=== pmem_sched ===
$ cat src/rtl/lc3b_types.sv
// Shared types for the physical-memory scheduler.
// Word, line and scheduler state types.
package lc3b_types;

  typedef logic [15:0]  lc3b_word;
  typedef logic [127:0] lc3b_line;

  typedef enum logic [1:0] {
    IDLE    = 2'd0,
    GRANT_I = 2'd1,
    GRANT_D = 2'd2,
    DONE    = 2'd3
  } pmem_state_e;

  function automatic logic is_grant(pmem_state_e s);
    return (s == GRANT_I) || (s == GRANT_D);
  endfunction

endpackage

$ cat src/rtl/pmem_sched.sv
// pmem_sched: arbitrates icache/dcache line traffic onto one physical
// memory port. FSM IDLE -> GRANT_I/GRANT_D -> DONE -> IDLE.
// Ports:
//   clk, reset_n            clock, async active-low reset
//   icache_pmem_*           icache line-fill request / response
//   dcache_pmem_*           dcache fill / write-back request / response
//   pmem_*                  physical memory command and completion
//   ld_regs                 pipeline-latch advance enable
// Macro PMEM_SCHED_STARVE_EN: dcache-streak limit protecting icache.
module pmem_sched
  import lc3b_types::*;
#(
  parameter int STARVE_LIMIT = 4
) (
  input  logic         clk,
  input  logic         reset_n,
  input  logic         icache_pmem_read,
  input  logic [15:0]  icache_pmem_address,
  input  logic         dcache_pmem_read,
  input  logic         dcache_pmem_write,
  input  logic [15:0]  dcache_pmem_address,
  input  logic [127:0] dcache_pmem_wdata,
  input  logic         pmem_resp,
  input  logic [127:0] pmem_rdata,
  output logic         pmem_read,
  output logic         pmem_write,
  output logic [15:0]  pmem_address,
  output logic [127:0] pmem_wdata,
  output logic         icache_pmem_resp,
  output logic         dcache_pmem_resp,
  output logic [127:0] icache_pmem_rdata,
  output logic [127:0] dcache_pmem_rdata,
  output logic         ld_regs
);

  if (STARVE_LIMIT < 1 || STARVE_LIMIT > 7) begin : g_bad_limit
    $error("pmem_sched: STARVE_LIMIT must be 1..7");
  end

  pmem_state_e state_q, state_d;
  lc3b_word    addr_q, addr_d;
  lc3b_line    wdata_q, wdata_d;
  logic        wr_q, wr_d;

  logic i_req;
  logic d_req;
  logic starve;
  logic take_d;
  logic take_i;

  assign i_req = icache_pmem_read;
  assign d_req = dcache_pmem_read | dcache_pmem_write;

`ifdef PMEM_SCHED_STARVE_EN
  logic [2:0] starve_q, starve_d;

  // Only meaningful while icache is actually waiting.
  assign starve = i_req &&
                  (starve_q == 3'(STARVE_LIMIT));
`else
  assign starve = 1'b0;
`endif

  assign take_d = (state_q == IDLE) && d_req && !starve;
  assign take_i = (state_q == IDLE) && !take_d && i_req;

  always_comb begin
    state_d = state_q;
    addr_d  = addr_q;
    wdata_d = wdata_q;
    wr_d    = wr_q;
    unique case (state_q)
      IDLE: begin
        unique case (1'b1)
          take_d: begin
            state_d = GRANT_D;
            addr_d  = dcache_pmem_address;
            wdata_d = dcache_pmem_wdata;
            // read+write together is a write-back
            wr_d    = dcache_pmem_write;
          end
          take_i: begin
            state_d = GRANT_I;
            addr_d  = icache_pmem_address;
            wdata_d = '0;
            wr_d    = 1'b0;
          end
          default: state_d = IDLE;
        endcase
      end
      GRANT_I, GRANT_D: begin
        if (pmem_resp) state_d = DONE;
      end
      DONE:    state_d = IDLE;
      default: state_d = IDLE;
    endcase
  end

  always_ff @(posedge clk or negedge reset_n) begin
    if (!reset_n) begin
      state_q <= IDLE;
      addr_q  <= '0;
      wdata_q <= '0;
      wr_q    <= 1'b0;
    end else begin
      state_q <= state_d;
      addr_q  <= addr_d;
      wdata_q <= wdata_d;
      wr_q    <= wr_d;
    end
  end

`ifdef PMEM_SCHED_STARVE_EN
  always_comb begin
    starve_d = starve_q;
    if (take_i) begin
      starve_d = '0;
    end else if (take_d && i_req &&
                 starve_q != 3'd7) begin
      starve_d = starve_q + 3'd1;
    end
  end

  always_ff @(posedge clk or negedge reset_n) begin
    if (!reset_n) starve_q <= '0;
    else          starve_q <= starve_d;
  end
`endif

  assign pmem_read    = is_grant(state_q) && !wr_q;
  assign pmem_write   = is_grant(state_q) && wr_q;
  assign pmem_address = addr_q;
  assign pmem_wdata   = wdata_q;

  // A cache that withdrew its request mid-grant gets no resp.
  assign icache_pmem_resp = (state_q == GRANT_I) &&
                            pmem_resp && i_req;
  assign dcache_pmem_resp = (state_q == GRANT_D) &&
                            pmem_resp && d_req;

  // Data path is unregistered; gated so reset forces all outputs low.
  assign icache_pmem_rdata = reset_n ? pmem_rdata : '0;
  assign dcache_pmem_rdata = reset_n ? pmem_rdata : '0;

  assign ld_regs = reset_n && !is_grant(state_q) &&
                   !i_req && !d_req;

endmodule

$ cat config.mk
export PLATFORM = sky130hd
export DESIGN_NAME = pmem_sched
export DESIGN_NICKNAME = d
export VERILOG_FILES = /design/src/rtl/lc3b_types.sv /design/src/rtl/pmem_sched.sv
export SDC_FILE = /design/constraint.sdc
export NUM_CORES = 1
export LEC_CHECK = 0
export CAP_MARGIN = 20
export CORE_AREA = 2 2 273 275
export DETAILED_ROUTE_END_ITERATION = 10
export DIE_AREA = 0 0 275 277
export GPL_ROUTABILITY_DRIVEN = 0
export HOLD_SLACK_MARGIN = 0.12
export PLACE_DENSITY = 0.39
export SLEW_MARGIN = 20
export SYNTH_ARGS = -nofsm -noshare
export SYNTH_HDL_FRONTEND = slang
export SYNTH_SLANG_ARGS = --single-unit
export TNS_END_PERCENT = 30
$ cat constraint.sdc
create_clock -name clk -period 1.46 [get_ports clk]
set_input_delay 0.292 -clock clk [delete_from_list [all_inputs] [get_ports clk]]
set_output_delay 0.292 -clock clk [all_outputs]
set_load 0.03 [all_outputs]
=== led_counter_mux ===
## src/rtl/led_counter_mux.sv

```systemverilog
// led_counter_mux: prescaled BCD up/down counter with load, wrap carry and multiplexed 7-segment drive
module led_counter_mux #(
    parameter int DIGITS         = 2,
    parameter int TICK_DIV       = 50_000_000,
    parameter int SCAN_DIV       = 50_000,
    parameter int SEG_ACTIVE_LOW = 1,
    parameter int BLANK_LZ       = 0
) (
    input  logic                clk_i,
    input  logic                rst_i,
    input  logic                div_rst_i,
    input  logic                e_i,
    input  logic                u_i,
    input  logic                ld_i,
    input  logic [4*DIGITS-1:0] ld_val_i,
    output logic                tick_o,
    output logic [4*DIGITS-1:0] count_o,
    output logic                carry_o,
    output logic [DIGITS-1:0]   seg_sel_o,
    output logic [6:0]          seg_o
);
    localparam int TW = $clog2(TICK_DIV);
    localparam int SW = $clog2(SCAN_DIV);
    localparam int IW = (DIGITS > 1) ? $clog2(DIGITS) : 1;

    logic [TW-1:0]       tick_q, tick_d;
    logic [SW-1:0]       scan_q, scan_d;
    logic [IW-1:0]       idx_q, idx_d;
    logic [4*DIGITS-1:0] count_q, count_d;
    logic                carry_q, carry_d;
    logic                scan_end, ripple, upper_zero, blank;
    logic [3:0]          nib, digit;
    logic [6:0]          enc;

    assign tick_o    = !div_rst_i && (tick_q == TW'(TICK_DIV - 1));
    assign scan_end  = !div_rst_i && (scan_q == SW'(SCAN_DIV - 1));
    assign count_o   = count_q;
    assign carry_o   = carry_q;
    assign seg_sel_o = DIGITS'(1) << idx_q;
    assign blank     = (BLANK_LZ != 0) && (idx_q != '0) && upper_zero;
    assign seg_o     = (blank ? 7'd0 : enc) ^ {7{SEG_ACTIVE_LOW != 0}};

    // Prescalers wrap on terminal count; DivRst parks both at zero without touching the scan index
    always_comb begin
        tick_d = (div_rst_i || tick_o) ? '0 : tick_q + 1'b1;
        scan_d = (div_rst_i || scan_end) ? '0 : scan_q + 1'b1;
        idx_d  = !scan_end ? idx_q : (idx_q == IW'(DIGITS - 1)) ? '0 : idx_q + 1'b1;
    end

    // Count next state: load (clamped to 9 per digit) beats a BCD step; a ripple out of the top digit is the wrap
    always_comb begin
        count_d = count_q;
        carry_d = 1'b0;
        ripple  = 1'b0;
        nib     = '0;
        if (ld_i) begin
            for (int d = 0; d < DIGITS; d++) begin
                nib = ld_val_i[4*d +: 4];
                count_d[4*d +: 4] = (nib > 4'd9) ? 4'd9 : nib;
            end
        end else if (tick_o && e_i) begin
            ripple = 1'b1;
            for (int d = 0; d < DIGITS; d++) begin
                nib = count_q[4*d +: 4];
                if (ripple) begin
                    count_d[4*d +: 4] = u_i ? ((nib == 4'd9) ? 4'd0 : nib + 1'b1)
                                            : ((nib == 4'd0) ? 4'd9 : nib - 1'b1);
                    ripple = u_i ? (nib == 4'd9) : (nib == 4'd0);
                end
            end
            carry_d = ripple;
        end
    end

    // All state registers, cleared immediately by Rst
    always_ff @(posedge clk_i or posedge rst_i) begin
        if (rst_i) begin
            tick_q  <= '0;
            scan_q  <= '0;
            idx_q   <= '0;
            count_q <= '0;
            carry_q <= 1'b0;
        end else begin
            tick_q  <= tick_d;
            scan_q  <= scan_d;
            idx_q   <= idx_d;
            count_q <= count_d;
            carry_q <= carry_d;
        end
    end

    // Pick the scanned digit and find whether it and every higher digit are zero
    always_comb begin
        digit      = count_q[4*idx_q +: 4];
        upper_zero = 1'b1;
        for (int d = 0; d < DIGITS; d++)
            if (IW'(d) >= idx_q && count_q[4*d +: 4] != 4'd0) upper_zero = 1'b0;
    end

    // Active-high segment encoding {CA..CG}
    always_comb begin
        case (digit)
            4'd0:    enc = 7'b1111110;
            4'd1:    enc = 7'b0110000;
            4'd2:    enc = 7'b1101101;
            4'd3:    enc = 7'b1111001;
            4'd4:    enc = 7'b0110011;
            4'd5:    enc = 7'b1011011;
            4'd6:    enc = 7'b1011111;
            4'd7:    enc = 7'b1110000;
            4'd8:    enc = 7'b1111111;
            default: enc = 7'b1111011;
        endcase
    end
endmodule

```

## config.mk

```make
export PLATFORM = sky130hd
export DESIGN_NAME = led_counter_mux
export DESIGN_NICKNAME = d
export VERILOG_FILES = /design/src/rtl/led_counter_mux.sv
export SDC_FILE = /design/constraint.sdc
export NUM_CORES = 1
export LEC_CHECK = 0
export CORE_UTILIZATION = 57
export DETAILED_ROUTE_END_ITERATION = 7
export GPL_TIMING_DRIVEN = 0
export PLACE_DENSITY = 0.89
export SYNTH_ARGS = -nofsm -noshare
export SYNTH_HDL_FRONTEND = slang
export SYNTH_SLANG_ARGS = --single-unit
```

## constraint.sdc

```tcl
create_clock -name clk_i -period 3.65 [get_ports clk_i]
set_clock_uncertainty 0.2 [all_clocks]
set_input_delay 1.095 -clock clk_i [delete_from_list [all_inputs] [get_ports clk_i]]
set_output_delay 1.095 -clock clk_i [all_outputs]
set_load 0.02 [all_outputs]
```

Figure 1. Register map, names as in the netlist (pmem_sched).
Drawn at 1.5 px/µm. Other sequential cells in the stronger grey, the rest of the logic in the fainter grey.
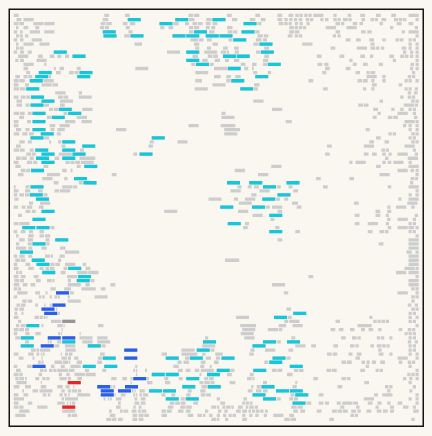
`state_q`: marked red, sequential cells 2. `pmem_wdata`: marked cyan, sequential cells 128. `pmem_address`: marked blue, sequential cells 16, where south-west.
Another 1 sequential cells are not coloured.
proportion of cell area occupied by registers: 21.9%
Sequential cell area: 3680 µm²

Figure 2. Gate families picked out (pmem_sched).
Drawn at 1.5 px/µm.
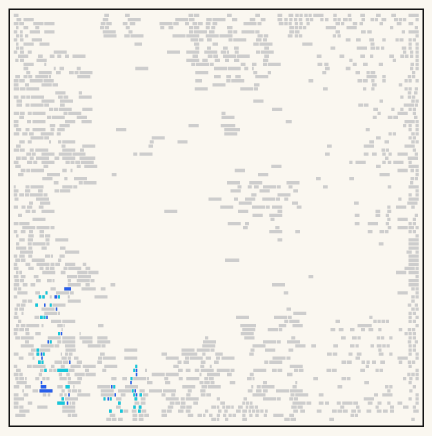
NOR gates: marked blue, cells 23, most used nor2_1, where south-west. inverting AOI/OAI gates: marked cyan, cells 36, where south-west.
share of cell area taken by multi-input logic gates: 15.5%
Layout Cells excl Fill: 2271
most used logic cell in the final layout: sky130_fd_sc_hd__clkdlybuf4s50_1

==> job_summary.md, pmem_sched <==
## Implementation flow summary

| Metric | Value |
|---|---|
| Amount of wire on met2 after detailed routing | `approximately 28000 µm` |
| Most used flip-flop cell after synthesis | `sky130_fd_sc_hd__dfrtp_1` |
| Worst slew pin tran | `406 ps` |
| Area share of the largest cell type after synthesis | `51.1%` |
| Maximum number of pins on one net before global-route repair | `69` |
| Type of the worst min-delay path | `in2async` |
| Result of the run | `finished with violations` |
| Final critical-path setup slack | `-411 ps` |
| Number of standard cells after synthesis | `654` |
| Buffers outside the clock class | `about 780` |
| Post-route worst hold slack | `128 ps` |
| Flop count | `147` |
| Final-layout clock buffer total | `20` |
| Count of inserted antenna diode cells | `14` |
| 1st-pass router iterations | `4` |
| Placeable core region | `between 70000 and 80000 µm²` |
| Metal3 WL | `between 5000 and 6000 µm` |
| Clock buf/inv share | `~3.7%` |
| Inst Count DP | `approximately 2.2k` |
| Number of setup violations in the final report | `99` |
| Violations in the final reports | `setup timing` |
| Crit path to | `ld_regs` |
| Largest family of logic cells by area | `AND-OR/OR-AND gates` |
| Antenna violations before repair | `40` |
## pmem_sched: sequential cells by signal, summed over array words and instances, names as in the netlist
signal,cells
pmem_wdata,128
pmem_address,16
state_q,2
wr_q,1
## pmem_sched: cell usage in the layout (no fill, tap or decap), types with 18 or more instances in the layout
cell                                n
sky130_fd_sc_hd__clkdlybuf4s15_2   78
sky130_fd_sc_hd__nor2_1            19
sky130_fd_sc_hd__dfrtp_1          147
sky130_fd_sc_hd__clkbuf_16         29
sky130_fd_sc_hd__buf_6             23
sky130_fd_sc_hd__and2_2            83
sky130_fd_sc_hd__clkdlybuf4s50_1  285
sky130_fd_sc_hd__and2_4            28
sky130_fd_sc_hd__and2_1            18
sky130_fd_sc_hd__buf_2             24
sky130_fd_sc_hd__buf_4            228
sky130_fd_sc_hd__a22o_1           128
sky130_fd_sc_hd__buf_12           108
## pmem_sched: power by group
part / internal [W] / switching, W / total [W] / leakage, nW
combinational: 0.00901 / 0.00983 / 0.0188 / 5.34
sequential: 0.00602 / 0.00151 / 0.00754 / 1.81
clock: 0.00292 / 0.00190 / 0.00483 / 0.290
Figure 3. Gate families picked out (led_counter_mux).
Drawn at 6 px/µm.
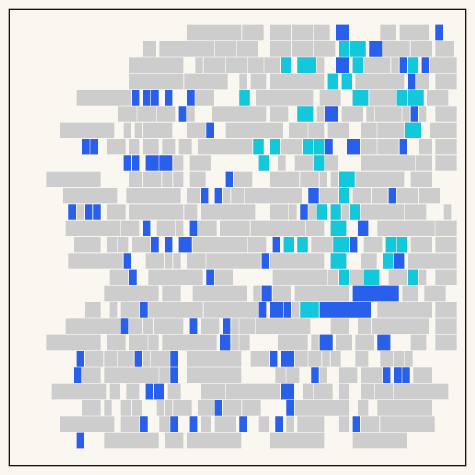
inverting AOI/OAI gates: marked cyan, cells 37, most used o21ai_0. NOR gates: marked blue, cells 83, most used nor2_1.

==> job_summary.md, led_counter_mux <==
## Implementation flow summary

| Metric | Value |
|---|---|
| Cells on worst reg2reg path | `5` |
| FP Core Util | `roughly 60%` |
| Logic inverters | `13` |
| CTS Root Buffer Type | `sky130_fd_sc_hd__clkbuf_8` |
| Final critical-path setup slack | `108 ps` |
| Average via count per standard cell | `5.78` |
| Critical Path Sink Type | `output port` |
| Routed Wire Length | `6700 µm` |
| Layout Cells excl Fill | `456` |
| Result of the run | `finished, final reports clean` |
| Maximum clock path buffer count | `2` |
| Post-route ant nets | `0` |
| TritonCTS clock tree | `done` |
| Group with the largest share of power | `sequential cells` |
| Inst Count DP | `450` |
| Simple-Gate Fraction of Synth Area | `roughly 27%` |
| Yosys aoi share | `8.78%` |
| Hold-critical path endpoint | `scan_q[0]` |
| Unique cell types | `around 48` |
| Setup slack at placement | `-179 ps` |
| 1st-pass router iterations | `4` |
| Destination of the worst register-to-register timing path | `count_o[7]` |
| Switching power share of the total | `29.6%` |
| Finished Core Util | `a little over 70%` |
| Count of multi-input combinational gates | `about 270` |
| DR WL/cell | `14.7 µm` |
==> led_counter_mux: worst max-delay path by stage <==
stage | startpoint | endpoint | slack (ps) | depth (start not counted)
global route | count_o[6] | seg_o[5] | 4 | 5
detailed placement | tick_q[18] | tick_o | -180 | 5
CTS | idx_q | seg_o[2] | 10 | 5
finish | tick_q[18] | tick_o | 110 | 5
floorplan | tick_q[18] | tick_o | 300 | 4
global placement | tick_q[18] | tick_o | -170 | 5
==> led_counter_mux: metal layers <==
metal / vias up / global-route usage (%) / routed length (µm)
met3: 11 / 5.42 / 254
li1: 1287 / - / -
met4: 0 / 7.82 / 105
met1: 1257 / 29.6 / 2950
met2: 79 / 41.5 / 3390
met5: - / 0 / 0
==> led_counter_mux: critical path, cell delays in order (launching register included) <==
cell and delay, ps:
sky130_fd_sc_hd__dfrtp_1 420, sky130_fd_sc_hd__or4_1 530, sky130_fd_sc_hd__or4_4 480, sky130_fd_sc_hd__and2b_2 240
sky130_fd_sc_hd__nor2b_1 120, sky130_fd_sc_hd__buf_4 150
==> led_counter_mux: flip-flops by register name, indices dropped and copies added (netlist names) <==
| signal | count |
|---|---|
| carry_o | 1 |
| scan_q | 16 |
| idx_q | 1 |
| count_o | 8 |
| tick_q | 26 |

## Gallery

Clock nets.
picture 1
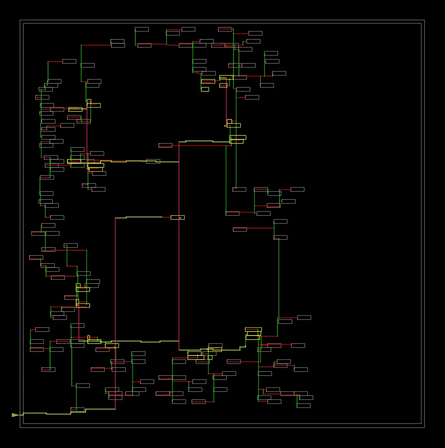
picture 2
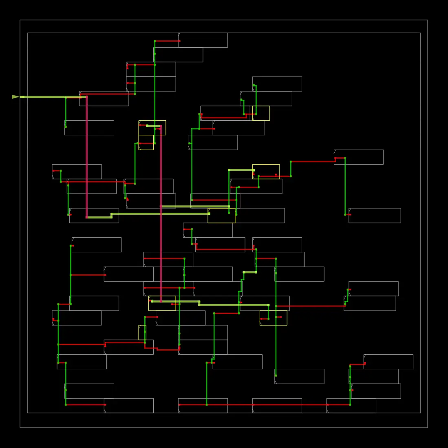
Picture 2 is led_counter_mux.
Picture 1 is pmem_sched.
Of these, most clock buffers: picture 1


=== branch_cond_unit_flat ===
`src/rtl/branch_cond_pkg.sv`:
```
// Shared definitions for the branch condition unit: condition codes and FSM states.
package branch_cond_pkg;

  localparam int unsigned COND_W = 3;

  typedef enum logic [COND_W-1:0] {
    COND_EQ     = 3'b000,
    COND_NE     = 3'b001,
    COND_GE     = 3'b010,
    COND_LT     = 3'b011,
    COND_GT     = 3'b100,
    COND_LE     = 3'b101,
    COND_ALWAYS = 3'b110,
    COND_NEVER  = 3'b111
  } cond_e;

  typedef enum logic {
    ST_IDLE   = 1'b0,
    ST_WAIT_B = 1'b1
  } state_e;

endpackage

```
`src/rtl/branch_cond_if.sv`:
```
// Control/datapath signals of the branch condition unit; master drives, slave evaluates.
interface branch_cond_if #(
  parameter int unsigned DATA_W = 32,
  parameter int unsigned HIST_D = 4
);
  logic              con_in;
  logic [DATA_W-1:0] bus_in;
  logic [2:0]        ir_cond;
  logic              cmp_mode;
  logic              signed_cmp;
  logic              cancel;
  logic              taken_ack;
  logic              con_out;
  logic              con_valid;
  logic              busy;
  logic [HIST_D-1:0] con_hist;

  modport master (
    output con_in, bus_in, ir_cond, cmp_mode, signed_cmp, cancel, taken_ack,
    input  con_out, con_valid, busy, con_hist
  );

  modport slave (
    input  con_in, bus_in, ir_cond, cmp_mode, signed_cmp, cancel, taken_ack,
    output con_out, con_valid, busy, con_hist
  );
endinterface

```
`src/rtl/cond_compare.sv`:
```
// Combinational evaluation of one condition code on operands x and y.
module cond_compare
  import branch_cond_pkg::*;
#(
  parameter int unsigned DATA_W = 32
) (
  input  logic [DATA_W-1:0] x_i,
  input  logic [DATA_W-1:0] y_i,
  input  cond_e             cond_i,
  input  logic              is_signed_i,
  output logic              result_o
);

  logic eq;
  logic lt;

  assign eq = (x_i == y_i);
  assign lt = is_signed_i ? ($signed(x_i) < $signed(y_i)) : (x_i < y_i);

  always_comb begin
    result_o = 1'b0;
    case (cond_i)
      COND_EQ:     result_o = eq;
      COND_NE:     result_o = !eq;
      COND_GE:     result_o = !lt;
      COND_LT:     result_o = lt;
      COND_GT:     result_o = !lt && !eq;
      COND_LE:     result_o = lt || eq;
      COND_ALWAYS: result_o = 1'b1;
      COND_NEVER:  result_o = 1'b0;
    endcase
  end

endmodule

```
`src/rtl/branch_cond_unit.sv`:
```
// Branch condition unit: zero or two-operand compare, registered result, valid flag and history.
module branch_cond_unit
  import branch_cond_pkg::*;
#(
  parameter int unsigned DATA_W = 32,
  parameter int unsigned HIST_D = 4
) (
  input  logic         clk,
  input  logic         clr,
  branch_cond_if.slave bus
);

  state_e            state_q;
  logic [DATA_W-1:0] a_q;
  logic              con_out_q;
  logic              con_valid_q;
  logic [HIST_D-1:0] hist_q;

  logic [DATA_W-1:0] cmp_x;
  logic [DATA_W-1:0] cmp_y;
  logic              cmp_res;
  logic [HIST_D-1:0] hist_d;
  logic              in_wait;

  // In WAIT_B the captured operand is X and the bus is Y; otherwise compare the bus against zero.
  assign in_wait = (state_q == ST_WAIT_B);
  assign cmp_x   = in_wait ? a_q : bus.bus_in;
  assign cmp_y   = in_wait ? bus.bus_in : '0;
  assign hist_d  = (hist_q << 1) | HIST_D'(cmp_res);

  cond_compare #(.DATA_W(DATA_W)) u_cmp (
    .x_i         (cmp_x),
    .y_i         (cmp_y),
    .cond_i      (cond_e'(bus.ir_cond)),
    .is_signed_i (bus.signed_cmp),
    .result_o    (cmp_res)
  );

  always_ff @(posedge clk or posedge clr) begin
    if (clr) begin
      state_q     <= ST_IDLE;
      a_q         <= '0;
      con_out_q   <= 1'b0;
      con_valid_q <= 1'b0;
      hist_q      <= '0;
    end else begin
      // Acknowledge first so a same-cycle evaluation overrides it.
      if (bus.taken_ack) con_valid_q <= 1'b0;
      case (state_q)
        ST_IDLE: begin
          if (bus.con_in) begin
            if (bus.cmp_mode) begin
              a_q     <= bus.bus_in;
              state_q <= ST_WAIT_B;
            end else begin
              con_out_q   <= cmp_res;
              con_valid_q <= 1'b1;
              hist_q      <= hist_d;
            end
          end
        end
        ST_WAIT_B: begin
          if (bus.cancel) begin
            state_q <= ST_IDLE;
          end else if (bus.con_in) begin
            con_out_q   <= cmp_res;
            con_valid_q <= 1'b1;
            hist_q      <= hist_d;
            state_q     <= ST_IDLE;
          end
        end
        default: state_q <= ST_IDLE;
      endcase
    end
  end

  assign bus.con_out   = con_out_q;
  assign bus.con_valid = con_valid_q;
  assign bus.busy      = in_wait;
  assign bus.con_hist  = hist_q;

endmodule

```
`src/flat_wrapper.sv`:
```
// flat-port wrapper written by rule: the top's interface ports become plain ports
module branch_cond_unit_flat import branch_cond_pkg::*;
#(
  parameter int unsigned DATA_W = 32,
  parameter int unsigned HIST_D = 4
)
  (clk, clr, bus_con_in, bus_bus_in, bus_ir_cond, bus_cmp_mode, bus_signed_cmp, bus_cancel, bus_taken_ack, bus_con_out, bus_con_valid, bus_busy, bus_con_hist);
  branch_cond_if #(.DATA_W(DATA_W), .HIST_D(HIST_D)) bus_i ();
  input  logic clk;
  input  logic clr;
  input wire logic [$bits(bus_i.con_in)-1:0] bus_con_in;
  input wire logic [$bits(bus_i.bus_in)-1:0] bus_bus_in;
  input wire logic [$bits(bus_i.ir_cond)-1:0] bus_ir_cond;
  input wire logic [$bits(bus_i.cmp_mode)-1:0] bus_cmp_mode;
  input wire logic [$bits(bus_i.signed_cmp)-1:0] bus_signed_cmp;
  input wire logic [$bits(bus_i.cancel)-1:0] bus_cancel;
  input wire logic [$bits(bus_i.taken_ack)-1:0] bus_taken_ack;
  output wire logic [$bits(bus_i.con_out)-1:0] bus_con_out;
  output wire logic [$bits(bus_i.con_valid)-1:0] bus_con_valid;
  output wire logic [$bits(bus_i.busy)-1:0] bus_busy;
  output wire logic [$bits(bus_i.con_hist)-1:0] bus_con_hist;
  assign bus_i.con_in = bus_con_in;
  assign bus_i.bus_in = bus_bus_in;
  assign bus_i.ir_cond = bus_ir_cond;
  assign bus_i.cmp_mode = bus_cmp_mode;
  assign bus_i.signed_cmp = bus_signed_cmp;
  assign bus_i.cancel = bus_cancel;
  assign bus_i.taken_ack = bus_taken_ack;
  assign bus_con_out = bus_i.con_out;
  assign bus_con_valid = bus_i.con_valid;
  assign bus_busy = bus_i.busy;
  assign bus_con_hist = bus_i.con_hist;
  branch_cond_unit #(.DATA_W(DATA_W), .HIST_D(HIST_D)) u_core (.clk(clk), .clr(clr), .bus(bus_i));
endmodule
```
`config.mk`:
```
export PLATFORM = sky130hd
export DESIGN_NAME = branch_cond_unit_flat
export DESIGN_NICKNAME = d
export VERILOG_FILES = /design/src/rtl/branch_cond_pkg.sv /design/src/rtl/branch_cond_if.sv /design/src/rtl/cond_compare.sv /design/src/rtl/branch_cond_unit.sv /design/src/flat_wrapper.sv
export SDC_FILE = /design/constraint.sdc
export NUM_CORES = 1
export LEC_CHECK = 0
export CORE_ASPECT_RATIO = 1.75
export CORE_MARGIN = 2
export CORE_UTILIZATION = 40
export DETAILED_ROUTE_END_ITERATION = 16
export PLACE_DENSITY_LB_ADDON = 0.08
export SLEW_MARGIN = 5
export SYNTH_ARGS = -nofsm -noshare
export SYNTH_HDL_FRONTEND = slang
export SYNTH_SLANG_ARGS = --single-unit
```
`constraint.sdc`:
```
create_clock -name clk -period 3.1 [get_ports clk]
set_input_delay 0.93 -clock clk [delete_from_list [all_inputs] [get_ports clk]]
set_output_delay 0.93 -clock clk [all_outputs]
set_load 0.01 [all_outputs]
```
=== usb_tx_sequencer_flat ===
`src/rtl/usb_pkg.sv`:
```
// Shared types and USB constants for the transmit sequencer and its CRC generator.
package usb_pkg;

   typedef enum logic [1:0] {
      PKT_HANDSHAKE = 2'b00,
      PKT_TOKEN     = 2'b01,
      PKT_DATA      = 2'b10,
      PKT_RESERVED  = 2'b11
   } pkt_type_t;

   typedef enum logic [3:0] {
      ST_IDLE,
      ST_SYNC,
      ST_PID,
      ST_ADDR,
      ST_ENDP,
      ST_CRC5,
      ST_DATA,
      ST_CRC16,
      ST_EOP
   } seq_state_t;

   localparam logic [3:0] PID_OUT   = 4'b0001;
   localparam logic [3:0] PID_IN    = 4'b1001;
   localparam logic [3:0] PID_DATA0 = 4'b0011;
   localparam logic [3:0] PID_ACK   = 4'b0010;
   localparam logic [3:0] PID_NAK   = 4'b1010;

   // Indexed by bit position, so bit 0 is the first bit on the wire.
   localparam logic [7:0] SYNC_PATTERN = 8'b1000_0000;

   localparam logic [4:0]  CRC5_POLY  = 5'b00101;
   localparam logic [4:0]  CRC5_INIT  = 5'h1F;
   localparam logic [15:0] CRC16_POLY = 16'h8005;
   localparam logic [15:0] CRC16_INIT = 16'hFFFF;

   function automatic logic [6:0] field_len(input seq_state_t s);
      case (s)
         ST_SYNC:  return 7'd8;
         ST_PID:   return 7'd8;
         ST_ADDR:  return 7'd7;
         ST_ENDP:  return 7'd4;
         ST_CRC5:  return 7'd5;
         ST_DATA:  return 7'd64;
         ST_CRC16: return 7'd16;
         default:  return 7'd1;
      endcase
   endfunction

   function automatic seq_state_t next_field(input seq_state_t s, input pkt_type_t t);
      case (s)
         ST_SYNC: return ST_PID;
         ST_PID: begin
            if (t == PKT_TOKEN) return ST_ADDR;
            if (t == PKT_DATA)  return ST_DATA;
            return ST_EOP;
         end
         ST_ADDR: return ST_ENDP;
         ST_ENDP: return ST_CRC5;
         ST_DATA: return ST_CRC16;
         default: return ST_EOP;
      endcase
   endfunction

endpackage

```
`src/rtl/usb_tx_sequencer_if.sv`:
```
// Request, bit-stream and status signals between the protocol FSM, the sequencer and the stuffer.
interface usb_tx_sequencer_if;

   logic        start;
   logic [1:0]  pkt_type;
   logic [3:0]  pid;
   logic [6:0]  addr;
   logic [3:0]  endp;
   logic [63:0] data;
   logic        pause;
   logic        bit_out;
   logic        bit_valid;
   logic        do_eop;
   logic        busy;
   logic        done;

   modport master (
      output start, pkt_type, pid, addr, endp, data, pause,
      input  bit_out, bit_valid, do_eop, busy, done
   );

   modport slave (
      input  start, pkt_type, pid, addr, endp, data, pause,
      output bit_out, bit_valid, do_eop, busy, done
   );

endinterface

```
`src/rtl/usb_crc_gen.sv`:
```
// Serial USB CRC generator; mode=1 selects CRC16, mode=0 selects CRC5 (returned in the low bits).
module usb_crc_gen
   import usb_pkg::*;
(
   input  logic        clk,
   input  logic        rst_L,
   input  logic        clear,
   input  logic        en,
   input  logic        mode,
   input  logic        din,
   output logic [15:0] crc
);

   logic [4:0]  crc5;
   logic [15:0] crc16;
   logic        fb5;
   logic        fb16;

   assign fb5  = crc5[4] ^ din;
   assign fb16 = crc16[15] ^ din;

   always_ff @(posedge clk or negedge rst_L) begin
      if (!rst_L) begin
         crc5  <= CRC5_INIT;
         crc16 <= CRC16_INIT;
      end else if (clear) begin
         crc5  <= CRC5_INIT;
         crc16 <= CRC16_INIT;
      end else if (en) begin
         if (mode) crc16 <= {crc16[14:0], 1'b0} ^ (fb16 ? CRC16_POLY : 16'h0000);
         else      crc5  <= {crc5[3:0], 1'b0} ^ (fb5 ? CRC5_POLY : 5'b00000);
      end
   end

   assign crc = mode ? crc16 : {11'b0, crc5};

endmodule

```
`src/rtl/usb_tx_sequencer.sv`:
```
// Latches one packet request and serialises SYNC/PID/fields/CRC as NRZ bits, then requests EOP.
module usb_tx_sequencer
   import usb_pkg::*;
(
   input  logic               clk,
   input  logic               rst_L,
   usb_tx_sequencer_if.slave  bus
);

   seq_state_t  state, state_nxt;
   logic [6:0]  bit_cnt, cnt_nxt;
   logic        done_q, done_nxt;
   pkt_type_t   pkt_q;
   logic [3:0]  pid_q;
   logic [6:0]  addr_q;
   logic [3:0]  endp_q;
   logic [63:0] data_q;
   logic        accept;
   logic        bit_o, bit_valid, do_eop, busy, done;
   logic        crc_en;
   logic [15:0] crc_rem;
   logic [3:0]  crc5_idx, crc16_idx;

   always_ff @(posedge clk or negedge rst_L) begin
      if (!rst_L) begin
         state   <= ST_IDLE;
         bit_cnt <= '0;
         done_q  <= 1'b0;
         pkt_q   <= PKT_HANDSHAKE;
         pid_q   <= '0;
         addr_q  <= '0;
         endp_q  <= '0;
         data_q  <= '0;
      end else begin
         state   <= state_nxt;
         bit_cnt <= cnt_nxt;
         done_q  <= done_nxt;
         if (accept) begin
            pkt_q  <= pkt_type_t'(bus.pkt_type);
            pid_q  <= bus.pid;
            addr_q <= bus.addr;
            endp_q <= bus.endp;
            data_q <= bus.data;
         end
      end
   end

   // CRC fields go out MSB first, so the index counts down from the top bit.
   always_comb begin
      crc5_idx  = 4'd4 - bit_cnt[3:0];
      crc16_idx = 4'd15 - bit_cnt[3:0];
      case (state)
         ST_SYNC:  bit_o = SYNC_PATTERN[bit_cnt[2:0]];
         ST_PID:   bit_o = bit_cnt[2] ? ~pid_q[bit_cnt[1:0]] : pid_q[bit_cnt[1:0]];
         ST_ADDR:  bit_o = addr_q[bit_cnt[2:0]];
         ST_ENDP:  bit_o = endp_q[bit_cnt[1:0]];
         ST_CRC5:  bit_o = ~crc_rem[crc5_idx];
         ST_DATA:  bit_o = data_q[bit_cnt[5:0]];
         ST_CRC16: bit_o = ~crc_rem[crc16_idx];
         default:  bit_o = 1'b0;
      endcase
   end

   always_comb begin
      state_nxt = state;
      cnt_nxt   = bit_cnt;
      done_nxt  = 1'b0;
      accept    = 1'b0;
      bit_valid = 1'b0;
      do_eop    = 1'b0;
      busy      = 1'b0;
      done      = 1'b0;
      crc_en    = 1'b0;
      case (state)
         ST_IDLE: begin
            done = done_q;
            if (bus.start && bus.pkt_type != PKT_RESERVED) begin
               accept    = 1'b1;
               state_nxt = ST_SYNC;
               cnt_nxt   = '0;
            end
         end
         ST_EOP: begin
            busy = 1'b1;
            // A pause right after the last bit is the stuffer's trailing stuff bit; wait it out.
            if (!(bit_cnt == 7'd0 && bus.pause)) begin
               do_eop = 1'b1;
               if (bit_cnt == 7'd2) begin
                  state_nxt = ST_IDLE;
                  cnt_nxt   = '0;
                  done_nxt  = 1'b1;
               end else begin
                  cnt_nxt = bit_cnt + 7'd1;
               end
            end
         end
         default: begin
            busy      = 1'b1;
            bit_valid = 1'b1;
            if (!bus.pause) begin
               crc_en  = (state == ST_ADDR) || (state == ST_ENDP) || (state == ST_DATA);
               cnt_nxt = bit_cnt + 7'd1;
               if (bit_cnt == field_len(state) - 7'd1) begin
                  cnt_nxt   = '0;
                  state_nxt = next_field(state, pkt_q);
               end
            end
         end
      endcase
   end

   usb_crc_gen u_crc (
      .clk   (clk),
      .rst_L (rst_L),
      .clear (accept),
      .en    (crc_en),
      .mode  (pkt_q == PKT_DATA),
      .din   (bit_o),
      .crc   (crc_rem)
   );

   assign bus.bit_out   = bit_o;
   assign bus.bit_valid = bit_valid;
   assign bus.do_eop    = do_eop;
   assign bus.busy      = busy;
   assign bus.done      = done;

endmodule
```
`src/flat_wrapper.sv`:
```
// flat-port wrapper written by rule: the top's interface ports become plain ports
module usb_tx_sequencer_flat import usb_pkg::*;
  (clk, rst_L, bus_start, bus_pkt_type, bus_pid, bus_addr, bus_endp, bus_data, bus_pause, bus_bit_out, bus_bit_valid, bus_do_eop, bus_busy, bus_done);
  usb_tx_sequencer_if bus_i ();
  input  logic clk;
  input  logic rst_L;
  input wire logic [$bits(bus_i.start)-1:0] bus_start;
  input wire logic [$bits(bus_i.pkt_type)-1:0] bus_pkt_type;
  input wire logic [$bits(bus_i.pid)-1:0] bus_pid;
  input wire logic [$bits(bus_i.addr)-1:0] bus_addr;
  input wire logic [$bits(bus_i.endp)-1:0] bus_endp;
  input wire logic [$bits(bus_i.data)-1:0] bus_data;
  input wire logic [$bits(bus_i.pause)-1:0] bus_pause;
  output wire logic [$bits(bus_i.bit_out)-1:0] bus_bit_out;
  output wire logic [$bits(bus_i.bit_valid)-1:0] bus_bit_valid;
  output wire logic [$bits(bus_i.do_eop)-1:0] bus_do_eop;
  output wire logic [$bits(bus_i.busy)-1:0] bus_busy;
  output wire logic [$bits(bus_i.done)-1:0] bus_done;
  assign bus_i.start = bus_start;
  assign bus_i.pkt_type = bus_pkt_type;
  assign bus_i.pid = bus_pid;
  assign bus_i.addr = bus_addr;
  assign bus_i.endp = bus_endp;
  assign bus_i.data = bus_data;
  assign bus_i.pause = bus_pause;
  assign bus_bit_out = bus_i.bit_out;
  assign bus_bit_valid = bus_i.bit_valid;
  assign bus_do_eop = bus_i.do_eop;
  assign bus_busy = bus_i.busy;
  assign bus_done = bus_i.done;
  usb_tx_sequencer u_core (.clk(clk), .rst_L(rst_L), .bus(bus_i));
endmodule
```
`config.mk`:
```
export PLATFORM = sky130hd
export DESIGN_NAME = usb_tx_sequencer_flat
export DESIGN_NICKNAME = d
export VERILOG_FILES = /design/src/rtl/usb_pkg.sv /design/src/rtl/usb_tx_sequencer_if.sv /design/src/rtl/usb_crc_gen.sv /design/src/rtl/usb_tx_sequencer.sv /design/src/flat_wrapper.sv
export SDC_FILE = /design/constraint.sdc
export NUM_CORES = 1
export LEC_CHECK = 0
export ABC_CLOCK_PERIOD_IN_PS = 6400
export CAP_MARGIN = 20
export CORE_AREA = 2 2 110 112
export CTS_CLUSTER_SIZE = 25
export DETAILED_ROUTE_END_ITERATION = 7
export DIE_AREA = 0 0 112 114
export GPL_TIMING_DRIVEN = 0
export PLACE_DENSITY = 0.79
export SLEW_MARGIN = 15
export SYNTH_ARGS = -nofsm -noshare
export SYNTH_HDL_FRONTEND = slang
export SYNTH_SLANG_ARGS = --single-unit
```
`constraint.sdc`:
```
create_clock -name clk -period 6.4 [get_ports clk]
set_input_delay 0.64 -clock clk [delete_from_list [all_inputs] [get_ports clk]]
set_output_delay 0.64 -clock clk [all_outputs]
set_load 0.03 [all_outputs]
```
Figure 4. Local utilization (branch_cond_unit_flat).
Drawn at 3 px/µm. 7 x 11 tiles, from dark purple (low) to yellow (high), 0 to 100% covered.
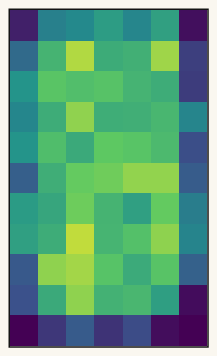
The fullest tile reaches 91%. The densest ninth of the die: centre. 18% of the tiles are over 75% full. The emptiest ninth of the die: south-east.

Figure 5. Register map, names as in the netlist (branch_cond_unit_flat).
Drawn at 4 px/µm. Other sequential cells in the stronger grey, the rest of the logic in the fainter grey.
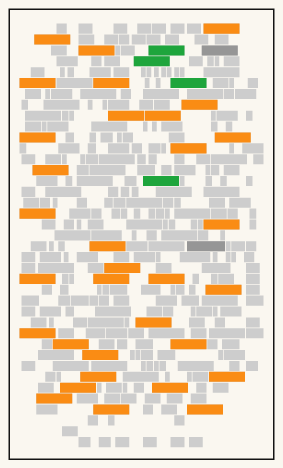
`u_core.a_q`: marked orange, sequential cells 32, where widely spread. `u_core.bus.con_hist`: marked green, sequential cells 4, where north.

==> job_summary.md, branch_cond_unit_flat <==
## Implementation flow summary

| Metric | Value |
|---|---|
| Row count | `39` |
| Synthesis-stage register bit count | `38` |
| Most used logic cell in the final layout | `sky130_fd_sc_hd__nand2_1` |
| DR WL/cell | `15.2 µm` |
| Most used flip-flop cell after synthesis | `sky130_fd_sc_hd__dfrtp_1` |
| Top cells by area | `sky130_fd_sc_hd__dfrtp_1, sky130_fd_sc_hd__mux2_2, sky130_fd_sc_hd__ha_1` |
| Total cells reported by yosys after synthesis | `257` |
| Worst EP arrival | `3170 ps` |
| Met2 track utilization from global routing | `33.5%` |
| Clock latency on the worst-skew pair | `280 ps` |
| Result of the run | `finished, final reports clean` |
| Detailed-route DRC error count | `0` |
| Combinational cell area excluding buffers and inverters | `2150 µm²` |
| Die width | `between 60 and 70 µm` |
| Met3 Resource Use GR | `3.01%` |
| Clock Skew | `2.99 ps` |
| Inst Count DP | `407` |
| Share of cells above drive strength 1 | `45.8%` |
| DR iter-0 viols | `54` |
| Clock buf/inv share | `3.61%` |
| CTS Root Buffer Type | `sky130_fd_sc_hd__clkbuf_16` |
| Max-cap violations | `0` |
| Met1 wire length | `2500 µm` |
| Count of multi-input combinational gates | `approximately 200` |
| Maximum number of pins on one net before global-route repair | `39` |
| Final-layout clock buffer total | `7` |
| HPWL after detailed placement | `4270 µm` |
| RePlAce Congestion | `0.723` |
| Post-route ant nets | `0` |
| Largest family of logic cells by area | `multiplexers` |
## branch_cond_unit_flat: state kept, by name, indices dropped and copies added (netlist names)
| register | cells |
|---|---|
| u_core.a_q | 32 |
| u_core.bus.con_hist | 4 |
| u_core.bus.busy | 1 |
| u_core.bus.con_valid | 1 |
## branch_cond_unit_flat: power by group
part / total [W] / switching, W / internal (W)
clock network: 0.000522 / 0.000202 / 0.000319
logic: 0.000703 / 0.000295 / 0.000409
registers: 0.000652 / 0.0000556 / 0.000596
total: 0.00188 / 0.000553 / 0.00132
## branch_cond_unit_flat: path summary, 6_finish.rpt
path	slack (ps)	from	end	depth (start not counted)
worst min register to register	480	u_core.bus.con_hist[3]	u_core.bus.con_hist[3]	2
worst max-delay path	90	bus_bus_in[15]	u_core.bus.con_hist[0]	11
worst min-delay path	480	u_core.bus.con_hist[3]	u_core.bus.con_hist[3]	2
min in group asynchronous	1080	clr	u_core.a_q[6]	3
max in group asynchronous	1650	clr	u_core.bus.busy	3
worst max register to register	160	u_core.bus.busy	u_core.bus.con_hist[0]	11
## branch_cond_unit_flat: what timing repair did
action,in CTS,in global routing
endpoints found under the hold margin,0,0
resized,59,67
setup endpoints to repair,1,1
setup buffers,3,1
pin swaps,12,30
Figure 6. Register map, names as in the netlist (usb_tx_sequencer_flat).
Drawn at 3 px/µm. Other sequential cells in the stronger grey, the rest of the logic in the fainter grey.
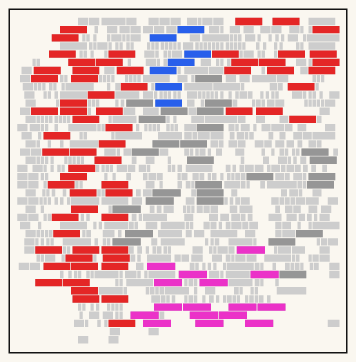
`u_core.data_q`: marked red, sequential cells 64, where widely spread. `u_core.u_crc.crc16`: marked magenta, sequential cells 16. `u_core.addr_q`: marked blue, sequential cells 7, where north.
total sequential power: 0.00120 W
Finished Core Util: 67.5%
Sequential cell area: 2880 µm²
proportion of cell area occupied by registers: 36.4%

Figure 7. Clock nets (usb_tx_sequencer_flat).
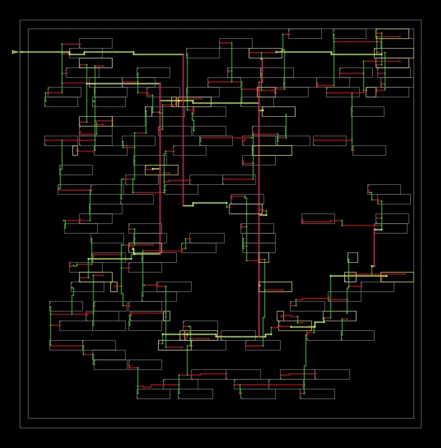
flop count: 114
number of buffers created by CTS: 17
clock distribution power: 0.000905 W
Clock Skew: 9.42 ps
clock sink total: 114

==> job_summary.md, usb_tx_sequencer_flat <==
## Implementation flow summary

| Metric | Value |
|---|---|
| Result of the run | `finished, final reports clean` |
| Met3 Resource Use GR | `5.90%` |
| Cells on worst reg2reg path | `14` |
| Crit path max-delay cell type | `sky130_fd_sc_hd__clkdlybuf4s50_1` |
| Quantity of hold-fixing buffers added after cts | `0` |
| Met1 wire length | `6660 µm` |
| Maximum number of pins on one net before global-route repair | `just over 90` |
| Yosys stat chip area | `6230 µm²` |
| Kind of critical path | `reg2out` |
| Adder and majority cell fraction of the synthesized area | `1.61%` |
| # port buffers | `89` |
| Register with the most flip-flops | `u_core.data_q` |
| RePlAce Congestion | `0.866` |
| Xor/xnor cell area share of the yosys netlist | `between 2 and 3%` |
| OpenROAD warnings | `30` |
| Worst slew pin tran | `803 ps` |
| TritonCTS clock tree | `done` |
| Average via count per standard cell | `5.59` |
| P&R area growth vs syn | `26.7%` |
| RSZ-0062 raised after global routing | `no` |
| Critical Path Start | `u_core.bit_cnt[1]` |
| Mean Syn Cell Area | `9.12 µm²` |
| Detailed-route DRC error count | `0` |
| Pins Over Slew Limit | `0` |
| Setup TNS Final | `0 ps` |
| Clock latency on the worst-skew pair | `420 ps` |
| Max-cap violations | `0` |
| Placeable core region | `11700 µm²` |
| Count of inserted antenna diode cells | `0` |
| Most used flip-flop cell after synthesis | `sky130_fd_sc_hd__dfrtp_1` |
| Worst EP arrival | `3640 ps` |
| Cells traversed along the worst timing path | `buf_4, inv_1, ha_1, mux4_2, mux2i_1, o311a_1, a211oi_1, o21a_4, inv_4, clkdlybuf4s50_1` |
| Buffer and inverter count on the worst path | `4` |
| Combined area of all synthesized cells | `6230 µm²` |
| Number of warning messages in the yosys log | `0` |
| Most used logic cell in the final layout | `sky130_fd_sc_hd__nand2_1` |
| 1st-pass router iterations | `6` |
-- usb_tx_sequencer_flat: metrics by stage --
| step | hold slack, ps | utilization, % | worst slack (ps) | total power (W) | instance area (µm²) |
|---|---|---|---|---|---|
| after floorplan | 344 | - | 3430 | 0.00234 | 6230 |
| after global placement | 450 | 62.4 | 568 | 0.00272 | 7310 |
| after detailed placement | 458 | 62.7 | 2580 | 0.00279 | 7340 |
| after CTS | 67.8 | 67.5 | 2130 | 0.00372 | 7900 |
| after global routing | 86.2 | 67.5 | 1960 | 0.00394 | 7900 |
| final | 69.4 | 67.5 | 2120 | 0.00371 | 7900 |
-- usb_tx_sequencer_flat: final cells by class --
cell class | instances | area, µm²
Sequential cell | 114 | 2880
Fill cell | 919 | 3810
Inverter | 12 | 47.5
Tap cell | 147 | 184
Buffer | 47 | 225
Multi-Input combinational cell | 511 | 3080
Timing Repair Buffer | 90 | 920
Clock buffer | 21 | 450
Clock inverter | 10 | 111

=== serdesphy_ana_ce_sched ===
Figure 8. Local utilization (serdesphy_ana_ce_sched).
Drawn at 3 px/µm. 8 x 8 tiles, from dark purple (low) to yellow (high), 0 to 100% covered.
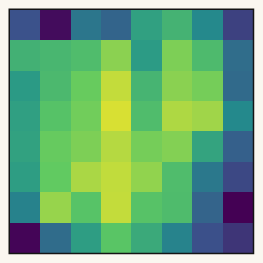

**src/rtl/serdesphy_ana_ce_sched.sv**
```systemverilog
// Clock-enable scheduler: one shared tick divider granted to one analog requester at a time for a burst of ticks.
// Define SERDESPHY_CE_SCHED_PRIO_EN for fixed lowest-index-wins arbitration instead of round-robin.
module serdesphy_ana_ce_sched #(
   parameter int NREQ    = 4,
   parameter int CNT_W   = 10,
   parameter int BURST_W = 8
) (
   input  logic                     clk,
   input  logic                     rst_n,
   input  logic                     enable,
   input  logic [CNT_W-1:0]         period,
   input  logic [NREQ-1:0]          req,
   input  logic [NREQ*BURST_W-1:0]  burst_len,
   output logic [NREQ-1:0]          grant,
   output logic [NREQ-1:0]          ce_vec,
   output logic [NREQ-1:0]          done,
   output logic                     busy
);

   localparam int PTR_W = (NREQ > 1) ? $clog2(NREQ) : 1;
   localparam int PW1   = PTR_W + 1;

   typedef enum logic [1:0] {
      ST_IDLE,
      ST_RUN,
      ST_DONE
   } state_t;

   state_t             state;
   state_t             state_nx;
   logic [CNT_W-1:0]   cnt;
   logic [CNT_W-1:0]   cnt_nx;
   logic [CNT_W-1:0]   per_q;
   logic [CNT_W-1:0]   per_nx;
   logic [BURST_W-1:0] rem;
   logic [BURST_W-1:0] rem_nx;
   logic [PTR_W-1:0]   owner;
   logic [PTR_W-1:0]   owner_nx;
   logic [PTR_W-1:0]   owner_inc;
   logic [PTR_W-1:0]   ptr;
   logic [PTR_W-1:0]   ptr_nx;
   logic [NREQ-1:0]    grant_nx;
   logic [NREQ-1:0]    ce_nx;
   logic [NREQ-1:0]    done_nx;
   logic               busy_nx;
   logic               win_vld;
   logic [PTR_W-1:0]   win_idx;
   logic [BURST_W-1:0] win_len;
`ifndef SERDESPHY_CE_SCHED_PRIO_EN
   logic [PW1-1:0]     rr_sum;
`endif

   // Winner selection; only consulted while idle.
   always_comb begin
      win_vld = 1'b0;
      win_idx = '0;
`ifdef SERDESPHY_CE_SCHED_PRIO_EN
      for (int i = NREQ - 1; i >= 0; i--) begin
         if (req[i]) begin
            win_vld = 1'b1;
            win_idx = PTR_W'(i);
         end
      end
`else
      rr_sum = '0;
      for (int i = 0; i < NREQ; i++) begin
         rr_sum = {1'b0, ptr} + PW1'(i);
         if (rr_sum >= PW1'(NREQ)) begin
            rr_sum = rr_sum - PW1'(NREQ);
         end
         if (!win_vld && req[rr_sum[PTR_W-1:0]]) begin
            win_vld = 1'b1;
            win_idx = rr_sum[PTR_W-1:0];
         end
      end
`endif
   end

   assign win_len   = burst_len[int'(win_idx)*BURST_W +: BURST_W];
   assign owner_inc = (owner == PTR_W'(NREQ - 1)) ? '0 : owner + 1'b1;

   // Next-state and registered-output logic; abort outranks a same-cycle final tick.
   always_comb begin
      state_nx = state;
      cnt_nx   = cnt;
      per_nx   = per_q;
      rem_nx   = rem;
      owner_nx = owner;
      ptr_nx   = ptr;
      grant_nx = grant;
      ce_nx    = '0;
      done_nx  = '0;
      unique case (state)
         ST_IDLE: begin
            if (enable && win_vld) begin
               grant_nx          = '0;
               grant_nx[win_idx] = 1'b1;
               owner_nx          = win_idx;
               per_nx            = period;
               rem_nx            = (win_len == '0) ? BURST_W'(1) : win_len;
               cnt_nx            = '0;
               state_nx          = ST_RUN;
            end
         end
         ST_RUN: begin
            if (!enable || !req[owner]) begin
               grant_nx = '0;
               cnt_nx   = '0;
               rem_nx   = '0;
               ptr_nx   = owner_inc;
               state_nx = ST_IDLE;
            end else if (cnt == per_q) begin
               cnt_nx       = '0;
               ce_nx[owner] = 1'b1;
               rem_nx       = rem - 1'b1;
               if (rem == BURST_W'(1)) begin
                  state_nx = ST_DONE;
               end
            end else begin
               cnt_nx = cnt + 1'b1;
            end
         end
         ST_DONE: begin
            grant_nx       = '0;
            done_nx[owner] = 1'b1;
            ptr_nx         = owner_inc;
            state_nx       = ST_IDLE;
         end
         default: begin
            grant_nx = '0;
            state_nx = ST_IDLE;
         end
      endcase
`ifdef SERDESPHY_CE_SCHED_PRIO_EN
      ptr_nx = '0;
`endif
      busy_nx = (state_nx != ST_IDLE);
   end

   always_ff @(posedge clk or negedge rst_n) begin
      if (!rst_n) begin
         state  <= ST_IDLE;
         cnt    <= '0;
         per_q  <= '0;
         rem    <= '0;
         owner  <= '0;
         ptr    <= '0;
         grant  <= '0;
         ce_vec <= '0;
         done   <= '0;
         busy   <= 1'b0;
      end else begin
         state  <= state_nx;
         cnt    <= cnt_nx;
         per_q  <= per_nx;
         rem    <= rem_nx;
         owner  <= owner_nx;
         ptr    <= ptr_nx;
         grant  <= grant_nx;
         ce_vec <= ce_nx;
         done   <= done_nx;
         busy   <= busy_nx;
      end
   end

endmodule
```
**config.mk**
```make
export PLATFORM = sky130hd
export DESIGN_NAME = serdesphy_ana_ce_sched
export DESIGN_NICKNAME = d
export VERILOG_FILES = /design/src/rtl/serdesphy_ana_ce_sched.sv
export SDC_FILE = /design/constraint.sdc
export NUM_CORES = 1
export LEC_CHECK = 0
export CORE_MARGIN = 2
export CORE_UTILIZATION = 45
export CTS_CLUSTER_DIAMETER = 150
export DETAILED_ROUTE_END_ITERATION = 12
export HOLD_SLACK_MARGIN = 0.06
export MAX_ROUTING_LAYER = met4
export PLACE_DENSITY = 0.77
export SYNTH_ARGS = -nofsm -noshare
export SYNTH_HDL_FRONTEND = slang
export SYNTH_SLANG_ARGS = --single-unit
```
**constraint.sdc**
```tcl
create_clock -name clk -period 1.75 [get_ports clk]
set_input_delay 0.525 -clock clk [delete_from_list [all_inputs] [get_ports clk]]
set_output_delay 0.525 -clock clk [all_outputs]
set_load 0.02 [all_outputs]
```
=== mc_control ===
==> src/rtl/mc_pkg.sv <==
// mc_pkg: shared state, opcode/funct, ALU and mux-select encodings for the multicycle control unit
package mc_pkg;
    typedef enum logic [3:0] {
        FETCH, DECODE, MEMADR, MEMRD, MEMWB, MEMWR, REX, RWB, IEX, IWB, BEQ, JMP
    } state_t;

    localparam logic [5:0] OP_R    = 6'b000000;
    localparam logic [5:0] OP_LW   = 6'b100011;
    localparam logic [5:0] OP_SW   = 6'b101011;
    localparam logic [5:0] OP_BEQ  = 6'b000100;
    localparam logic [5:0] OP_J    = 6'b000010;
    localparam logic [5:0] OP_ADDI = 6'b001000;
    localparam logic [5:0] OP_ANDI = 6'b001100;
    localparam logic [5:0] OP_ORI  = 6'b001101;

    localparam logic [5:0] FN_ADD  = 6'b100000;
    localparam logic [5:0] FN_ADDU = 6'b100001;
    localparam logic [5:0] FN_SUB  = 6'b100010;
    localparam logic [5:0] FN_AND  = 6'b100100;
    localparam logic [5:0] FN_OR   = 6'b100101;
    localparam logic [5:0] FN_NOR  = 6'b100111;

    localparam logic [2:0] ALU_AND  = 3'b000;
    localparam logic [2:0] ALU_OR   = 3'b001;
    localparam logic [2:0] ALU_NOR  = 3'b011;
    localparam logic [2:0] ALU_ADD  = 3'b100;
    localparam logic [2:0] ALU_ADDU = 3'b101;
    localparam logic [2:0] ALU_SUB  = 3'b110;

    localparam logic [1:0] SRCB_REG  = 2'b00;
    localparam logic [1:0] SRCB_FOUR = 2'b01;
    localparam logic [1:0] SRCB_IMM  = 2'b10;
    localparam logic [1:0] SRCB_BR   = 2'b11;

    localparam logic [1:0] PCS_ALU = 2'b00;
    localparam logic [1:0] PCS_OUT = 2'b01;
    localparam logic [1:0] PCS_JMP = 2'b10;
endpackage

==> src/rtl/mc_control_alu_dec.sv <==
// alu_dec: maps funct (R-type) or opcode (I-type/beq) to the 3-bit ALU operation and flags valid functs
module alu_dec
    import mc_pkg::*;
(
    input  logic [5:0] opcode,
    input  logic [5:0] funct,
    output logic [2:0] alu_ctrl,
    output logic       funct_ok
);
    logic [2:0] r_ctrl;

    always_comb begin
        funct_ok = 1'b1;
        r_ctrl   = ALU_ADD;
        case (funct)
            FN_ADD:  r_ctrl = ALU_ADD;
            FN_ADDU: r_ctrl = ALU_ADDU;
            FN_SUB:  r_ctrl = ALU_SUB;
            FN_AND:  r_ctrl = ALU_AND;
            FN_OR:   r_ctrl = ALU_OR;
            FN_NOR:  r_ctrl = ALU_NOR;
            default: funct_ok = 1'b0;
        endcase
    end

    assign alu_ctrl = opcode == OP_R    ? r_ctrl :
                      opcode == OP_ANDI ? ALU_AND :
                      opcode == OP_ORI  ? ALU_OR :
                      opcode == OP_BEQ  ? ALU_SUB : ALU_ADD;
endmodule

==> src/rtl/mc_control.sv <==
// mc_control: multicycle MIPS control FSM sequencing fetch, decode, execute, memory and writeback
module mc_control
    import mc_pkg::*;
(
    input  logic       clk,
    input  logic       rst,
    input  logic [5:0] opcode,
    input  logic [5:0] funct,
    input  logic       Zero,
    input  logic       O,
    input  logic       mem_rdy,
    output logic       PCWrite,
    output logic       PCWriteCond,
    output logic       IorD,
    output logic       MemRead,
    output logic       MemWrite,
    output logic       IRWrite,
    output logic       MemtoReg,
    output logic       RegDst,
    output logic       RegWrite,
    output logic       ALUSrcA,
    output logic       ExtOp,
    output logic [1:0] ALUSrcB,
    output logic [1:0] PCSource,
    output logic [2:0] ALUCtrl,
    output logic       ovf,
    output logic       illegal
);
    state_t     state;
    logic       ovf_q;
    logic [2:0] dec_alu;
    logic       funct_ok;
    logic       is_r, is_mem, is_imm, legal;
    logic       unused_zero;

    // the branch decision on Zero is made in the datapath
    assign unused_zero = Zero;

    alu_dec u_dec (
        .opcode   (opcode),
        .funct    (funct),
        .alu_ctrl (dec_alu),
        .funct_ok (funct_ok)
    );

    assign is_r   = opcode == OP_R;
    assign is_mem = opcode == OP_LW || opcode == OP_SW;
    assign is_imm = opcode == OP_ADDI || opcode == OP_ANDI || opcode == OP_ORI;
    assign legal  = is_r ? funct_ok : is_mem || is_imm || opcode == OP_BEQ || opcode == OP_J;

    always_ff @(posedge clk or posedge rst) begin
        if (rst) begin
            state <= FETCH;
            ovf_q <= 1'b0;
        end else begin
            ovf_q <= O && ((state == REX && (funct == FN_ADD || funct == FN_SUB)) ||
                           (state == IEX && opcode == OP_ADDI));
            case (state)
                FETCH:   state <= mem_rdy ? DECODE : FETCH;
                DECODE:  state <= !legal ? FETCH : is_mem ? MEMADR : is_r ? REX :
                                  is_imm ? IEX : opcode == OP_BEQ ? BEQ : JMP;
                MEMADR:  state <= opcode == OP_LW ? MEMRD : MEMWR;
                MEMRD:   state <= mem_rdy ? MEMWB : MEMRD;
                MEMWR:   state <= mem_rdy ? FETCH : MEMWR;
                REX:     state <= RWB;
                IEX:     state <= IWB;
                default: state <= FETCH;
            endcase
        end
    end

    always_comb begin
        {PCWrite, PCWriteCond, IorD, MemRead, MemWrite, IRWrite, MemtoReg, RegDst,
         RegWrite, ALUSrcA, ExtOp, ALUSrcB, PCSource, ovf, illegal} = '0;
        ALUCtrl = ALU_ADD;
        case (state)
            FETCH:   begin MemRead = 1'b1; ALUSrcB = SRCB_FOUR; IRWrite = mem_rdy; PCWrite = mem_rdy; end
            DECODE:  begin ALUSrcB = SRCB_BR; ExtOp = 1'b1; illegal = !legal; end
            MEMADR:  begin ALUSrcA = 1'b1; ALUSrcB = SRCB_IMM; ExtOp = 1'b1; end
            MEMRD:   begin MemRead = 1'b1; IorD = 1'b1; end
            MEMWB:   begin RegWrite = 1'b1; MemtoReg = 1'b1; end
            MEMWR:   begin MemWrite = 1'b1; IorD = 1'b1; end
            REX:     begin ALUSrcA = 1'b1; ALUSrcB = SRCB_REG; ALUCtrl = dec_alu; end
            RWB:     begin RegDst = 1'b1; RegWrite = !ovf_q; ovf = ovf_q; ALUCtrl = dec_alu; end
            IEX:     begin ALUSrcA = 1'b1; ALUSrcB = SRCB_IMM; ALUCtrl = dec_alu; ExtOp = opcode == OP_ADDI; end
            IWB:     begin RegWrite = !ovf_q; ovf = ovf_q; end
            BEQ:     begin ALUSrcA = 1'b1; ALUSrcB = SRCB_REG; ALUCtrl = ALU_SUB; PCWriteCond = 1'b1; PCSource = PCS_OUT; end
            JMP:     begin PCWrite = 1'b1; PCSource = PCS_JMP; end
            default: ;
        endcase
        // reset kills any in-flight write on the same cycle it rises
        if (rst) begin
            {PCWrite, PCWriteCond, IorD, MemRead, MemWrite, IRWrite, MemtoReg, RegDst,
             RegWrite, ALUSrcA, ExtOp, ALUSrcB, PCSource, ovf, illegal} = '0;
            ALUCtrl = 3'b000;
        end
    end
endmodule

==> config.mk <==
export PLATFORM = sky130hd
export DESIGN_NAME = mc_control
export DESIGN_NICKNAME = d
export VERILOG_FILES = /design/src/rtl/mc_pkg.sv /design/src/rtl/mc_control_alu_dec.sv /design/src/rtl/mc_control.sv
export SDC_FILE = /design/constraint.sdc
export NUM_CORES = 1
export LEC_CHECK = 0
export CORE_UTILIZATION = 42
export DETAILED_ROUTE_END_ITERATION = 7
export PLACE_DENSITY = 0.79
export SLEW_MARGIN = 20
export SYNTH_ARGS = -nofsm -noshare
export SYNTH_HDL_FRONTEND = slang
export SYNTH_HIERARCHICAL = 1
export SYNTH_SLANG_ARGS = --single-unit
export TNS_END_PERCENT = 20
==> constraint.sdc <==
create_clock -name clk -period 2.4 [get_ports clk]
set_input_delay 0.48 -clock clk [delete_from_list [all_inputs] [get_ports clk]]
set_output_delay 0.48 -clock clk [all_outputs]
set_load 0.02 [all_outputs]
=== imm_logic_unit ===
--- config.mk ---
export PLATFORM = sky130hd
export DESIGN_NAME = imm_logic_unit
export DESIGN_NICKNAME = d
export VERILOG_FILES = /design/src/rtl/imm_logic_unit.sv
export SDC_FILE = /design/constraint.sdc
export NUM_CORES = 2
export LEC_CHECK = 0
export CAP_MARGIN = 20
export CORE_MARGIN = 2
export CORE_UTILIZATION = 30
export DETAILED_ROUTE_END_ITERATION = 10
export HOLD_SLACK_MARGIN = 0.03
export PLACE_DENSITY = 0.47
export SETUP_SLACK_MARGIN = 0.05
export SLEW_MARGIN = 20
export SYNTH_ARGS = -nofsm -noshare
export SYNTH_HDL_FRONTEND = slang
export SYNTH_SLANG_ARGS = --single-unit
--- constraint.sdc ---
create_clock -name clk -period 4.45 [get_ports clk]
set_input_delay 0.89 -clock clk [delete_from_list [all_inputs] [get_ports clk]]
set_output_delay 0.89 -clock clk [all_outputs]
set_load 0.02 [all_outputs]
--- src/rtl/imm_logic_unit.sv ---
// Multi-cycle immediate-operand logic unit (ANDI/ORI/XORI/NORI/LUI).
// Private register file, IDLE->DECODE->EXEC->WB control, r0 hardwired to zero.
module imm_logic_unit #(
    parameter int WIDTH    = 32,
    parameter int IMM_W    = 16,
    parameter int NREG     = 32,
    parameter bit SIGN_EXT = 1'b1
) (
    input  logic              clk,
    input  logic              reset,
    input  logic [IMM_W+15:0] instr,
    input  logic              instr_valid,
    output logic              instr_ready,
    output logic              done,
    output logic              err,
    input  logic [4:0]        dbg_addr,
    output logic [WIDTH-1:0]  dbg_data
);

    localparam int IW = IMM_W + 16;

    localparam logic [5:0] OP_ANDI = 6'h0D;
    localparam logic [5:0] OP_ORI  = 6'h0E;
    localparam logic [5:0] OP_XORI = 6'h0F;
    localparam logic [5:0] OP_NORI = 6'h10;
    localparam logic [5:0] OP_LUI  = 6'h11;

    localparam logic [5:0] NREG_C = 6'(NREG);

    typedef enum logic [1:0] {
        IDLE,
        DECODE,
        EXEC,
        WB
    } state_t;

    state_t           state;
    logic [IW-1:0]    ir;
    logic [WIDTH-1:0] regs [32];
    logic [WIDTH-1:0] op_a;
    logic [WIDTH-1:0] op_b;
    logic [WIDTH-1:0] result;

    logic [5:0]       opc;
    logic [4:0]       rs;
    logic [4:0]       rd;
    logic [IMM_W-1:0] imm;
    logic [WIDTH-1:0] imm_ext;
    logic [WIDTH-1:0] lui_val;
    logic [WIDTH-1:0] alu;
    logic             op_ok;
    logic             legal;

    assign opc = ir[IW-1 -: 6];
    assign rs  = ir[IW-7 -: 5];
    assign rd  = ir[IW-12 -: 5];
    assign imm = ir[IMM_W-1:0];

    assign lui_val = WIDTH'(imm) << (WIDTH - IMM_W);

    // Immediate extension: sign bit or zero fills the upper bits.
    always_comb begin
        imm_ext = '0;
        imm_ext[IMM_W-1:0] = imm;
        for (int i = IMM_W; i < WIDTH; i++) begin
            imm_ext[i] = SIGN_EXT && imm[IMM_W-1];
        end
    end

    // Legality: known opcode and both register indices in range.
    always_comb begin
        op_ok = (opc == OP_ANDI) || (opc == OP_ORI) ||
                (opc == OP_XORI) || (opc == OP_NORI) ||
                (opc == OP_LUI);
        legal = op_ok &&
                ({1'b0, rs} < NREG_C) &&
                ({1'b0, rd} < NREG_C);
    end

    // Logic operation on the operands latched during DECODE.
    always_comb begin
        case (opc)
            OP_ANDI: alu = op_a & op_b;
            OP_ORI:  alu = op_a | op_b;
            OP_XORI: alu = op_a ^ op_b;
            OP_NORI: alu = ~(op_a | op_b);
            default: alu = lui_val;
        endcase
    end

    // Debug read port; out-of-range indices and r0 read as zero.
    always_comb begin
        dbg_data = '0;
        if (({1'b0, dbg_addr} < NREG_C) && (dbg_addr != 5'd0)) begin
            dbg_data = regs[dbg_addr];
        end
    end

    // Control FSM, datapath registers and register-file writeback.
    always_ff @(posedge clk) begin
        if (reset) begin
            state       <= IDLE;
            instr_ready <= 1'b1;
            done        <= 1'b0;
            err         <= 1'b0;
            ir          <= '0;
            op_a        <= '0;
            op_b        <= '0;
            result      <= '0;
            for (int i = 0; i < 32; i++) begin
                regs[i] <= '0;
            end
        end else begin
            done <= 1'b0;
            err  <= 1'b0;
            case (state)
                IDLE: begin
                    if (instr_valid) begin
                        ir          <= instr;
                        state       <= DECODE;
                        instr_ready <= 1'b0;
                    end
                end
                DECODE: begin
                    if (legal) begin
                        op_a  <= regs[rs];
                        op_b  <= imm_ext;
                        state <= EXEC;
                    end else begin
                        err         <= 1'b1;
                        state       <= IDLE;
                        instr_ready <= 1'b1;
                    end
                end
                EXEC: begin
                    result <= alu;
                    done   <= 1'b1;
                    state  <= WB;
                end
                default: begin
                    if (rd != 5'd0) begin
                        regs[rd] <= result;
                    end
                    state       <= IDLE;
                    instr_ready <= 1'b1;
                end
            endcase
        end
    end

endmodule

=== simd_shift_seq ===
<file path="src/rtl/simd_shift_pkg.sv">
// Shared types and constants for the SIMD shift sequencer.
// Lane-mode codes and FSM state encoding.
package simd_shift_pkg;

    localparam logic [1:0] MODE_8    = 2'b00;
    localparam logic [1:0] MODE_4    = 2'b01;
    localparam logic [1:0] MODE_2    = 2'b10;
    localparam logic [1:0] MODE_RSVD = 2'b11;

    typedef enum logic [1:0] {
        ST_IDLE  = 2'b00,
        ST_SHIFT = 2'b01,
        ST_DONE  = 2'b10
    } state_t;

endpackage

</file>
<file path="src/rtl/simd_shift_step.sv">
// Combinational 1-bit lane-aware logical shifter.
// Bits that would cross a lane boundary are masked to zero.
module simd_shift_step
    import simd_shift_pkg::*;
(
    input  logic [7:0] data,
    input  logic [1:0] mode,
    input  logic       left,
    output logic [7:0] result
);

    logic [7:0] raw;
    logic [7:0] mask;

    // Whole-byte shift, then clear the bit entering each lane's edge
    always_comb begin
        raw  = left ? {data[6:0], 1'b0} : {1'b0, data[7:1]};
        mask = 8'hFF;
        unique case (mode)
            MODE_4:  mask = left ? 8'hEE : 8'h77;
            MODE_2:  mask = left ? 8'hAA : 8'h55;
            default: mask = 8'hFF;
        endcase
        result = raw & mask;
    end

endmodule

</file>
<file path="src/rtl/simd_shift_seq.sv">
// Multi-bit shift sequencer: one lane-aware 1-bit step per cycle,
// result held under a valid/ready handshake.
module simd_shift_seq
    import simd_shift_pkg::*;
#(
    parameter int AMT_W      = 3,
    parameter int EARLY_EXIT = 0
) (
    input  logic             clk,
    input  logic             rst_n,
    input  logic             in_valid,
    output logic             in_ready,
    input  logic [7:0]       in_data,
    input  logic [AMT_W-1:0] in_amt,
    input  logic             in_left,
    input  logic [1:0]       in_mode,
    output logic             out_valid,
    input  logic             out_ready,
    output logic [7:0]       out_data,
    output logic             out_err,
    output logic             busy
);

    state_t           state;
    state_t           state_nxt;
    logic [7:0]       data_q;
    logic [AMT_W-1:0] cnt_q;
    logic [1:0]       mode_q;
    logic             left_q;
    logic [7:0]       step_data;
    logic             last_step;

    simd_shift_step u_step (
        .data   (data_q),
        .mode   (mode_q),
        .left   (left_q),
        .result (step_data)
    );

    assign last_step = (cnt_q == AMT_W'(1))
                     || ((EARLY_EXIT != 0) && (step_data == 8'h00));

    // State register
    always_ff @(posedge clk or negedge rst_n) begin
        if (!rst_n) state <= ST_IDLE;
        else        state <= state_nxt;
    end

    // Next-state and handshake outputs
    always_comb begin
        state_nxt = state;
        in_ready  = 1'b0;
        out_valid = 1'b0;
        busy      = 1'b0;
        unique case (state)
            ST_IDLE: begin
                in_ready = 1'b1;
                if (in_valid)
                    state_nxt = (in_amt == '0) ? ST_DONE : ST_SHIFT;
            end
            ST_SHIFT: begin
                busy = 1'b1;
                if (last_step) state_nxt = ST_DONE;
            end
            ST_DONE: begin
                busy      = 1'b1;
                out_valid = 1'b1;
                if (out_ready) state_nxt = ST_IDLE;
            end
            default: state_nxt = ST_IDLE;
        endcase
    end

    // Working registers: capture in IDLE, step in SHIFT, hold otherwise
    always_ff @(posedge clk or negedge rst_n) begin
        if (!rst_n) begin
            data_q <= '0;
            cnt_q  <= '0;
            mode_q <= '0;
            left_q <= 1'b0;
        end else if (state == ST_IDLE && in_valid) begin
            data_q <= in_data;
            cnt_q  <= in_amt;
            mode_q <= in_mode;
            left_q <= in_left;
        end else if (state == ST_SHIFT) begin
            data_q <= step_data;
            cnt_q  <= cnt_q - AMT_W'(1);
        end
    end

    assign out_data = data_q;
    assign out_err  = (state == ST_DONE) && (mode_q == MODE_RSVD);

endmodule

</file>
<file path="config.mk">
export PLATFORM = sky130hd
export DESIGN_NAME = simd_shift_seq
export DESIGN_NICKNAME = d
export VERILOG_FILES = /design/src/rtl/simd_shift_pkg.sv /design/src/rtl/simd_shift_step.sv /design/src/rtl/simd_shift_seq.sv
export SDC_FILE = /design/constraint.sdc
export NUM_CORES = 1
export LEC_CHECK = 0
export ABC_AREA = 1
export CAP_MARGIN = 30
export CORE_MARGIN = 3
export CORE_UTILIZATION = 45
export DETAILED_ROUTE_END_ITERATION = 12
export HOLD_SLACK_MARGIN = 0.05
export PLACE_DENSITY = 0.76
export SYNTH_ARGS = -nofsm -noshare
export SYNTH_HDL_FRONTEND = slang
export SYNTH_HIERARCHICAL = 1
export SYNTH_SLANG_ARGS = --single-unit
</file>
<file path="constraint.sdc">
create_clock -name clk -period 3.67 [get_ports clk]
set_clock_uncertainty 0.05 [all_clocks]
set_input_delay 0.367 -clock clk [delete_from_list [all_inputs] [get_ports clk]]
set_output_delay 0.367 -clock clk [all_outputs]
set_load 0.1 [all_outputs]
</file>
Figure 9. Sizing map (mc_control).
Drawn at 10 px/µm.
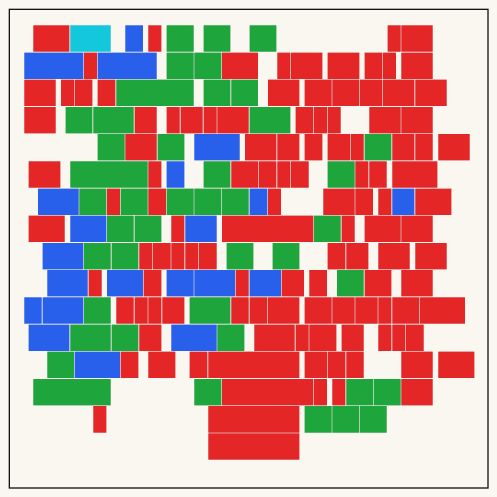
drive 1 or less: marked red, cells 117, share 64%, most used nor2_1. drive 3 to 4: marked green, cells 43, share 24%, most used buf_4. drive 2: marked blue, cells 21, share 12%, most used clkdlybuf4s15_2. drive 6 and up: marked cyan, cells 1, share 0.55%, most used buf_6.
buffers outside the clock class: 64
final critical-path setup slack: -169 ps
final non-filler cell area: 1460 µm²
P&R area growth vs syn: 65.8%

==> job_summary.md, mc_control <==
## Implementation flow summary

| Metric | Value |
|---|---|
| Most used logic cell in the final layout | `sky130_fd_sc_hd__buf_4` |
| Number of buffers created by CTS | `3` |
| Met1 wire length | `1140 µm` |
| Finished Core Util | `74.2%` |
| Average via count per standard cell | `5.49` |
| Type of the worst min-delay path | `reg2reg` |
| Share of cell area taken by multi-input logic gates | `49.4%` |
| Overall track demand over capacity in global routing | `23.9%` |
| Amount of wire on met2 after detailed routing | `1360 µm` |
| Share of cell area taken by muxes after synthesis | `0%` |
| Critical Path Sink Type | `output port` |
| Final critical-path setup slack | `-169 ps` |
| Slew Limit Headroom | `74.3%` |
| Xor/xnor cell area share of the yosys netlist | `3.99%` |
| Busiest layer in global routing | `met2` |
| Worst EP arrival | `2090 ps` |
| Leading cell kind | `combinational gates` |
| Synthesis-stage register bit count | `5` |
| Worst slew pin tran | `382 ps` |
| Pins Over Slew Limit | `0` |
| Number of setup violations in the final report | `3` |
| Violations in the final reports | `setup timing` |
| Register with the most flip-flops | `state` |
| Result of the run | `finished with violations` |
[mc_control: cells in the mapped netlist, drive strengths merged, types with 2 or more instances]
library cell,n,area (µm²)
a211oi,2,20.0
a21oi,5,25.0
and3,2,12.5
buf,8,55.1
clkbuf,4,25.0
dfrtp,5,125
inv,4,15.0
nand2,9,33.8
nand3,3,15.0
nor2,20,75.1
nor2b,4,25.0
nor3,9,45.0
nor3b,3,22.5
nor4,6,52.6
o21ai,8,40.0
o31ai,2,20.0
or4,3,31.3
xnor2,3,26.3
[mc_control: worst max-delay path, cell delays in order]
cell,delay (ps)
sky130_fd_sc_hd__buf_6,100
sky130_fd_sc_hd__or3b_4,400
sky130_fd_sc_hd__or4_4,510
sky130_fd_sc_hd__o31a_1,310
sky130_fd_sc_hd__nor2_1,100
sky130_fd_sc_hd__nor2_1,50
sky130_fd_sc_hd__buf_4,150
[mc_control: metrics by stage]
step,area (µm²),std cells
floorplan,883,126
global placement,1410,206
detailed placement,1410,206
CTS,1440,209
global route,1460,209
finish,1460,209
[mc_control: timing repair]
action / in CTS / in global routing
setup endpoints to repair: 18 / 8
setup buffers: 0 / 0
pin swaps: 13 / 0
cloned: 0 / 0
gates resized: 75 / 4
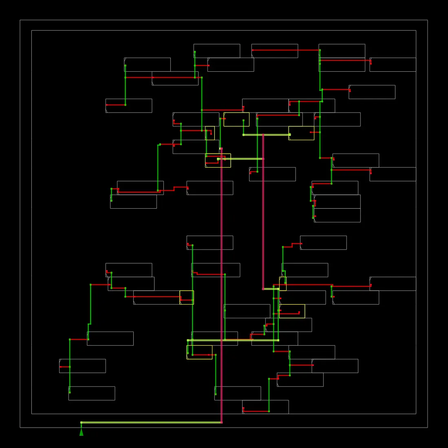
Figure 10: serdesphy_ana_ce_sched, clock nets.
Clock Skew: 6.72 ps
clock latency on the worst-skew pair: 300 ps
flop count: 47

Figure 11. Register map, names as in the netlist (serdesphy_ana_ce_sched).
Drawn at 4 px/µm. Other sequential cells in the stronger grey, the rest of the logic in the fainter grey.
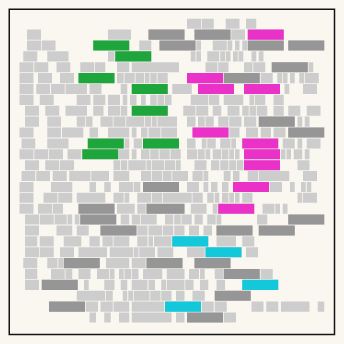
`rem`: marked green, sequential cells 8. `done`: marked cyan, sequential cells 4, where south. `cnt`: marked magenta, sequential cells 10.
Another 25 sequential cells are not coloured.

## Picture notes: Figure 8
3.1% of the tiles are nearly empty. The emptiest ninth of the die: south-east. 33% of the tiles are over 75% full. The densest ninth of the die: centre. The fullest tile reaches 94%.

==> job_summary.md, serdesphy_ana_ce_sched <==
## Implementation flow summary

| Metric | Value |
|---|---|
| RSZ-0062 raised after global routing | `yes` |
| First-pass GRT wire length | `11900 µm` |
| Most used logic cell in the final layout | `sky130_fd_sc_hd__nand2_1` |
| Detailed-route DRC error count | `0` |
| Destination of the worst register-to-register timing path | `state[0]` |
| Final non-filler cell area | `~4000 µm²` |
| Result of the run | `finished with violations` |
| Post-route ant nets | `0` |
| Met1 routing resource usage after global routing | `between 20% and 30%` |
| Count of inserted antenna diode cells | `0` |
| Total cells reported by yosys after synthesis | `272` |
| Setup slack at placement | `-787 ps` |
| Violations in the final reports | `setup timing` |
| Share of cell area taken by muxes after synthesis | `11.3%` |
| Busiest layer in global routing | `met2` |
| Number of setup violations in the final report | `20` |
| Post-layout period usage | `112%` |
| Overall track demand over capacity in global routing | `roughly 25%` |
| Biggest regs | `cnt: 10 flops, per_q: 10 flops, rem: 8 flops` |
| Seq share, synth | `between 40% and 50%` |
| Final critical-path setup slack | `-217 ps` |
| Largest family of logic cells by area | `simple AND/OR/NAND/NOR gates` |
-- serdesphy_ana_ce_sched: final cells by class --
| type | instances | area, µm² |
|---|---|---|
| fillers | 463 | 1840 |
| clock inverters | 2 | 12.5 |
| flip-flops and latches | 47 | 1180 |
| well taps | 75 | 93.8 |
| inverters | 7 | 26.3 |
| multi-input cells | 208 | 1520 |
| clock buffers | 6 | 72.6 |
| repair buffers | 113 | 1080 |
-- serdesphy_ana_ce_sched: synth_stat cells (6+ instances only) --
library cell,instances,area [µm²]
sky130_fd_sc_hd__a22o_1,9,78.8
sky130_fd_sc_hd__and2_1,8,50.1
sky130_fd_sc_hd__dfrtp_1,47,1180
sky130_fd_sc_hd__ha_1,7,87.6
sky130_fd_sc_hd__inv_1,7,26.3
sky130_fd_sc_hd__mux2_2,6,67.6
sky130_fd_sc_hd__mux2i_1,18,180
sky130_fd_sc_hd__nand2_1,52,195
sky130_fd_sc_hd__nor2_1,9,33.8
sky130_fd_sc_hd__o21ai_0,24,120
sky130_fd_sc_hd__xnor2_1,9,78.8
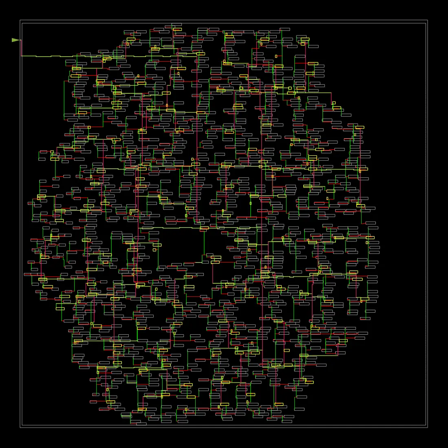
Figure 12: imm_logic_unit, clock nets.
clock latency on the worst-skew pair: 800 ps
number of buffers created by CTS: 137

==> job_summary.md, imm_logic_unit <==
## Implementation flow summary

| Metric | Value |
|---|---|
| CTS H-tree lvls | `4` |
| Largest family of logic cells by area | `multiplexers` |
| Most used flip-flop cell after synthesis | `sky130_fd_sc_hd__edfxtp_1` |
| Ranking of synthesized cells by instance count | `sky130_fd_sc_hd__edfxtp_1, sky130_fd_sc_hd__and2_1, sky130_fd_sc_hd__mux2i_1, sky130_fd_sc_hd__clkbuf_1, sky130_fd_sc_hd__mux4_2` |
| Slew Limit Headroom | `a little under a quarter` |
| Critical Path Sink Type | `output port` |
| Top-level port count | `about 75` |
| Seq share, synth | `54.9%` |
| Number of warning messages in the yosys log | `0` |
| Placeable core region | `approximately 200000 µm²` |
| Cells on worst reg2reg path | `8` |
| Logic inverters | `81` |
| Type of the worst min-delay path | `reg2reg` |
| Buffer and inverter count on the worst path | `4` |
| Result of the run | `finished, final reports clean` |
| Maximum number of pins on one net before global-route repair | `82` |
| Maximum clock path buffer count | `3` |
imm_logic_unit: stage by stage:
| step | hold WS, ps | util, % | setup slack (ps) | instances |
|---|---|---|---|---|
| global route | 489 | 34.9 | 33.9 | 7343 |
| floorplan | 445 | - | 672 | 4578 |
| CTS | 454 | 34.9 | 47.6 | 7342 |
| global placement | 455 | 32.7 | 52.7 | 7099 |
| detailed placement | 458 | 32.7 | 45.8 | 7099 |
| finish | 465 | 35.0 | 106 | 7349 |
imm_logic_unit: flip-flops by register name (all words and copies together), names as in the netlist:
name / count
op_a: 32
done: 1
err: 1
state: 2
ir: 32
op_b: 16
instr_ready: 1
result: 32
regs: 1024
imm_logic_unit: cell families (layout without fill, tap and decap cells):
group,Yosys count,in the layout
adders and majority gates,64,64
buffers and inverters,535,644
muxes,832,832
AOI/OAI and AO/OA,646,646
other,1,38
DFF,1141,1141
and+or+nand+nor,1328,1328
imm_logic_unit: repair_timing:
item                       in CTS  in global routing
resized                         1                  1
hold buffers                    0                  0
setup endpoints to repair       1                  2
setup buffers                   0                  0
pin swaps                       0                  0
gates cloned                    0                  1
Figure 13. Local utilization (simd_shift_seq).
Drawn at 4 px/µm. 11 x 11 tiles, from dark purple (low) to yellow (high), 0 to 100% covered.
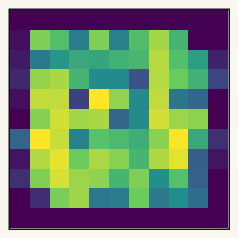
32% of the tiles are over 75% full. The mean over all tiles is 46%. 25% of the tiles are nearly empty. The fullest tile reaches 100%.

==> job_summary.md, simd_shift_seq <==
## Implementation flow summary

| Metric | Value |
|---|---|
| Result of the run | `finished, final reports clean` |
| Clock latency on the worst-skew pair | `between 200 and 300 ps` |
| Share of cells above drive strength 1 | `~6%` |
| Critical path fanouts, max | `3` |
| Die width | `around 55 µm` |
| Post-layout nets | `212` |
| Most used logic cell in the final layout | `sky130_fd_sc_hd__nand2_1` |
| Finished Core Util | `67.0%` |
| Number of global-route vias before repair | `939` |
| Inst Count DP | `208` |
| Kind of critical path | `reg2out` |
| Floorplan net count | `180` |
| Max-cap violations | `0` |
| OpenROAD warnings | `31` |
| Top sig layer | `met4` |
| Worst slew pin tran | `989 ps` |
| Crit start category | `flop` |
| Maximum number of pins on one net before global-route repair | `17` |
| FP Core Util | `50.6%` |
| Detailed-route via count | `995` |
| Critical Path Sink Type | `output port` |
| Busiest layer in global routing | `met2` |
| Worst Min Path Start | `cnt_q[1]` |
| Routed Wire Length | `2370 µm` |
| Amount of wire on met2 after detailed routing | `1200 µm` |
| Maximum clock path buffer count | `2` |
| Worst EP arrival | `2260 ps` |
| Synthesis-stage register bit count | `16` |
| Number of filler instances in the final layout | `approximately 190` |
| Post-route worst hold slack | `463 ps` |
| Total overflow reported by the global router | `0` |
==> simd_shift_seq: cell type report <==
type / instances / area, µm² / area share, %
clock buffers: 4 / 36.3 / 2.58
inverters: 28 / 108 / 7.64
multi-input cells: 108 / 541 / 38.4
flip-flops and latches: 16 / 400 / 28.4
well taps: 27 / 33.8 / 2.40
repair buffers: 29 / 290 / 20.6
==> simd_shift_seq: registers in the layout, summed over array words and instances, names as in the netlist <==
signal and flops:
cnt_q 3, left_q 1, mode_q 2, out_data 8, state 2
==> simd_shift_seq: cell usage after synthesis (all sizes together) <==
cell,instances,area (µm²)
a21oi,2,10.0
ha,8,100
nand2,69,264
xor2,1,8.76
dfrtp,16,400
nand3b,1,7.51
nor2,5,26.3
nand3,12,65.1
and3,1,6.26
buf,2,15.0
o21ai,5,25.0
inv,28,108
o211ai,2,15.0
nand4,2,12.5
==> simd_shift_seq: critical path, cell delays in order (launching register included) <==
cell                              delay (ps)
sky130_fd_sc_hd__dfrtp_1                 410
sky130_fd_sc_hd__inv_1                    80
sky130_fd_sc_hd__ha_1                    190
sky130_fd_sc_hd__and3_1                  160
sky130_fd_sc_hd__clkdlybuf4s50_1        1130

==> screenshots <==
Gate families picked out.
(a)
Drawn at 8 px/µm.
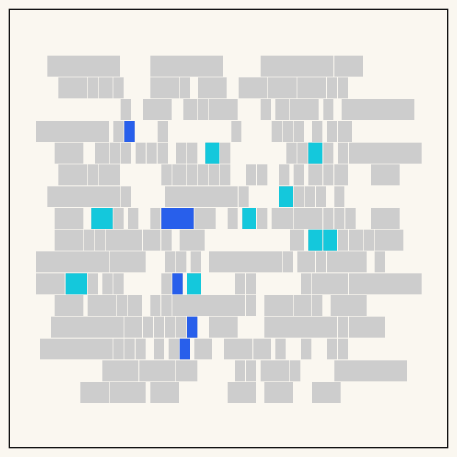
(b)
Drawn at 6 px/µm.
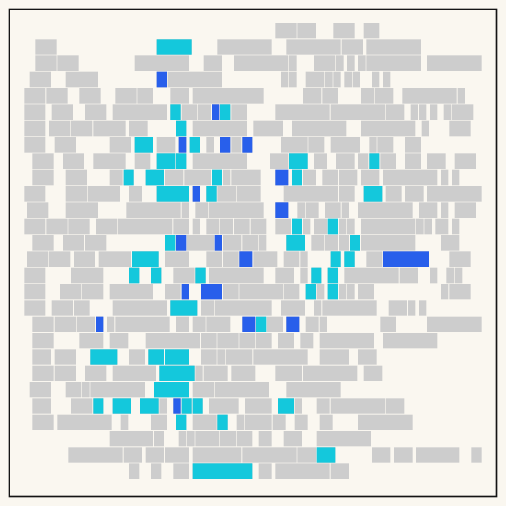
(c)
Drawn at 10 px/µm.
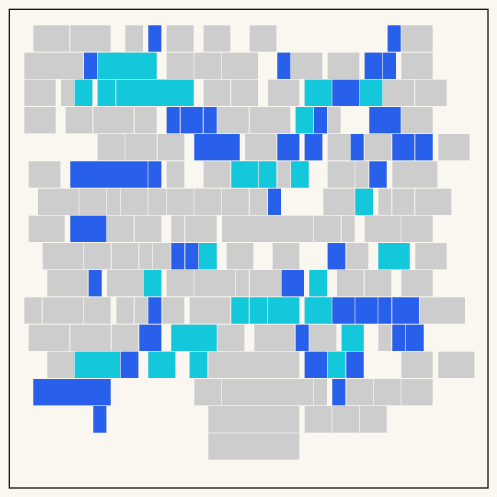
- mc_control = (c)
- serdesphy_ana_ce_sched = (b)
- simd_shift_seq = (a)
Of these, largest die: (b)
Of these, most cells: (b)

Key to (b):
NOR gates: marked blue, cells 18, most used nor2_1, where centre. inverting AOI/OAI gates: marked cyan, cells 49, most used o21ai_1.



## Gallery

Nets reached from selected ports.
Plate I
Drawn at 4 px/µm.
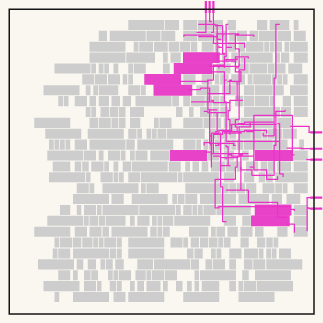
Plate II
Drawn at 4 px/µm.
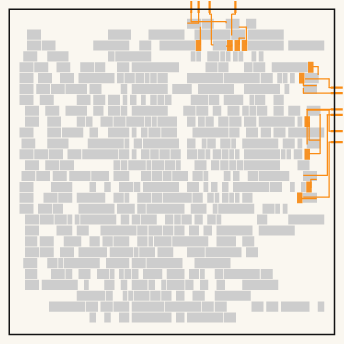
Plate III
Drawn at 1 px/µm.
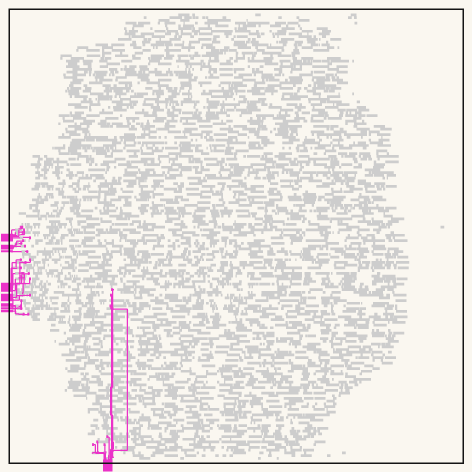
Plate IV
Drawn at 3 px/µm.
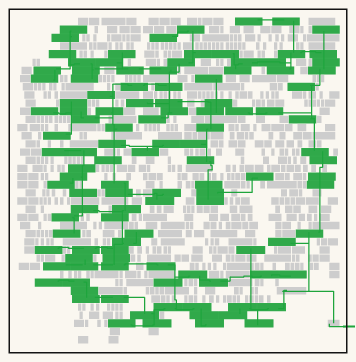
Plate V
Drawn at 6 px/µm.
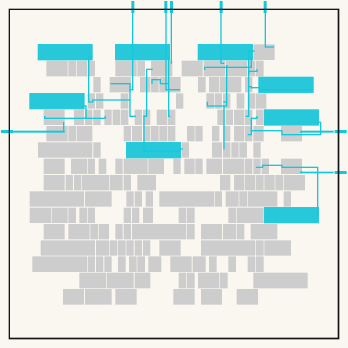
Plate VI
Drawn at 8 px/µm.
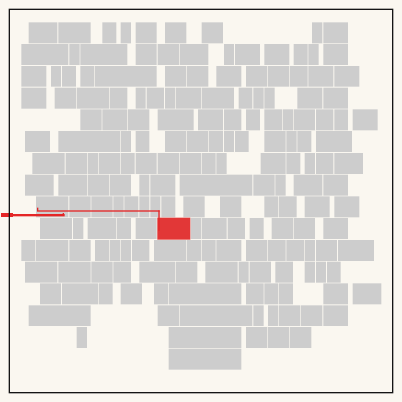
Plate I is led_counter_mux.
Plate V is simd_shift_seq.
Plate IV is usb_tx_sequencer_flat.
Plate III is imm_logic_unit.
Plate VI is mc_control.
Plate II is serdesphy_ana_ce_sched.
Of these, largest die: Plate III
Of these, most cells: Plate III


==> notes/layouts.md <==
Pictures saved along the way, in no particular order.

Register map, names as in the netlist.
shot_01.png
Drawn at 6 px/µm. Other sequential cells in the stronger grey, the rest of the logic in the fainter grey.
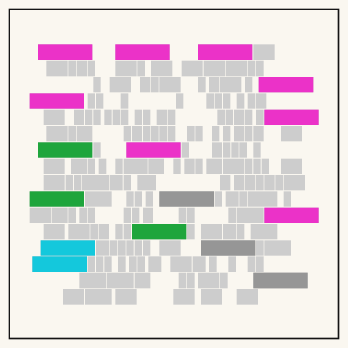
shot_02.png
Drawn at 1 px/µm. Other sequential cells in the stronger grey, the rest of the logic in the fainter grey.
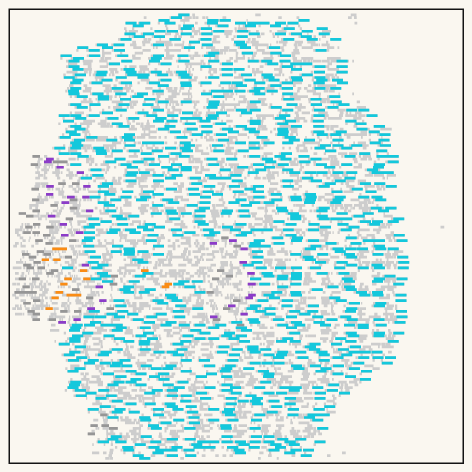
shot_03.png
Drawn at 4 px/µm. Other sequential cells in the stronger grey, the rest of the logic in the fainter grey.
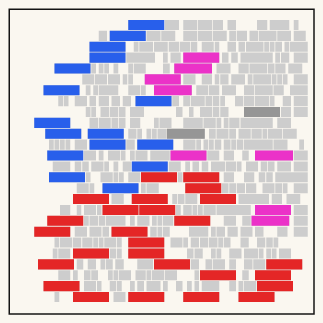
led_counter_mux: shot_03.png
simd_shift_seq: shot_01.png
imm_logic_unit: shot_02.png

Key to shot_01.png:
`cnt_q`: marked green, sequential cells 3. `out_data`: marked magenta, sequential cells 8. `state`: marked cyan, sequential cells 2.
Another 3 sequential cells are not coloured.

No activity file was given, so power comes from the tool's default toggle rates.
